=== bcd_convert_param ===
Figure 1. Metal 2 (bcd_convert_param).
(3 px per um)
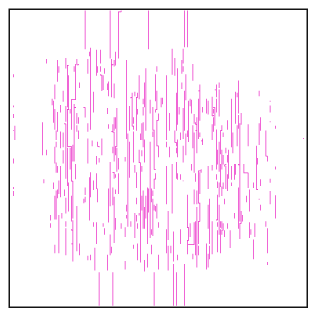

--- src/rtl/bcd_convert_param.sv ---
// Sequential binary-to-BCD converter (shift-and-add-3, one bit per cycle).
// The add-3 correction and the shift happen in one cycle, so a conversion
// takes BIN_WIDTH cycles. Optional two's-complement input is converted as
// sign plus magnitude. The result ports only change on the done pulse.
module bcd_convert_param #(
  parameter int BIN_WIDTH = 14,
  parameter int DIGITS    = 4,
  parameter bit SIGNED    = 1'b0
) (
  input  logic                  clk,
  input  logic                  rst_n,
  input  logic                  start,
  input  logic [BIN_WIDTH-1:0]  binary,
  output logic                  busy,
  output logic                  done,
  output logic [4*DIGITS-1:0]   bcd,
  output logic                  sign,
  output logic                  overflow
);

  localparam int BCD_W = 4 * DIGITS;
  localparam int CNT_W = $clog2(BIN_WIDTH + 1);
  localparam int CMP_W = (BIN_WIDTH > BCD_W) ? BIN_WIDTH : BCD_W;

  // 10^DIGITS - 1. 10^DIGITS < 16^DIGITS, so CMP_W bits always hold it.
  function automatic logic [CMP_W-1:0] max_value();
    logic [CMP_W-1:0] v;
    v = CMP_W'(1);
    for (int i = 0; i < DIGITS; i++) begin
      v = (v << 3) + (v << 1);
    end
    return v - CMP_W'(1);
  endfunction

  localparam logic [CMP_W-1:0] MAX_VAL = max_value();
  localparam logic [CNT_W-1:0] LAST_CNT = CNT_W'(BIN_WIDTH - 1);

  typedef enum logic {
    IDLE  = 1'b0,
    SHIFT = 1'b1
  } state_t;

  state_t               state_q, state_d;
  logic [BIN_WIDTH-1:0] mag_q, mag_d;
  logic [BCD_W-1:0]     work_q, work_d;
  logic [CNT_W-1:0]     cnt_q, cnt_d;
  logic                 busy_q, busy_d;
  logic                 done_q, done_d;
  logic [BCD_W-1:0]     bcd_q, bcd_d;
  logic                 sign_q, sign_d;
  logic                 ovf_q, ovf_d;
  // Sign and overflow of the operand in flight; published on done.
  logic                 sign_pend_q, sign_pend_d;
  logic                 ovf_pend_q, ovf_pend_d;

  logic [BCD_W-1:0]     work_adj;
  logic [BCD_W-1:0]     work_shift;
  logic [BIN_WIDTH-1:0] mag_load;
  logic                 neg_load;
  logic                 ovf_load;

  // Per-digit add-3 correction ahead of the shift.
  for (genvar gi = 0; gi < DIGITS; gi++) begin : g_adj
    assign work_adj[4*gi +: 4] = (work_q[4*gi +: 4] >= 4'd5) ?
                                 work_q[4*gi +: 4] + 4'd3 : work_q[4*gi +: 4];
  end

  // Bit leaving the top digit is dropped, which yields magnitude mod 10^DIGITS.
  assign work_shift = {work_adj[BCD_W-2:0], mag_q[BIN_WIDTH-1]};

  // Most negative operand negates to itself, which reads correctly as unsigned.
  assign neg_load = SIGNED && binary[BIN_WIDTH-1];
  assign mag_load = neg_load ? (~binary + BIN_WIDTH'(1)) : binary;
  assign ovf_load = CMP_W'(mag_load) > MAX_VAL;

  // Next-state and datapath control; everything holds unless updated below.
  always_comb begin
    state_d     = state_q;
    mag_d       = mag_q;
    work_d      = work_q;
    cnt_d       = cnt_q;
    busy_d      = busy_q;
    done_d      = 1'b0;
    bcd_d       = bcd_q;
    sign_d      = sign_q;
    ovf_d       = ovf_q;
    sign_pend_d = sign_pend_q;
    ovf_pend_d  = ovf_pend_q;
    case (state_q)
      IDLE: begin
        if (start) begin
          mag_d       = mag_load;
          sign_pend_d = neg_load;
          ovf_pend_d  = ovf_load;
          work_d      = '0;
          cnt_d       = '0;
          busy_d      = 1'b1;
          state_d     = SHIFT;
        end
      end
      SHIFT: begin
        work_d = work_shift;
        mag_d  = {mag_q[BIN_WIDTH-2:0], 1'b0};
        cnt_d  = cnt_q + CNT_W'(1);
        if (cnt_q == LAST_CNT) begin
          bcd_d   = work_shift;
          sign_d  = sign_pend_q;
          ovf_d   = ovf_pend_q;
          done_d  = 1'b1;
          busy_d  = 1'b0;
          state_d = IDLE;
        end
      end
      default: state_d = IDLE;
    endcase
  end

  // State and datapath registers with asynchronous clear.
  always_ff @(posedge clk or negedge rst_n) begin
    if (!rst_n) begin
      state_q     <= IDLE;
      mag_q       <= '0;
      work_q      <= '0;
      cnt_q       <= '0;
      busy_q      <= 1'b0;
      done_q      <= 1'b0;
      bcd_q       <= '0;
      sign_q      <= 1'b0;
      ovf_q       <= 1'b0;
      sign_pend_q <= 1'b0;
      ovf_pend_q  <= 1'b0;
    end else begin
      state_q     <= state_d;
      mag_q       <= mag_d;
      work_q      <= work_d;
      cnt_q       <= cnt_d;
      busy_q      <= busy_d;
      done_q      <= done_d;
      bcd_q       <= bcd_d;
      sign_q      <= sign_d;
      ovf_q       <= ovf_d;
      sign_pend_q <= sign_pend_d;
      ovf_pend_q  <= ovf_pend_d;
    end
  end

  assign busy     = busy_q;
  assign done     = done_q;
  assign bcd      = bcd_q;
  assign sign     = sign_q;
  assign overflow = ovf_q;

endmodule

--- config.mk ---
export PLATFORM = sky130hd
export DESIGN_NAME = bcd_convert_param
export DESIGN_NICKNAME = d
export VERILOG_FILES = /design/src/rtl/bcd_convert_param.sv
export SDC_FILE = /design/constraint.sdc
export NUM_CORES = 1
export LEC_CHECK = 0
export CELL_PAD_IN_SITES_DETAIL_PLACEMENT = 0
export CELL_PAD_IN_SITES_GLOBAL_PLACEMENT = 1
export CORE_MARGIN = 10
export CORE_UTILIZATION = 43
export CTS_CLUSTER_DIAMETER = 120
export CTS_CLUSTER_SIZE = 40
export DETAILED_ROUTE_END_ITERATION = 8
export PLACE_DENSITY = 0.77
export SYNTH_ARGS = -nofsm -noshare
export SYNTH_HDL_FRONTEND = slang
export SYNTH_SLANG_ARGS = --single-unit
--- constraint.sdc ---
create_clock -name clk -period 1.7 [get_ports clk]
set_input_delay 0.34 -clock clk [delete_from_list [all_inputs] [get_ports clk]]
set_output_delay 0.34 -clock clk [all_outputs]
set_load 0.02 [all_outputs]
=== keypad_set_ctrl ===
$ cat config.mk
export PLATFORM = sky130hd
export DESIGN_NAME = keypad_set_ctrl
export DESIGN_NICKNAME = d
export VERILOG_FILES = /design/src/rtl/keypad_set_ctrl.sv
export SDC_FILE = /design/constraint.sdc
export NUM_CORES = 1
export LEC_CHECK = 0
export ABC_AREA = 1
export ABC_CLOCK_PERIOD_IN_PS = 2000
export CAP_MARGIN = 15
export CELL_PAD_IN_SITES_DETAIL_PLACEMENT = 0
export CELL_PAD_IN_SITES_GLOBAL_PLACEMENT = 1
export CORE_ASPECT_RATIO = 0.9
export CORE_MARGIN = 1
export CORE_UTILIZATION = 41
export CTS_CLUSTER_SIZE = 12
export DETAILED_ROUTE_END_ITERATION = 10
export PLACE_DENSITY_LB_ADDON = 0.05
export SLEW_MARGIN = 20
export SYNTH_ARGS = -nofsm -noshare
export SYNTH_HDL_FRONTEND = slang
export SYNTH_SLANG_ARGS = --single-unit
$ cat constraint.sdc
create_clock -name clk -period 2 [get_ports clk]
set_clock_uncertainty 0.05 [all_clocks]
set_input_delay 0.3 -clock clk [delete_from_list [all_inputs] [get_ports clk]]
set_output_delay 0.3 -clock clk [all_outputs]
set_load 0.02 [all_outputs]
$ cat src/rtl/keypad_set_ctrl.sv
// Purpose : keypad/button sequencer for the alarm clock; gathers four BCD digits (HH:MM),
//           validates them and issues one-cycle load strobes to the time counter or alarm register.
// Latency : key digits visible one edge after the key press edge; strobes registered, one clk wide,
//           starting at the edge that detects the button rising edge; entry clears one edge later.
// Backpr. : none; inputs are level signals sampled every clock, events during a strobe are dropped.
//
// Ports
//   clk            system clock, all state changes on posedge
//   reset          asynchronous active-low reset
//   keypad_buttons one bit per digit key (bit n = digit n), level while held
//   time_button    rising edge commits the entry as the current time
//   alarm_button   rising edge commits the entry as the alarm; level in IDLE shows the alarm
//   entry_digits   BCD {h_tens,h_ones,m_tens,m_ones} being entered
//   load_time      one-cycle strobe: time counter loads entry_digits
//   load_alarm     one-cycle strobe: alarm register loads entry_digits
//   entry_err      one-cycle strobe: commit rejected (incomplete or out-of-range)
//   disp_sel       00 = current time, 01 = alarm, 10 = entry_digits
module keypad_set_ctrl #(
   parameter int TIMEOUT_CYCLES = 153600,
   parameter int TO_W           = 18
) (
   input  logic        clk,
   input  logic        reset,
   input  logic [9:0]  keypad_buttons,
   input  logic        time_button,
   input  logic        alarm_button,
   output logic [15:0] entry_digits,
   output logic        load_time,
   output logic        load_alarm,
   output logic        entry_err,
   output logic [1:0]  disp_sel
);

   typedef enum logic {IDLE = 1'b0, ENTRY = 1'b1} state_t;

   state_t          state, state_nxt;
   logic [9:0]      keys_prev;
   logic            time_prev, alarm_prev;
   logic [2:0]      count, count_nxt;
   logic [15:0]     digits_nxt;
   logic [TO_W-1:0] to_cnt, to_nxt;
   logic            load_time_nxt, load_alarm_nxt, entry_err_nxt;

   logic            one_hot, key_evt, time_evt, alarm_evt, btn_evt;
   logic [3:0]      key_digit;
   logic            entry_ok, strobe_pend, to_done;

   // A key event needs exactly one key down after a cycle with no key down,
   // so held keys and chords never produce more than one digit.
   assign one_hot   = (keypad_buttons != 10'd0) &&
                      ((keypad_buttons & (keypad_buttons - 10'd1)) == 10'd0);
   assign key_evt   = one_hot && (keys_prev == 10'd0);
   assign time_evt  = time_button  & ~time_prev;
   assign alarm_evt = alarm_button & ~alarm_prev;
   assign btn_evt   = time_evt | alarm_evt;

   always_comb begin
      key_digit = 4'd0;
      for (int i = 0; i < 10; i++) begin
         if (keypad_buttons[i]) key_digit = 4'(i);
      end
   end

   // Hours 00..23 and minute tens 0..5; BCD digits themselves never exceed 9.
   assign entry_ok = ((entry_digits[15:12] < 4'd2) ||
                      (entry_digits[15:12] == 4'd2 && entry_digits[11:8] <= 4'd3)) &&
                     (entry_digits[7:4] <= 4'd5);

   // A strobe in flight means the committed value is on entry_digits this cycle
   // and must be cleared at the next edge.
   assign strobe_pend = load_time | load_alarm | entry_err;
   assign to_done     = (to_cnt == TO_W'(TIMEOUT_CYCLES - 1));

   always_comb begin
      state_nxt      = state;
      digits_nxt     = entry_digits;
      count_nxt      = count;
      to_nxt         = to_cnt;
      load_time_nxt  = 1'b0;
      load_alarm_nxt = 1'b0;
      entry_err_nxt  = 1'b0;
      case (state)
         IDLE: begin
            to_nxt = '0;
            if (key_evt) begin
               digits_nxt = {entry_digits[11:0], key_digit};
               count_nxt  = 3'd1;
               state_nxt  = ENTRY;
            end
         end
         ENTRY: begin
            if (strobe_pend) begin
               digits_nxt = 16'd0;
               count_nxt  = 3'd0;
               to_nxt     = '0;
               state_nxt  = IDLE;
            end else if (btn_evt) begin
               // Digits are held so the load target sees them during the strobe;
               // a key arriving in this same cycle is deliberately dropped.
               if (count == 3'd4 && entry_ok) begin
                  if (time_evt) load_time_nxt  = 1'b1;
                  else          load_alarm_nxt = 1'b1;
               end else begin
                  entry_err_nxt = 1'b1;
               end
            end else if (key_evt) begin
               digits_nxt = {entry_digits[11:0], key_digit};
               count_nxt  = (count == 3'd4) ? 3'd4 : count + 3'd1;
               to_nxt     = '0;
            end else if (to_done) begin
               digits_nxt = 16'd0;
               count_nxt  = 3'd0;
               to_nxt     = '0;
               state_nxt  = IDLE;
            end else begin
               to_nxt = to_cnt + 1'b1;
            end
         end
         default: state_nxt = IDLE;
      endcase
   end

   always_ff @(posedge clk or negedge reset) begin
      if (!reset) begin
         state        <= IDLE;
         keys_prev    <= 10'd0;
         time_prev    <= 1'b0;
         alarm_prev   <= 1'b0;
         entry_digits <= 16'd0;
         count        <= 3'd0;
         to_cnt       <= '0;
         load_time    <= 1'b0;
         load_alarm   <= 1'b0;
         entry_err    <= 1'b0;
      end else begin
         state        <= state_nxt;
         keys_prev    <= keypad_buttons;
         time_prev    <= time_button;
         alarm_prev   <= alarm_button;
         entry_digits <= digits_nxt;
         count        <= count_nxt;
         to_cnt       <= to_nxt;
         load_time    <= load_time_nxt;
         load_alarm   <= load_alarm_nxt;
         entry_err    <= entry_err_nxt;
      end
   end

   always_comb begin
      if (state == ENTRY)    disp_sel = 2'b10;
      else if (alarm_button) disp_sel = 2'b01;
      else                   disp_sel = 2'b00;
   end

endmodule

Figure 2. Clock nets (keypad_set_ctrl).
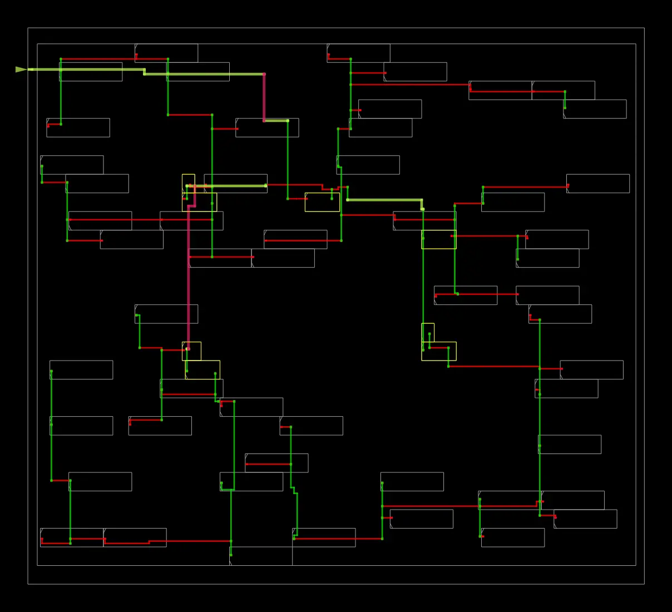
flop count: 53
Late-Pin Clk Latency: 0.31 ns
Clock Buffer Count: 5
Clock Power: 0.611 mW
Clock Sinks: 53

==> results.sh, keypad_set_ctrl <==
# implementation run metrics
export IMPL_max_freq_ghz=0.5339
export IMPL_cp_required_ns=1.65
export IMPL_seq_area_sq_mm=0.001326
export IMPL_power_mw=3.312
export IMPL_route_detailed_drc=0
export IMPL_min_to="alarm_prev"
export IMPL_numPortBuffers=34
export IMPL_syn_mean_instance_area_sq_um=7.604
export IMPL_fin_cells=535
export IMPL_status="finished, final reports clean"
export IMPL_xor_share=0.02144
export IMPL_largest_reg_flops=18
export IMPL_comb_area_frac=0.3593
export IMPL_layout_top_cell="nand2_1"
export IMPL_cpPeakStageDelay_ns=0.61
export IMPL_fin_setup_tns_ns=0
export IMPL_bufAreaShareNonClock=0.1604
export IMPL_synthCells=376
export IMPL_holdWs_ns=0.3985
export IMPL_num_nets_final=461
## keypad_set_ctrl: synthesized netlist by cell type (all sizes together) (3+ instances only)
cell type	number	area, sq um
a21oi	19	98.85
buf	6	50.04
dfrtp	53	1326
ha	3	37.54
inv	59	221.5
nand2	127	506.7
nand3	12	90.08
nand4	4	25.02
nor2	57	266.5
nor3	11	65.06
o21ai	7	35.03
xor2	6	52.55
## keypad_set_ctrl: metal layers
layer / track usage / vias up / wire (um)
met4: 0.04839 / 0 / 52
met3: 0.03745 / 8 / 261
met5: 0 / - / 0
li1: - / 1284 / -
met2: 0.2733 / 41 / 2605
met1: 0.2628 / 1083 / 3601
Figure 3. Routed metal, one colour a layer (bcd_convert_param).
(4 px per um)
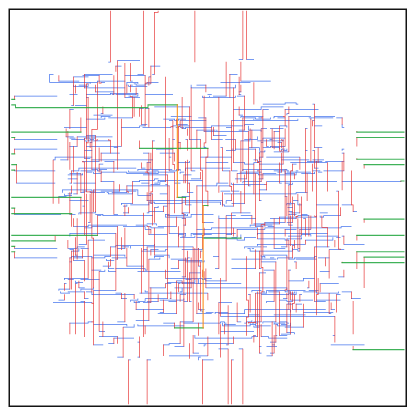
met1: shown in blue, wire length 2360 um. met4: shown in orange, wire length 53.7 um. met2: shown in red, wire length 2330 um. met3: shown in green, wire length 284 um.
GRT Total Usage: 0.1041
routed wire length: 5030 um
WL/cell: 13.78 um

About Figure 1:
The longest straight run is 33.1 um. The layer holds 46% of the routed length. 254 nets have wire on it.
GR Layer Usage met2: 0.1688
via count: 1823

==> results.sh, bcd_convert_param <==
# implementation run metrics
export IMPL_path_buffers=1
export IMPL_fin_setup_tns_ns=0
export IMPL_place_hpwl_um=3691
export IMPL_ant_nets=0
export IMPL_slew_violations=0
export IMPL_yosys_cells=250
export IMPL_critPathMaxFanout=2
export IMPL_htree_levels=2
export IMPL_cp_end_kind="output port"
export IMPL_crit_path_end="overflow"
export IMPL_sw_frac_of_total=0.3782
export IMPL_largest_class="sequential cells"
export IMPL_nWellTaps=75
export IMPL_vias_per_cell=4.995
export IMPL_wl_met2_um=2329
export IMPL_r2r_cells=6
export IMPL_cts_tree="built"
export IMPL_pwr_share_clk=0.136
export IMPL_fp_nets=277
export IMPL_m1WireLength_um=2362
export IMPL_p_leak_nw=1.559
export IMPL_synthCells=250
export IMPL_finalCritPeriodShare=0.9645
export IMPL_grt_overflow_total=0
export IMPL_num_nets_final=316
export IMPL_rsz0062_at_grt="no"
export IMPL_ios=37
export IMPL_top_power_group="combinational cells"
export IMPL_openroad_warnings=31
export IMPL_r2r_slack_ns=0.12
export IMPL_status="finished, final reports clean"
export IMPL_synth_adder_area_share=0.04679
export IMPL_min_delay_start="bcd[7]"
export IMPL_synth_cell_types=30
export IMPL_timing_rr_end="bcd[2]"
export IMPL_powerSeq_mw=2.33
export IMPL_rr_startpoint="work_q[0]"
export IMPL_die_h_um=98.86
export IMPL_logic_family="simple AND/OR/NAND/NOR gates"
export IMPL_die_w_um=98.86
-- bcd_convert_param: Yosys cell counts, drive strengths merged --
cell	instances	area [sq um]
xnor2	5	43.79
nand2b	18	112.6
inv	10	37.53
a21oi	11	62.56
a22o	1	8.760
nor2	6	22.52
ha	10	125.1
mux2i	28	280.3
nor4	1	6.260
a21o	4	31.28
o21ai	29	145.1
dfrtp	55	1376
clkbuf	3	11.26
nand2	32	120.1
xor2	1	8.760
nand4	1	21.27
buf	10	57.55
nor3	2	10.01
nor2b	2	12.51
nand3	2	10.01
conb	1	3.750
mux2	6	75.07
o31ai	2	15.01
nor3b	9	67.56
a31o	1	8.760

==> layout pictures side by side <==
PDN straps and rails.
(4 px per um) Pins as bars on the die edge. Tap cells in grey.
shot_01.png
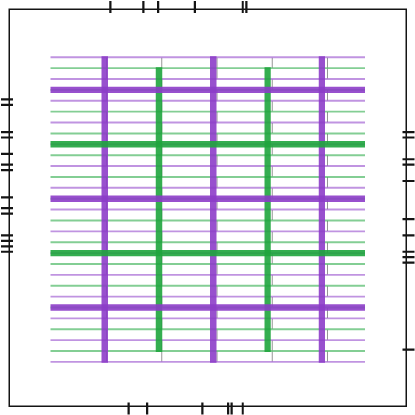
shot_02.png
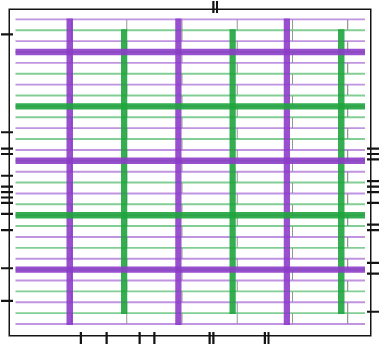
shot_02.png: keypad_set_ctrl
shot_01.png: bcd_convert_param


=== sp2_fb_flip_ctrl_flat ===
Figure 4. Metal 2 (sp2_fb_flip_ctrl_flat).
(3 px per um)
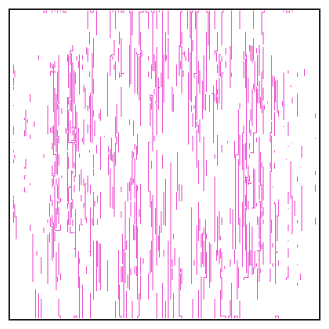

$ cat config.mk
export PLATFORM = sky130hd
export DESIGN_NAME = sp2_fb_flip_ctrl_flat
export DESIGN_NICKNAME = d
export VERILOG_FILES = /design/src/rtl/sp2_fb_flip_ctrl_if.sv /design/src/rtl/sp2_fb_flip_ctrl.sv /design/src/flat_wrapper.sv
export SDC_FILE = /design/constraint.sdc
export NUM_CORES = 1
export LEC_CHECK = 0
export CAP_MARGIN = 20
export CELL_PAD_IN_SITES_DETAIL_PLACEMENT = 1
export CELL_PAD_IN_SITES_GLOBAL_PLACEMENT = 1
export CORE_MARGIN = 4
export CORE_UTILIZATION = 27
export DETAILED_ROUTE_END_ITERATION = 6
export MAX_ROUTING_LAYER = met4
export PLACE_DENSITY_LB_ADDON = 0.08
export SYNTH_ARGS = -nofsm -noshare
export SYNTH_HDL_FRONTEND = slang
export SYNTH_SLANG_ARGS = --single-unit
$ cat constraint.sdc
create_clock -name clk -period 2.2 [get_ports clk]
set_clock_uncertainty 0.15 [all_clocks]
set_input_delay 0.44 -clock clk [delete_from_list [all_inputs] [get_ports clk]]
set_output_delay 0.44 -clock clk [all_outputs]
set_load 0.01 [all_outputs]
$ cat src/rtl/sp2_fb_flip_ctrl_if.sv
// Writer-client handshake and back-bank RAM write port for sp2_fb_flip_ctrl.
// Latency: none (wiring only); grant is combinational from the controller.
// Backpressure: clients hold req/addr/data stable until they see their gnt.
interface sp2_fb_flip_ctrl_if #(
    parameter int ADDR_W = 16
);
    logic              c0_req;
    logic              c1_req;
    logic [ADDR_W-1:0] c0_addr;
    logic [ADDR_W-1:0] c1_addr;
    logic [15:0]       c0_data;
    logic [15:0]       c1_data;
    logic              c0_gnt;
    logic              c1_gnt;
    logic              wr_en;
    logic [ADDR_W:0]   wr_addr;
    logic [15:0]       wr_data;
    logic              wr_err;

    modport master (
        output c0_req, c1_req, c0_addr, c1_addr, c0_data, c1_data,
        input  c0_gnt, c1_gnt, wr_en, wr_addr, wr_data, wr_err
    );

    modport slave (
        input  c0_req, c1_req, c0_addr, c1_addr, c0_data, c1_data,
        output c0_gnt, c1_gnt, wr_en, wr_addr, wr_data, wr_err
    );
endinterface

$ cat src/rtl/sp2_fb_flip_ctrl.sv
// Double-buffer page flip + round-robin back-bank write arbiter; SP2_FB_AUTOCLEAR_EN adds a post-swap fill engine.
// Latency: grant same cycle, write port registered 1 cycle later; swap 1 cycle after frame_done.
// Backpressure: grants withheld while a flip is pending, during the swap cycle and while clearing.
module sp2_fb_flip_ctrl #(
    parameter int PIX_COUNT = 55040,
    parameter int ADDR_W    = 16
) (
    input  logic              clk,
    input  logic              rst_n,
    input  logic              frame_done,
    input  logic [ADDR_W-1:0] disp_addr,
    output logic [ADDR_W:0]   rd_addr,
    output logic              disp_bank,
    input  logic              flip_req,
    output logic              flip_pending,
    output logic              flip_ack,
    input  logic [15:0]       fill_color,
    output logic              busy,
    output logic              clear_done,
    sp2_fb_flip_ctrl_if.slave wb
);

    typedef enum logic [1:0] {IDLE, PEND, CLEAR} state_t;

`ifdef SP2_FB_AUTOCLEAR_EN
    localparam state_t SWAP_NXT = CLEAR;
`else
    localparam state_t SWAP_NXT = IDLE;
`endif

    state_t            state, state_nxt;
    logic              pend_nxt;
    logic              swap;
    logic              rr_last;
    logic              grant_en;
    logic              g0, g1;
    logic [ADDR_W-1:0] sel_addr;
    logic [15:0]       sel_data;
    logic              in_range;
    logic              wr_en_q, wr_err_q;
    logic [ADDR_W:0]   wr_addr_q;
    logic [15:0]       wr_data_q;

`ifdef SP2_FB_AUTOCLEAR_EN
    logic [ADDR_W-1:0] clr_cnt;
    logic [15:0]       fill_q;
    logic              busy_q, done_q;
    logic              clr_wr, clr_last;
    assign clr_last   = (clr_cnt == ADDR_W'(PIX_COUNT - 1));
    assign busy       = busy_q;
    assign clear_done = done_q;
`else
    logic unused_fill;
    assign unused_fill = ^fill_color;
    assign busy        = 1'b0;
    assign clear_done  = 1'b0;
`endif

    assign rd_addr = {disp_bank, disp_addr};

    always_ff @(posedge clk or negedge rst_n) begin
        if (!rst_n) begin
            state        <= IDLE;
            flip_pending <= 1'b0;
            flip_ack     <= 1'b0;
            disp_bank    <= 1'b0;
        end else begin
            state        <= state_nxt;
            flip_pending <= pend_nxt;
            flip_ack     <= swap;
            disp_bank    <= disp_bank ^ swap;
        end
    end

    always_comb begin
        state_nxt = state;
        pend_nxt  = flip_pending;
        swap      = 1'b0;
`ifdef SP2_FB_AUTOCLEAR_EN
        clr_wr    = 1'b0;
`endif
        case (state)
            IDLE: begin
                if (flip_req && frame_done) begin
                    swap      = 1'b1;
                    state_nxt = SWAP_NXT;
                end else if (flip_req) begin
                    pend_nxt  = 1'b1;
                    state_nxt = PEND;
                end
            end
            PEND: begin
                if (frame_done) begin
                    swap      = 1'b1;
                    pend_nxt  = 1'b0;
                    state_nxt = SWAP_NXT;
                end
            end
`ifdef SP2_FB_AUTOCLEAR_EN
            CLEAR: begin
                clr_wr = 1'b1;
                if (flip_req)
                    pend_nxt = 1'b1;
                if (clr_last)
                    state_nxt = pend_nxt ? PEND : IDLE;
            end
`endif
            default: state_nxt = IDLE;
        endcase
    end

    // The swap cycle and the cycle after it are also blocked so no write
    // can straddle the bank change and land in the bank being displayed.
    assign grant_en = (state == IDLE) && !busy && !flip_ack && !(flip_req && frame_done);
    assign g0 = grant_en && wb.c0_req && (!wb.c1_req || rr_last);
    assign g1 = grant_en && wb.c1_req && (!wb.c0_req || !rr_last);
    assign wb.c0_gnt = g0;
    assign wb.c1_gnt = g1;

    assign sel_addr = g1 ? wb.c1_addr : wb.c0_addr;
    assign sel_data = g1 ? wb.c1_data : wb.c0_data;
    assign in_range = ({1'b0, sel_addr} < (ADDR_W + 1)'(PIX_COUNT));

    // rr_last holds the last winner; resetting to 1 lets c0 win first.
    always_ff @(posedge clk or negedge rst_n) begin
        if (!rst_n)
            rr_last <= 1'b1;
        else if (g0)
            rr_last <= 1'b0;
        else if (g1)
            rr_last <= 1'b1;
    end

    always_ff @(posedge clk or negedge rst_n) begin
        if (!rst_n) begin
            wr_en_q   <= 1'b0;
            wr_err_q  <= 1'b0;
            wr_addr_q <= '0;
            wr_data_q <= '0;
        end else begin
            wr_en_q  <= 1'b0;
            wr_err_q <= 1'b0;
`ifdef SP2_FB_AUTOCLEAR_EN
            if (clr_wr) begin
                wr_en_q   <= 1'b1;
                wr_addr_q <= {~disp_bank, clr_cnt};
                wr_data_q <= fill_q;
            end else
`endif
            if (g0 || g1) begin
                wr_en_q   <= in_range;
                wr_err_q  <= !in_range;
                wr_addr_q <= {~disp_bank, sel_addr};
                wr_data_q <= sel_data;
            end
        end
    end

`ifdef SP2_FB_AUTOCLEAR_EN
    always_ff @(posedge clk or negedge rst_n) begin
        if (!rst_n) begin
            clr_cnt <= '0;
            fill_q  <= '0;
            busy_q  <= 1'b0;
            done_q  <= 1'b0;
        end else begin
            done_q <= clr_wr && clr_last;
            if (done_q)
                busy_q <= 1'b0;
            if (swap) begin
                clr_cnt <= '0;
                fill_q  <= fill_color;
                busy_q  <= 1'b1;
            end else if (clr_wr) begin
                clr_cnt <= clr_cnt + ADDR_W'(1);
            end
        end
    end
`endif

    assign wb.wr_en   = wr_en_q;
    assign wb.wr_err  = wr_err_q;
    assign wb.wr_addr = wr_addr_q;
    assign wb.wr_data = wr_data_q;

endmodule

$ cat src/flat_wrapper.sv
// flat-port wrapper written by rule: the top's interface ports become plain ports
module sp2_fb_flip_ctrl_flat 
#(
    parameter int PIX_COUNT = 55040,
    parameter int ADDR_W    = 16
)
  (clk, rst_n, frame_done, disp_addr, rd_addr, disp_bank, flip_req, flip_pending, flip_ack, fill_color, busy, clear_done, wb_c0_req, wb_c1_req, wb_c0_addr, wb_c1_addr, wb_c0_data, wb_c1_data, wb_c0_gnt, wb_c1_gnt, wb_wr_en, wb_wr_addr, wb_wr_data, wb_wr_err);
  sp2_fb_flip_ctrl_if #(.ADDR_W(ADDR_W)) wb_i ();
  input  logic clk;
  input  logic rst_n;
  input  logic frame_done;
  input  logic [ADDR_W-1:0] disp_addr;
  output logic [ADDR_W:0] rd_addr;
  output logic disp_bank;
  input  logic flip_req;
  output logic flip_pending;
  output logic flip_ack;
  input  logic [15:0] fill_color;
  output logic busy;
  output logic clear_done;
  input wire logic [$bits(wb_i.c0_req)-1:0] wb_c0_req;
  input wire logic [$bits(wb_i.c1_req)-1:0] wb_c1_req;
  input wire logic [$bits(wb_i.c0_addr)-1:0] wb_c0_addr;
  input wire logic [$bits(wb_i.c1_addr)-1:0] wb_c1_addr;
  input wire logic [$bits(wb_i.c0_data)-1:0] wb_c0_data;
  input wire logic [$bits(wb_i.c1_data)-1:0] wb_c1_data;
  output wire logic [$bits(wb_i.c0_gnt)-1:0] wb_c0_gnt;
  output wire logic [$bits(wb_i.c1_gnt)-1:0] wb_c1_gnt;
  output wire logic [$bits(wb_i.wr_en)-1:0] wb_wr_en;
  output wire logic [$bits(wb_i.wr_addr)-1:0] wb_wr_addr;
  output wire logic [$bits(wb_i.wr_data)-1:0] wb_wr_data;
  output wire logic [$bits(wb_i.wr_err)-1:0] wb_wr_err;
  assign wb_i.c0_req = wb_c0_req;
  assign wb_i.c1_req = wb_c1_req;
  assign wb_i.c0_addr = wb_c0_addr;
  assign wb_i.c1_addr = wb_c1_addr;
  assign wb_i.c0_data = wb_c0_data;
  assign wb_i.c1_data = wb_c1_data;
  assign wb_c0_gnt = wb_i.c0_gnt;
  assign wb_c1_gnt = wb_i.c1_gnt;
  assign wb_wr_en = wb_i.wr_en;
  assign wb_wr_addr = wb_i.wr_addr;
  assign wb_wr_data = wb_i.wr_data;
  assign wb_wr_err = wb_i.wr_err;
  sp2_fb_flip_ctrl #(.PIX_COUNT(PIX_COUNT), .ADDR_W(ADDR_W)) u_core (.clk(clk), .rst_n(rst_n), .frame_done(frame_done), .disp_addr(disp_addr), .rd_addr(rd_addr), .disp_bank(disp_bank), .flip_req(flip_req), .flip_pending(flip_pending), .flip_ack(flip_ack), .fill_color(fill_color), .busy(busy), .clear_done(clear_done), .wb(wb_i));
endmodule
=== cic_decimator_mc_flat ===
## src/rtl/cic_decimator_mc_if.sv

```systemverilog
// Sample-stream bundle for cic_decimator_mc.
//   in_valid  : sample strobe shared by all channels
//   in_data   : CHANNELS packed IN_WIDTH-bit samples, channel c at [c*IN_WIDTH +: IN_WIDTH]
//   out_valid : one-cycle pulse marking a decimated output
//   out_data  : decimated outputs, same packing as in_data
// master drives samples and receives outputs; slave is the decimator side.
interface cic_decimator_mc_if #(
  parameter int unsigned IN_WIDTH = 8,
  parameter int unsigned CHANNELS = 2
);
  logic                         in_valid;
  logic [CHANNELS*IN_WIDTH-1:0] in_data;
  logic                         out_valid;
  logic [CHANNELS*IN_WIDTH-1:0] out_data;

  modport master (
    output in_valid,
    output in_data,
    input  out_valid,
    input  out_data
  );

  modport slave (
    input  in_valid,
    input  in_data,
    output out_valid,
    output out_data
  );
endinterface

```

## src/rtl/cic_decimator_mc.sv

```systemverilog
// Multi-channel CIC decimator with run-time power-of-two rate (R = 2^rate_r),
// differential delay 1, and exact gain normalisation by a right shift of STAGES*rate_r.
// Ports:
//   fast_clk  : clock, rising edge
//   rstn      : asynchronous active-low reset
//   clear     : synchronous clear of all datapath state; re-latches rate_log2
//   rate_log2 : log2 of decimation ratio, saturated to $clog2(MAX_RATE)
//   bus       : slave side of cic_decimator_mc_if (in_valid/in_data, out_valid/out_data)
module cic_decimator_mc #(
  parameter int unsigned IN_WIDTH = 8,
  parameter int unsigned STAGES   = 3,
  parameter int unsigned MAX_RATE = 16,
  parameter int unsigned CHANNELS = 2
) (
  input  logic                       fast_clk,
  input  logic                       rstn,
  input  logic                       clear,
  input  logic [$clog2(MAX_RATE):0]  rate_log2,
  cic_decimator_mc_if.slave          bus
);
  localparam int unsigned LogMax = $clog2(MAX_RATE);
  localparam int unsigned RateW  = LogMax + 1;
  localparam int unsigned AccW   = IN_WIDTH + STAGES * LogMax;
  localparam int unsigned DataW  = CHANNELS * IN_WIDTH;

  logic [RateW-1:0]  rate_q, rate_sat, rate_eff;
  logic              started_q;
  logic [LogMax-1:0] phase_q, phase_d;
  logic              accept, phase_last, strobe;
  logic [STAGES:0]   stb_q, stb_d;
  logic              out_valid_q, out_valid_d;
  logic [DataW-1:0]  out_data_q, out_data_d;

  logic [AccW-1:0] integ_q  [CHANNELS][STAGES];
  logic [AccW-1:0] integ_d  [CHANNELS][STAGES];
  logic [AccW-1:0] dly_q    [CHANNELS][STAGES];
  logic [AccW-1:0] dly_d    [CHANNELS][STAGES];
  logic [AccW-1:0] comb_q   [CHANNELS][STAGES];
  logic [AccW-1:0] comb_d   [CHANNELS][STAGES];
  logic [AccW-1:0] comb_src [CHANNELS][STAGES];

  always_comb begin
    rate_sat = (rate_log2 > RateW'(LogMax)) ? RateW'(LogMax) : rate_log2;
    // On the first cycle after reset rate_q is not latched yet; use the incoming value so a
    // sample accepted in that cycle already counts against the right ratio.
    rate_eff   = started_q ? rate_q : rate_sat;
    accept     = bus.in_valid & ~clear;
    phase_last = ({1'b0, phase_q} == ((RateW'(1) << rate_eff) - RateW'(1)));
    strobe     = accept & phase_last;
  end

  always_comb begin
    phase_d = phase_q;
    if (clear) begin
      phase_d = '0;
    end else if (accept) begin
      phase_d = phase_last ? '0 : phase_q + LogMax'(1);
    end
  end

  // Comb stage 0 differentiates the last integrator; later stages chain off the previous comb.
  always_comb begin
    for (int c = 0; c < CHANNELS; c++) begin
      comb_src[c][0] = integ_q[c][STAGES-1];
      for (int k = 1; k < STAGES; k++) begin
        comb_src[c][k] = comb_q[c][k-1];
      end
    end
  end

  always_comb begin
    for (int c = 0; c < CHANNELS; c++) begin
      for (int k = 0; k < STAGES; k++) begin
        integ_d[c][k] = integ_q[c][k];
        dly_d[c][k]   = dly_q[c][k];
        comb_d[c][k]  = comb_q[c][k];
      end
      if (accept) begin
        integ_d[c][0] = integ_q[c][0] + AccW'(bus.in_data[c*IN_WIDTH +: IN_WIDTH]);
        // Pre-edge value of the previous stage: a pipelined integrator chain.
        for (int k = 1; k < STAGES; k++) begin
          integ_d[c][k] = integ_q[c][k] + integ_q[c][k-1];
        end
      end
      for (int k = 0; k < STAGES; k++) begin
        if (stb_q[k]) begin
          comb_d[c][k] = comb_src[c][k] - dly_q[c][k];
          dly_d[c][k]  = comb_src[c][k];
        end
      end
      if (clear) begin
        for (int k = 0; k < STAGES; k++) begin
          integ_d[c][k] = '0;
          dly_d[c][k]   = '0;
          comb_d[c][k]  = '0;
        end
      end
    end
  end

  always_comb begin
    stb_d       = clear ? '0 : {stb_q[STAGES-1:0], strobe};
    out_valid_d = stb_q[STAGES] & ~clear;
    out_data_d  = out_data_q;
    if (clear) begin
      out_data_d = '0;
    end else if (stb_q[STAGES]) begin
      for (int c = 0; c < CHANNELS; c++) begin
        out_data_d[c*IN_WIDTH +: IN_WIDTH] =
          IN_WIDTH'(comb_q[c][STAGES-1] >> (STAGES * rate_q));
      end
    end
  end

  always_ff @(posedge fast_clk or negedge rstn) begin
    if (!rstn) begin
      rate_q      <= '0;
      started_q   <= 1'b0;
      phase_q     <= '0;
      stb_q       <= '0;
      out_valid_q <= 1'b0;
      out_data_q  <= '0;
      for (int c = 0; c < CHANNELS; c++) begin
        for (int k = 0; k < STAGES; k++) begin
          integ_q[c][k] <= '0;
          dly_q[c][k]   <= '0;
          comb_q[c][k]  <= '0;
        end
      end
    end else begin
      if (!started_q || clear) begin
        rate_q <= rate_sat;
      end
      started_q   <= 1'b1;
      phase_q     <= phase_d;
      stb_q       <= stb_d;
      out_valid_q <= out_valid_d;
      out_data_q  <= out_data_d;
      for (int c = 0; c < CHANNELS; c++) begin
        for (int k = 0; k < STAGES; k++) begin
          integ_q[c][k] <= integ_d[c][k];
          dly_q[c][k]   <= dly_d[c][k];
          comb_q[c][k]  <= comb_d[c][k];
        end
      end
    end
  end

  assign bus.out_valid = out_valid_q;
  assign bus.out_data  = out_data_q;

endmodule
```

## src/flat_wrapper.sv

```systemverilog
// flat-port wrapper written by rule: the top's interface ports become plain ports
module cic_decimator_mc_flat 
#(
  parameter int unsigned IN_WIDTH = 8,
  parameter int unsigned STAGES   = 3,
  parameter int unsigned MAX_RATE = 16,
  parameter int unsigned CHANNELS = 2
)
  (fast_clk, rstn, clear, rate_log2, bus_in_valid, bus_in_data, bus_out_valid, bus_out_data);
  cic_decimator_mc_if #(.IN_WIDTH(IN_WIDTH), .CHANNELS(CHANNELS)) bus_i ();
  input  logic fast_clk;
  input  logic rstn;
  input  logic clear;
  input  logic [$clog2(MAX_RATE):0] rate_log2;
  input wire logic [$bits(bus_i.in_valid)-1:0] bus_in_valid;
  input wire logic [$bits(bus_i.in_data)-1:0] bus_in_data;
  output wire logic [$bits(bus_i.out_valid)-1:0] bus_out_valid;
  output wire logic [$bits(bus_i.out_data)-1:0] bus_out_data;
  assign bus_i.in_valid = bus_in_valid;
  assign bus_i.in_data = bus_in_data;
  assign bus_out_valid = bus_i.out_valid;
  assign bus_out_data = bus_i.out_data;
  cic_decimator_mc #(.IN_WIDTH(IN_WIDTH), .STAGES(STAGES), .MAX_RATE(MAX_RATE), .CHANNELS(CHANNELS)) u_core (.fast_clk(fast_clk), .rstn(rstn), .clear(clear), .rate_log2(rate_log2), .bus(bus_i));
endmodule
```

## config.mk

```make
export PLATFORM = sky130hd
export DESIGN_NAME = cic_decimator_mc_flat
export DESIGN_NICKNAME = d
export VERILOG_FILES = /design/src/rtl/cic_decimator_mc_if.sv /design/src/rtl/cic_decimator_mc.sv /design/src/flat_wrapper.sv
export SDC_FILE = /design/constraint.sdc
export NUM_CORES = 1
export LEC_CHECK = 0
export CAP_MARGIN = 5
export CORE_UTILIZATION = 30
export CTS_CLUSTER_DIAMETER = 40
export DETAILED_ROUTE_END_ITERATION = 16
export PLACE_DENSITY = 0.54
export SLEW_MARGIN = 40
export SYNTH_ARGS = -nofsm -noshare
export SYNTH_HDL_FRONTEND = slang
export SYNTH_SLANG_ARGS = --single-unit
```

## constraint.sdc

```tcl
create_clock -name fast_clk -period 7.2 [get_ports fast_clk]
set_clock_uncertainty 0.15 [all_clocks]
set_input_delay 1.44 -clock fast_clk [delete_from_list [all_inputs] [get_ports fast_clk]]
set_output_delay 1.44 -clock fast_clk [all_outputs]
set_load 0.005 [all_outputs]
```

=== wall_follower_ctrl ===
## src/rtl/wall_follower_ctrl.sv

```systemverilog
// Left-hand wall-following navigation controller for the pipe-cleaner robot.
// Issues one-cycle move pulses on acao, tracks position and reports done/timeout/stuck.
module wall_follower_ctrl #(
  parameter int unsigned START_ROW    = 9,
  parameter int unsigned START_COL    = 17,
  parameter int unsigned ROWS         = 10,
  parameter int unsigned COLS         = 20,
  parameter logic [2:0]  START_ORIENT = 3'b001,
  parameter int unsigned SETTLE_CYC   = 1,
  parameter int unsigned MAX_STEPS    = 255,
  parameter int unsigned STEP_W       = 8
) (
  input  logic              clockc1,
  input  logic              reset,
  input  logic              go,
  input  logic              head,
  input  logic              left,
  output logic [2:0]        acao,
  output logic [2:0]        orientacao,
  output logic [3:0]        row_pos,
  output logic [4:0]        col_pos,
  output logic [STEP_W-1:0] step_cnt,
  output logic              done,
  output logic              timeout,
  output logic              stuck
);

  localparam int unsigned SET_W = (SETTLE_CYC > 1) ? $clog2(SETTLE_CYC) : 1;

  typedef enum logic [2:0] {
    ST_IDLE   = 3'd0,
    ST_SETTLE = 3'd1,
    ST_DECIDE = 3'd2,
    ST_CHECK  = 3'd3,
    ST_DONE   = 3'd4
  } state_e;

  typedef enum logic [2:0] {
    DIR_NONE = 3'b000,
    DIR_N    = 3'b001,
    DIR_W    = 3'b010,
    DIR_E    = 3'b011,
    DIR_S    = 3'b100
  } dir_e;

  function automatic dir_e turn_left(input dir_e d);
    case (d)
      DIR_N:   return DIR_W;
      DIR_W:   return DIR_S;
      DIR_S:   return DIR_E;
      DIR_E:   return DIR_N;
      default: return d;
    endcase
  endfunction

  function automatic dir_e turn_right(input dir_e d);
    case (d)
      DIR_N:   return DIR_E;
      DIR_E:   return DIR_S;
      DIR_S:   return DIR_W;
      DIR_W:   return DIR_N;
      default: return d;
    endcase
  endfunction

  state_e              r_state,   w_state_nxt;
  dir_e                r_orient,  w_orient_nxt;
  logic [2:0]          r_acao,    w_acao_nxt;
  logic [3:0]          r_row,     w_row_nxt;
  logic [4:0]          r_col,     w_col_nxt;
  logic [STEP_W-1:0]   r_step,    w_step_nxt;
  logic [SET_W-1:0]    r_settle,  w_settle_nxt;
  logic [2:0]          r_rturn,   w_rturn_nxt;
  logic                r_turned,  w_turned_nxt;
  logic                r_done,    w_done_nxt;
  logic                r_timeout, w_timeout_nxt;
  logic                r_stuck,   w_stuck_nxt;

  logic                w_in_grid;
  logic [3:0]          w_row_mv;
  logic [4:0]          w_col_mv;
  logic                w_at_start;

  // Target cell of a move along the current heading; grid edges count as walls.
  always_comb begin
    w_in_grid = 1'b0;
    w_row_mv  = r_row;
    w_col_mv  = r_col;
    case (r_orient)
      DIR_N: begin
        w_in_grid = (r_row != 4'd0);
        w_row_mv  = r_row - 4'd1;
      end
      DIR_S: begin
        w_in_grid = (r_row != 4'(ROWS - 1));
        w_row_mv  = r_row + 4'd1;
      end
      DIR_W: begin
        w_in_grid = (r_col != 5'd0);
        w_col_mv  = r_col - 5'd1;
      end
      DIR_E: begin
        w_in_grid = (r_col != 5'(COLS - 1));
        w_col_mv  = r_col + 5'd1;
      end
      default: w_in_grid = 1'b0;
    endcase
  end

  assign w_at_start = (r_row == 4'(START_ROW)) && (r_col == 5'(START_COL));

  // NOTE: every signal driven here gets a default first so no path leaves it unassigned (no latch).
  always_comb begin
    w_state_nxt   = r_state;
    w_orient_nxt  = r_orient;
    w_acao_nxt    = 3'b000;
    w_row_nxt     = r_row;
    w_col_nxt     = r_col;
    w_step_nxt    = r_step;
    w_settle_nxt  = r_settle;
    w_rturn_nxt   = r_rturn;
    w_turned_nxt  = r_turned;
    w_done_nxt    = r_done;
    w_timeout_nxt = r_timeout;
    w_stuck_nxt   = r_stuck;

    case (r_state)
      ST_IDLE: begin
        if (go) begin
          w_state_nxt  = ST_SETTLE;
          w_settle_nxt = '0;
          w_step_nxt   = '0;
          w_turned_nxt = 1'b0;
          w_rturn_nxt  = 3'd0;
        end
      end

      // Sensor flags lag a new heading/command by one edge, so they are not looked at here.
      ST_SETTLE: begin
        if (r_settle == SET_W'(SETTLE_CYC - 1)) begin
          w_state_nxt = ST_DECIDE;
        end else begin
          w_settle_nxt = r_settle + SET_W'(1);
        end
      end

      ST_DECIDE: begin
        if (!left && !r_turned) begin
          w_orient_nxt = turn_left(r_orient);
          w_turned_nxt = 1'b1;
          w_rturn_nxt  = 3'd0;
          w_settle_nxt = '0;
          w_state_nxt  = ST_SETTLE;
        end else if (!head && w_in_grid) begin
          w_acao_nxt   = r_orient;
          w_row_nxt    = w_row_mv;
          w_col_nxt    = w_col_mv;
          w_step_nxt   = r_step + STEP_W'(1);
          w_turned_nxt = 1'b0;
          w_rturn_nxt  = 3'd0;
          w_state_nxt  = ST_CHECK;
        end else begin
          w_orient_nxt = turn_right(r_orient);
          w_turned_nxt = 1'b0;
          w_rturn_nxt  = r_rturn + 3'd1;
          if (r_rturn == 3'd3) begin
            w_done_nxt  = 1'b1;
            w_stuck_nxt = 1'b1;
            w_state_nxt = ST_DONE;
          end else begin
            w_settle_nxt = '0;
            w_state_nxt  = ST_SETTLE;
          end
        end
      end

      // Returning to start takes precedence over hitting the step limit.
      ST_CHECK: begin
        if (w_at_start && (r_step != '0)) begin
          w_done_nxt  = 1'b1;
          w_state_nxt = ST_DONE;
        end else if (r_step == STEP_W'(MAX_STEPS)) begin
          w_done_nxt    = 1'b1;
          w_timeout_nxt = 1'b1;
          w_state_nxt   = ST_DONE;
        end else begin
          w_settle_nxt = '0;
          w_state_nxt  = ST_SETTLE;
        end
      end

      ST_DONE: w_state_nxt = ST_DONE;

      default: w_state_nxt = ST_IDLE;
    endcase
  end

  // NOTE: state registers use non-blocking assignments so all of them update together on the edge.
  always_ff @(posedge clockc1 or posedge reset) begin
    if (reset) begin
      r_state   <= ST_IDLE;
      r_orient  <= dir_e'(START_ORIENT);
      r_acao    <= 3'b000;
      r_row     <= 4'(START_ROW);
      r_col     <= 5'(START_COL);
      r_step    <= '0;
      r_settle  <= '0;
      r_rturn   <= 3'd0;
      r_turned  <= 1'b0;
      r_done    <= 1'b0;
      r_timeout <= 1'b0;
      r_stuck   <= 1'b0;
    end else begin
      r_state   <= w_state_nxt;
      r_orient  <= w_orient_nxt;
      r_acao    <= w_acao_nxt;
      r_row     <= w_row_nxt;
      r_col     <= w_col_nxt;
      r_step    <= w_step_nxt;
      r_settle  <= w_settle_nxt;
      r_rturn   <= w_rturn_nxt;
      r_turned  <= w_turned_nxt;
      r_done    <= w_done_nxt;
      r_timeout <= w_timeout_nxt;
      r_stuck   <= w_stuck_nxt;
    end
  end

  assign acao       = r_acao;
  assign orientacao = r_orient;
  assign row_pos    = r_row;
  assign col_pos    = r_col;
  assign step_cnt   = r_step;
  assign done       = r_done;
  assign timeout    = r_timeout;
  assign stuck      = r_stuck;

endmodule

```

## config.mk

```make
export PLATFORM = sky130hd
export DESIGN_NAME = wall_follower_ctrl
export DESIGN_NICKNAME = d
export VERILOG_FILES = /design/src/rtl/wall_follower_ctrl.sv
export SDC_FILE = /design/constraint.sdc
export NUM_CORES = 1
export LEC_CHECK = 0
export ABC_CLOCK_PERIOD_IN_PS = 2200
export CORE_MARGIN = 4
export CORE_UTILIZATION = 49
export DETAILED_ROUTE_END_ITERATION = 8
export PLACE_DENSITY = 0.76
export SLEW_MARGIN = 20
export SYNTH_ARGS = -nofsm -noshare
export SYNTH_HDL_FRONTEND = slang
export SYNTH_SLANG_ARGS = --single-unit
```

## constraint.sdc

```tcl
create_clock -name clockc1 -period 2.2 [get_ports clockc1]
set_input_delay 0.44 -clock clockc1 [delete_from_list [all_inputs] [get_ports clockc1]]
set_output_delay 0.44 -clock clockc1 [all_outputs]
set_load 0.02 [all_outputs]
```

=== exec_unit ===
==> config.mk <==
export PLATFORM = sky130hd
export DESIGN_NAME = exec_unit
export DESIGN_NICKNAME = d
export VERILOG_FILES = /design/src/rtl/exec_unit.sv
export SDC_FILE = /design/constraint.sdc
export NUM_CORES = 1
export LEC_CHECK = 0
export CELL_PAD_IN_SITES_DETAIL_PLACEMENT = 2
export CELL_PAD_IN_SITES_GLOBAL_PLACEMENT = 2
export CORE_MARGIN = 2
export CORE_UTILIZATION = 39
export DETAILED_ROUTE_END_ITERATION = 8
export PLACE_DENSITY_LB_ADDON = 0.1
export SLEW_MARGIN = 20
export SYNTH_ARGS = -nofsm -noshare
export SYNTH_HDL_FRONTEND = slang
export SYNTH_SLANG_ARGS = --single-unit
==> constraint.sdc <==
create_clock -name clk -period 16.2 [get_ports clk]
set_input_delay 4.86 -clock clk [delete_from_list [all_inputs] [get_ports clk]]
set_output_delay 4.86 -clock clk [all_outputs]
set_load 0.02 [all_outputs]
==> src/rtl/exec_unit.sv <==
// rtl/exec_unit.sv - RV integer execute unit: single-cycle base ALU plus iterative M-extension mul/div
module exec_unit #(
    parameter int XLEN   = 32,
    parameter int MUL_EN = 1
) (
    input  logic            clk,
    input  logic            rst,
    input  logic            in_valid,
    output logic            in_ready,
    input  logic [2:0]      func3,
    input  logic [6:0]      func7,
    input  logic            alu_op,
    input  logic [XLEN-1:0] a,
    input  logic [XLEN-1:0] b,
    output logic            out_valid,
    input  logic            out_ready,
    output logic [XLEN-1:0] result,
    output logic            busy
);

    localparam int SW = $clog2(XLEN);
    localparam logic [SW-1:0] LAST = SW'(XLEN - 1);

    typedef enum logic [1:0] {
        IDLE = 2'd0,
        CALC = 2'd1,
        DONE = 2'd2
    } state_t;

    state_t state, state_next;

    logic            accept;
    logic            is_mop;
    logic [SW-1:0]   shamt;
    logic [XLEN-1:0] base_res;

    // M-op working registers: {hi,lo} is the product accumulator or the
    // remainder/quotient pair; mcand holds the multiplicand or divisor magnitude
    logic [2:0]      op;
    logic            neg;
    logic [SW-1:0]   cnt;
    logic [XLEN-1:0] hi, lo, mcand;

    logic            a_sgn, b_sgn;
    logic [XLEN-1:0] a_mag, b_mag;

    logic [XLEN:0]     mul_sum;
    logic [XLEN:0]     div_sh;
    logic [XLEN+1:0]   div_diff;
    logic [XLEN-1:0]   hi_n, lo_n;
    logic [2*XLEN-1:0] prod, prod_c;
    logic [XLEN-1:0]   m_res;

    assign accept    = in_valid && in_ready;
    assign is_mop    = (MUL_EN != 0) && alu_op && (func7 == 7'b0000001);
    assign in_ready  = !rst && ((state == IDLE) || ((state == DONE) && out_ready));
    assign out_valid = (state == DONE);
    assign busy      = (state == CALC);
    assign shamt     = b[SW-1:0];

    // Single-cycle base ALU evaluated on the live inputs at the accept edge
    always_comb begin
        base_res = a + b;
        if (alu_op) begin
            case (func3)
                3'b000:  base_res = (func7 != 7'd0) ? (a - b) : (a + b);
                3'b001:  base_res = a << shamt;
                3'b010:  base_res = {{(XLEN-1){1'b0}}, ($signed(a) < $signed(b))};
                3'b011:  base_res = {{(XLEN-1){1'b0}}, (a < b)};
                3'b100:  base_res = a ^ b;
                3'b101:  base_res = (func7 != 7'd0) ? $unsigned($signed(a) >>> shamt) : (a >> shamt);
                3'b110:  base_res = a | b;
                default: base_res = a & b;
            endcase
        end
    end

    // Operand signedness per M op; the iterative core only works on magnitudes
    always_comb begin
        a_sgn = ((func3 == 3'b001) || (func3 == 3'b010) || (func3 == 3'b100) || (func3 == 3'b110))
                && a[XLEN-1];
        b_sgn = ((func3 == 3'b001) || (func3 == 3'b100) || (func3 == 3'b110)) && b[XLEN-1];
        a_mag = a_sgn ? (~a + 1'b1) : a;
        b_mag = b_sgn ? (~b + 1'b1) : b;
    end

    // One iteration: right-shifting shift-add multiply or restoring divide,
    // plus sign fix-up of the final value so the last step can load result directly
    always_comb begin
        mul_sum  = {1'b0, hi} + {1'b0, (lo[0] ? mcand : {XLEN{1'b0}})};
        div_sh   = {hi, lo[XLEN-1]};
        div_diff = {1'b0, div_sh} - {2'b00, mcand};
        if (!op[2]) begin
            hi_n = mul_sum[XLEN:1];
            lo_n = {mul_sum[0], lo[XLEN-1:1]};
        end else if (!div_diff[XLEN+1]) begin
            hi_n = div_diff[XLEN-1:0];
            lo_n = {lo[XLEN-2:0], 1'b1};
        end else begin
            hi_n = div_sh[XLEN-1:0];
            lo_n = {lo[XLEN-2:0], 1'b0};
        end
        prod   = {hi_n, lo_n};
        prod_c = neg ? (~prod + 1'b1) : prod;
        case (op)
            3'b000:         m_res = prod_c[XLEN-1:0];
            3'b001, 3'b010,
            3'b011:         m_res = prod_c[2*XLEN-1:XLEN];
            3'b100, 3'b101: m_res = neg ? (~lo_n + 1'b1) : lo_n;
            default:        m_res = neg ? (~hi_n + 1'b1) : hi_n;
        endcase
    end

    // State register
    always_ff @(posedge clk) begin
        if (rst) state <= IDLE;
        else     state <= state_next;
    end

    // Next-state: new op starts from IDLE or from DONE on a same-edge handoff
    always_comb begin
        state_next = state;
        case (state)
            IDLE: if (accept) state_next = is_mop ? CALC : DONE;
            CALC: if (cnt == LAST) state_next = DONE;
            DONE: begin
                if (accept)         state_next = is_mop ? CALC : DONE;
                else if (out_ready) state_next = IDLE;
            end
            default: state_next = IDLE;
        endcase
    end

    // Datapath: capture on accept, iterate in CALC, load result on completion
    always_ff @(posedge clk) begin
        if (rst) begin
            result <= '0;
            op     <= '0;
            neg    <= 1'b0;
            cnt    <= '0;
            hi     <= '0;
            lo     <= '0;
            mcand  <= '0;
        end else if (accept) begin
            cnt <= '0;
            op  <= func3;
            hi  <= '0;
            if (!is_mop) begin
                result <= base_res;
            end else if (!func3[2]) begin
                lo    <= b_mag;
                mcand <= a_mag;
                neg   <= a_sgn ^ b_sgn;
            end else begin
                lo    <= a_mag;
                mcand <= b_mag;
                // Divide by zero keeps the all-ones quotient; remainder sign follows dividend
                neg   <= func3[1] ? a_sgn : ((a_sgn ^ b_sgn) && (b != '0));
            end
        end else if (state == CALC) begin
            hi  <= hi_n;
            lo  <= lo_n;
            cnt <= cnt + 1'b1;
            if (cnt == LAST) result <= m_res;
        end
    end

endmodule

Figure 5. The metal 3 layer (sp2_fb_flip_ctrl_flat).
(3 px per um)
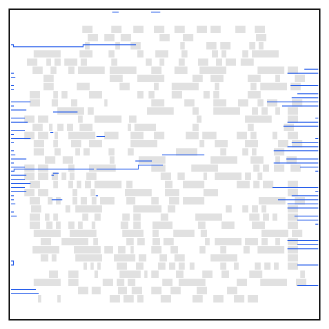
The wires run mostly horizontal. The longest straight run is 26.4 um. The layer holds 5.7% of the routed length. The layer carries 497 um of wire.
met3 usage: 0.03248
routed wire length: 8796 um
via count: 2447

Figure 6. Clock nets (sp2_fb_flip_ctrl_flat).
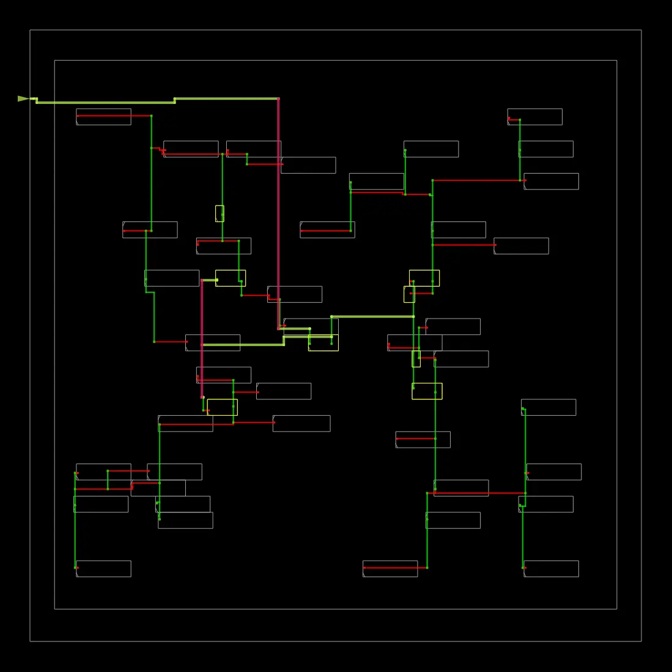
Late-Pin Clk Latency: 0.28 ns
Clock Buffer Count: 7

Notes on Figure 4 above:
The layer carries 4240 um of wire. 386 nets have wire on it. The layer holds 48% of the routed length.
GR Layer Usage met2: 0.2743

==> results.sh, sp2_fb_flip_ctrl_flat <==
# implementation run metrics
export IMPL_critical_path_cell_chain="clkdlybuf4s50_1, a21boi_4, nand2_2, inv_2, clkdlybuf4s15_1"
export IMPL_fillers=993
export IMPL_grt_start_max_net_pins=35
export IMPL_synth_area_yosys_sq_mm=0.002439
export IMPL_synth_adder_area_share=0
export IMPL_numPortBuffers=110
export IMPL_routed_top_layer="met4"
export IMPL_postCtsSetupRepairBufs=3
export IMPL_pwr_share_seq=0.370
export IMPL_clock_area_frac=0.02155
export IMPL_peakVddDrop_v=0.0003303
export IMPL_final_area_sq_mm=0.003774
export IMPL_grt_pass1_wl_um=13710
export IMPL_num_nets_final=452
export IMPL_finalCriticalPeriod_ns=2.151
export IMPL_vias_per_cell=5.331
export IMPL_grt_overflow_total=0
export IMPL_cp_slowest_cell="clkdlybuf4s50_1"
export IMPL_sh_seq_area=0.2656
export IMPL_die_w_um=103.0
export IMPL_finalCoreUtilization=0.4306
export IMPL_fp_util=0.2783
export IMPL_critPathMaxFanout=3
export IMPL_status="finished, final reports clean"
export IMPL_logic_area_sq_mm=0.001139
export IMPL_cts_resized=7
export IMPL_drive_above_1_share=0.2080
export IMPL_finalCritPeriodShare=0.9778
export IMPL_xor_share=0.003592
export IMPL_pwr_share_clk=0.160
export IMPL_rows=34
export IMPL_dp_slack_ns=-0.4205
export IMPL_syn_cell_area_sq_mm=0.002439
export IMPL_grt_busiest_layer="met2"
[sp2_fb_flip_ctrl_flat: worst paths after layout]
check | startpoint | to | slack, ns | cells after the start
worst min-delay path | u_core.disp_bank | u_core.disp_bank | 0.37 | 1
min in group asynchronous | rst_n | u_core.wb.wr_data[7] | 0.49 | 2
worst max register to register | u_core.flip_ack | u_core.wb.wr_addr[2] | 0.42 | 6
worst max-delay path | wb_c1_req | wb_c1_gnt | 0.05 | 5
worst min register to register | u_core.disp_bank | u_core.disp_bank | 0.37 | 1
max in group asynchronous | rst_n | u_core.rr_last | 0.84 | 3
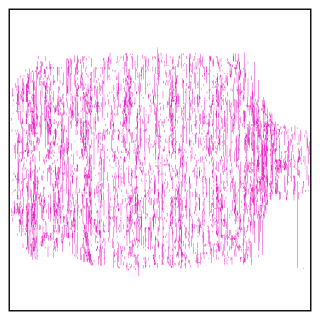
Figure 7: cic_decimator_mc_flat, metal 2.
(1 px per um)
The wires run mostly vertical. The layer holds 42% of the routed length. 2367 nets have wire on it. The layer carries 23.5 mm of wire.
via count: 19800
GR Layer Usage met2: 0.1932
routed wire length: 56490 um

Figure 8. PDN straps and rails (cic_decimator_mc_flat).
(1 px per um) Pins as bars on the die edge. Tap cells in grey.
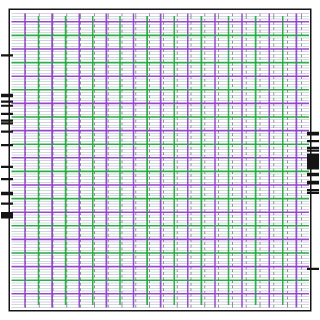
VSS: shown in purple. VDD: shown in green.
21 straps on met5. 1155 tap cells. 42 signal pins sit on the boundary. 21 straps on met4. The core has 108 rows.
chip width: 300.1 um
Max IR drop VDD: 0.0001356 V
Core Area: 0.08743 sq mm
chip height: 300.1 um

==> results.sh, cic_decimator_mc_flat <==
# implementation run metrics
export IMPL_antenna_cells=0
export IMPL_synth_area_yosys_sq_mm=0.02666
export IMPL_clock_sinks=391
export IMPL_wl_met2_um=23500
export IMPL_max_freq_ghz=0.2368
export IMPL_finalCriticalPeriod_ns=4.222
export IMPL_cts_resized=0
export IMPL_cp_end_kind="register"
export IMPL_synthTopCellsByCount="nor2_1, dfrtp_1, mux2i_1"
export IMPL_holdWs_ns=0.3159
export IMPL_wl_per_cell_um=13.64
export IMPL_synth_adder_area_share=0.1102
export IMPL_dr_wl_met3_um=1608
export IMPL_ys_seq_frac=0.3670
export IMPL_htree_levels=3
export IMPL_dp_slack_ns=2.369
export IMPL_fillers=8923
export IMPL_status="finished, final reports clean"
export IMPL_setup_violations_final=0
export IMPL_async_flop_share=1.000
export IMPL_ys_ff=391
[cic_decimator_mc_flat: final cells by class]
class                      instances  area (sq um)  share of cell area
clock buffer                      92          1957             0.06361
tap                             1155          1445             0.04697
inverter                         178         668.1             0.02172
sequential                       391          9797              0.3184
timing repair buffer              61         644.4             0.02095
multi-input combinational       2226         15790              0.5131
clock inverter                    37         467.9             0.01521
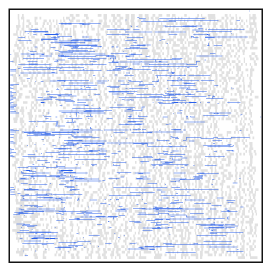
Figure 9: exec_unit, the metal 3 layer.
(1 px per um)
The wires run mostly horizontal. The longest straight run is 69.9 um. The layer holds 6.0% of the routed length. The layer carries 8340 um of wire.
via count: 29520
met3 usage: 0.05158
routed wire length: 138500 um

==> results.sh, exec_unit <==
# implementation run metrics
export IMPL_grt_start_max_net_pins=78
export IMPL_clock_area_frac=0.02236
export IMPL_top_cell_area_share=0.1164
export IMPL_critPathMaxFanout=3
export IMPL_r2r_cells=16
export IMPL_fp_util=0.3954
export IMPL_ys_ff=139
export IMPL_fillers=7243
export IMPL_top_power_group="combinational cells"
export IMPL_slew_violations=0
export IMPL_route_detailed_drc=0
export IMPL_dieArea_sq_mm=0.06331
export IMPL_holdPathStages=2
export IMPL_edf_count=0
export IMPL_final_area_sq_mm=0.02619
export IMPL_die_h_um=251.6
export IMPL_post_place_cells=4198
export IMPL_r2r_slack_ns=9.22
export IMPL_synthCells=3482
export IMPL_critical_path_cell_chain="clkdlybuf4s50_1, nor2b_1, nor3_1, clkdlybuf4s50_1"
export IMPL_cp_end_kind="output port"
export IMPL_p_comb_frac=0.460
export IMPL_signal_buffers=187
export IMPL_status="finished, final reports clean"
export IMPL_drive_above_1_share=0.07017
export IMPL_drtIter0Drc=2568
export IMPL_wl_per_cell_um=32.74
export IMPL_wl_met2_um=64880
export IMPL_htree_levels=4
export IMPL_sw_frac_of_total=0.4517
export IMPL_postCtsSetupRepairBufs=0
export IMPL_min_path_type="reg -> reg"
export IMPL_pwr_share_clk=0.287
export IMPL_flop_cell="dfxtp_1"
export IMPL_place_gp_congestion=1.034
export IMPL_cp_start_kind="primary input"
export IMPL_synth_adder_area_share=0.09073
export IMPL_cts_buffers=17
export IMPL_hold_violations=0
export IMPL_synth_area_leader_cell="dfxtp_1"
export IMPL_final_cell_mix="nor2_1, a21oi_1, nand2_1, o21ai_0, ha_1"
==> exec_unit: registers in the layout, summed over array words and instances (netlist names) <==
| name | count |
|---|---|
| hi | 32 |
| lo | 32 |
| mcand | 32 |
| result | 32 |
| cnt | 5 |
| op | 3 |
| state | 2 |
| neg | 1 |
==> exec_unit: metal layers <==
layer,vias up,GRT usage
met3,446,0.05158
li1,12670,-
met2,1383,0.7170
met5,-,0
met4,4,0.3235
met1,15020,0.4945
Figure 10. Clock nets (wall_follower_ctrl).
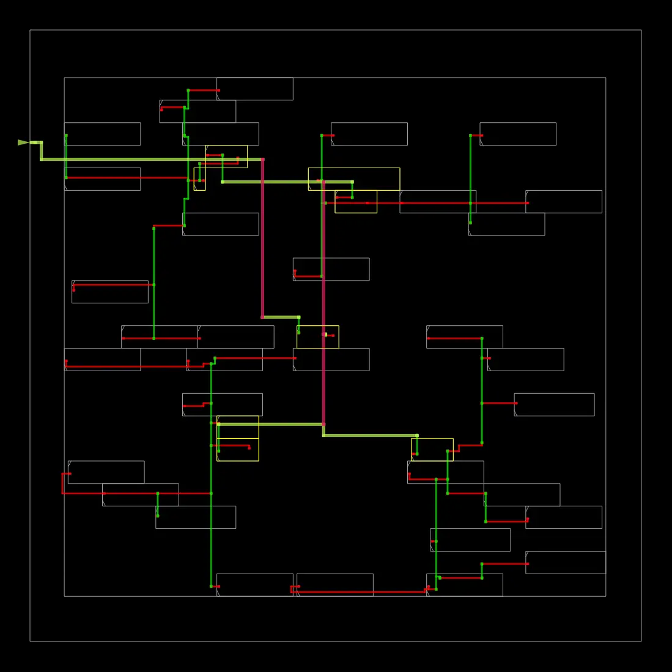
Clock Sinks: 33
Clock Power: 0.599 mW
flop count: 33

==> results.sh, wall_follower_ctrl <==
# implementation run metrics
export IMPL_status="finished, final reports clean"
export IMPL_globalRouteMet2Util=0.3100
export IMPL_cpPeakStageDelay_ns=0.57
export IMPL_cts_resized=0
export IMPL_slew_violations=0
export IMPL_fp_util=0.5184
export IMPL_largest_class="multi-input combinational cells"
export IMPL_clock_area_frac=0.04113
export IMPL_r2r_cells=7
export IMPL_setup_violations_final=0
export IMPL_ys_seq_frac=0.3928
export IMPL_clock_latency_ns=0.29
export IMPL_route_detailed_drc=0
export IMPL_async_flop_share=1.000
export IMPL_p_leak_nw=1.224
export IMPL_synth_area_leader_cell="dfrtp_1"
export IMPL_routed_top_layer="met4"
export IMPL_critical_path_cell_chain="nand3b_1, fa_2, a21o_1, a21oi_1, xor2_1, nor3_1, xor2_1"
export IMPL_holdPathStages=1
export IMPL_drive_above_1_share=0.2576
export IMPL_nNonClkInverters=9
export IMPL_cp_end_kind="register"
export IMPL_pwr_share_seq=0.355
wall_follower_ctrl: cells by family (layout without fill, tap and decap cells):
group,after synthesis,in the layout,synth area share
flops,33,33,0.3928
compound gates,48,48,0.1825
xor+xnor,10,10,0.04134
buf+inv,19,77,0.04666
mux,10,10,0.05021
simple gates,75,75,0.2144
fa+ha+maj,11,11,0.07206
wall_follower_ctrl: metrics by stage:
stage	TNS [ns]	worst slack, ns	cells
after global placement	-0.3257	-0.1013	305
final	0	0.05256	314
after global routing	-0.06816	-0.06027	314
after detailed placement	-0.6741	-0.1275	305
after floorplan	-0.008950	-0.004477	206
after CTS	0	0.01844	313

==> screenshots <==
Routed metal, one colour a layer.
image #1
(4 px per um)
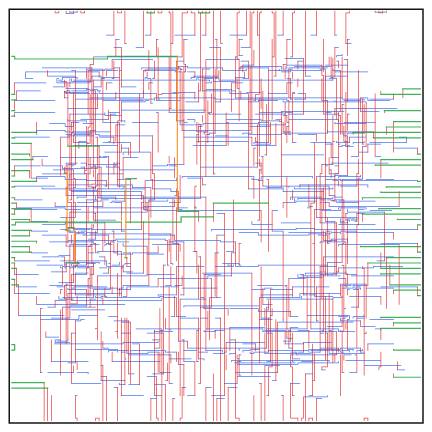
image #2
(1.5 px per um)
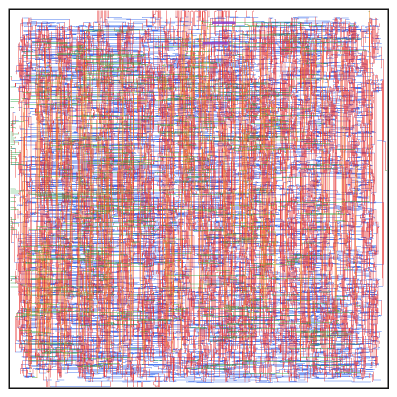
image #3
(4 px per um)
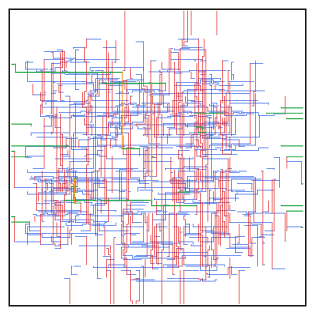
image #4
(1 px per um)
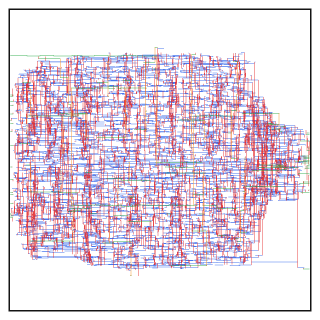
The one with the largest die is image #4.
The one with the least wire is image #3.
Image #4 is cic_decimator_mc_flat.
Image #3 is wall_follower_ctrl.
Image #1 is sp2_fb_flip_ctrl_flat.
Image #2 is exec_unit.



## Gallery

Metal 2.
(a)
(4 px per um)
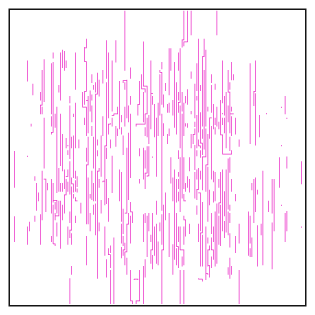
(b)
(3 px per um)
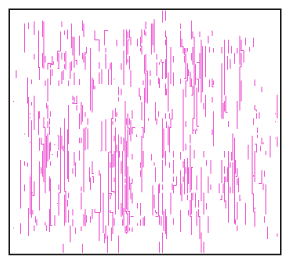
(c)
(1 px per um)
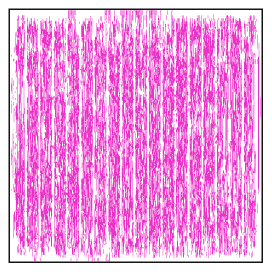
(a): wall_follower_ctrl
(b): keypad_set_ctrl
(c): exec_unit
The one with the largest die is (c).


## Gallery

Clock nets.
Plate I
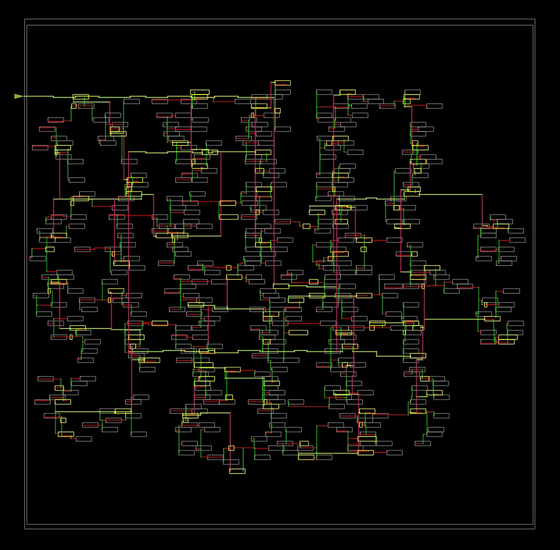
Plate II
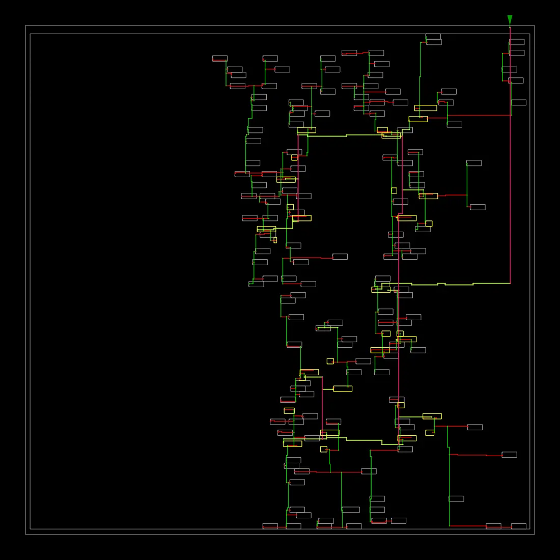
Plate III
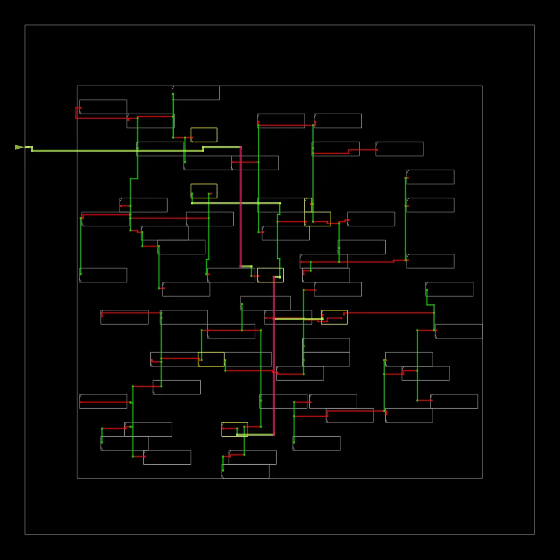
Plate II is exec_unit.
Plate I is cic_decimator_mc_flat.
Plate III is bcd_convert_param.

Power and IR drop assume default switching activity.
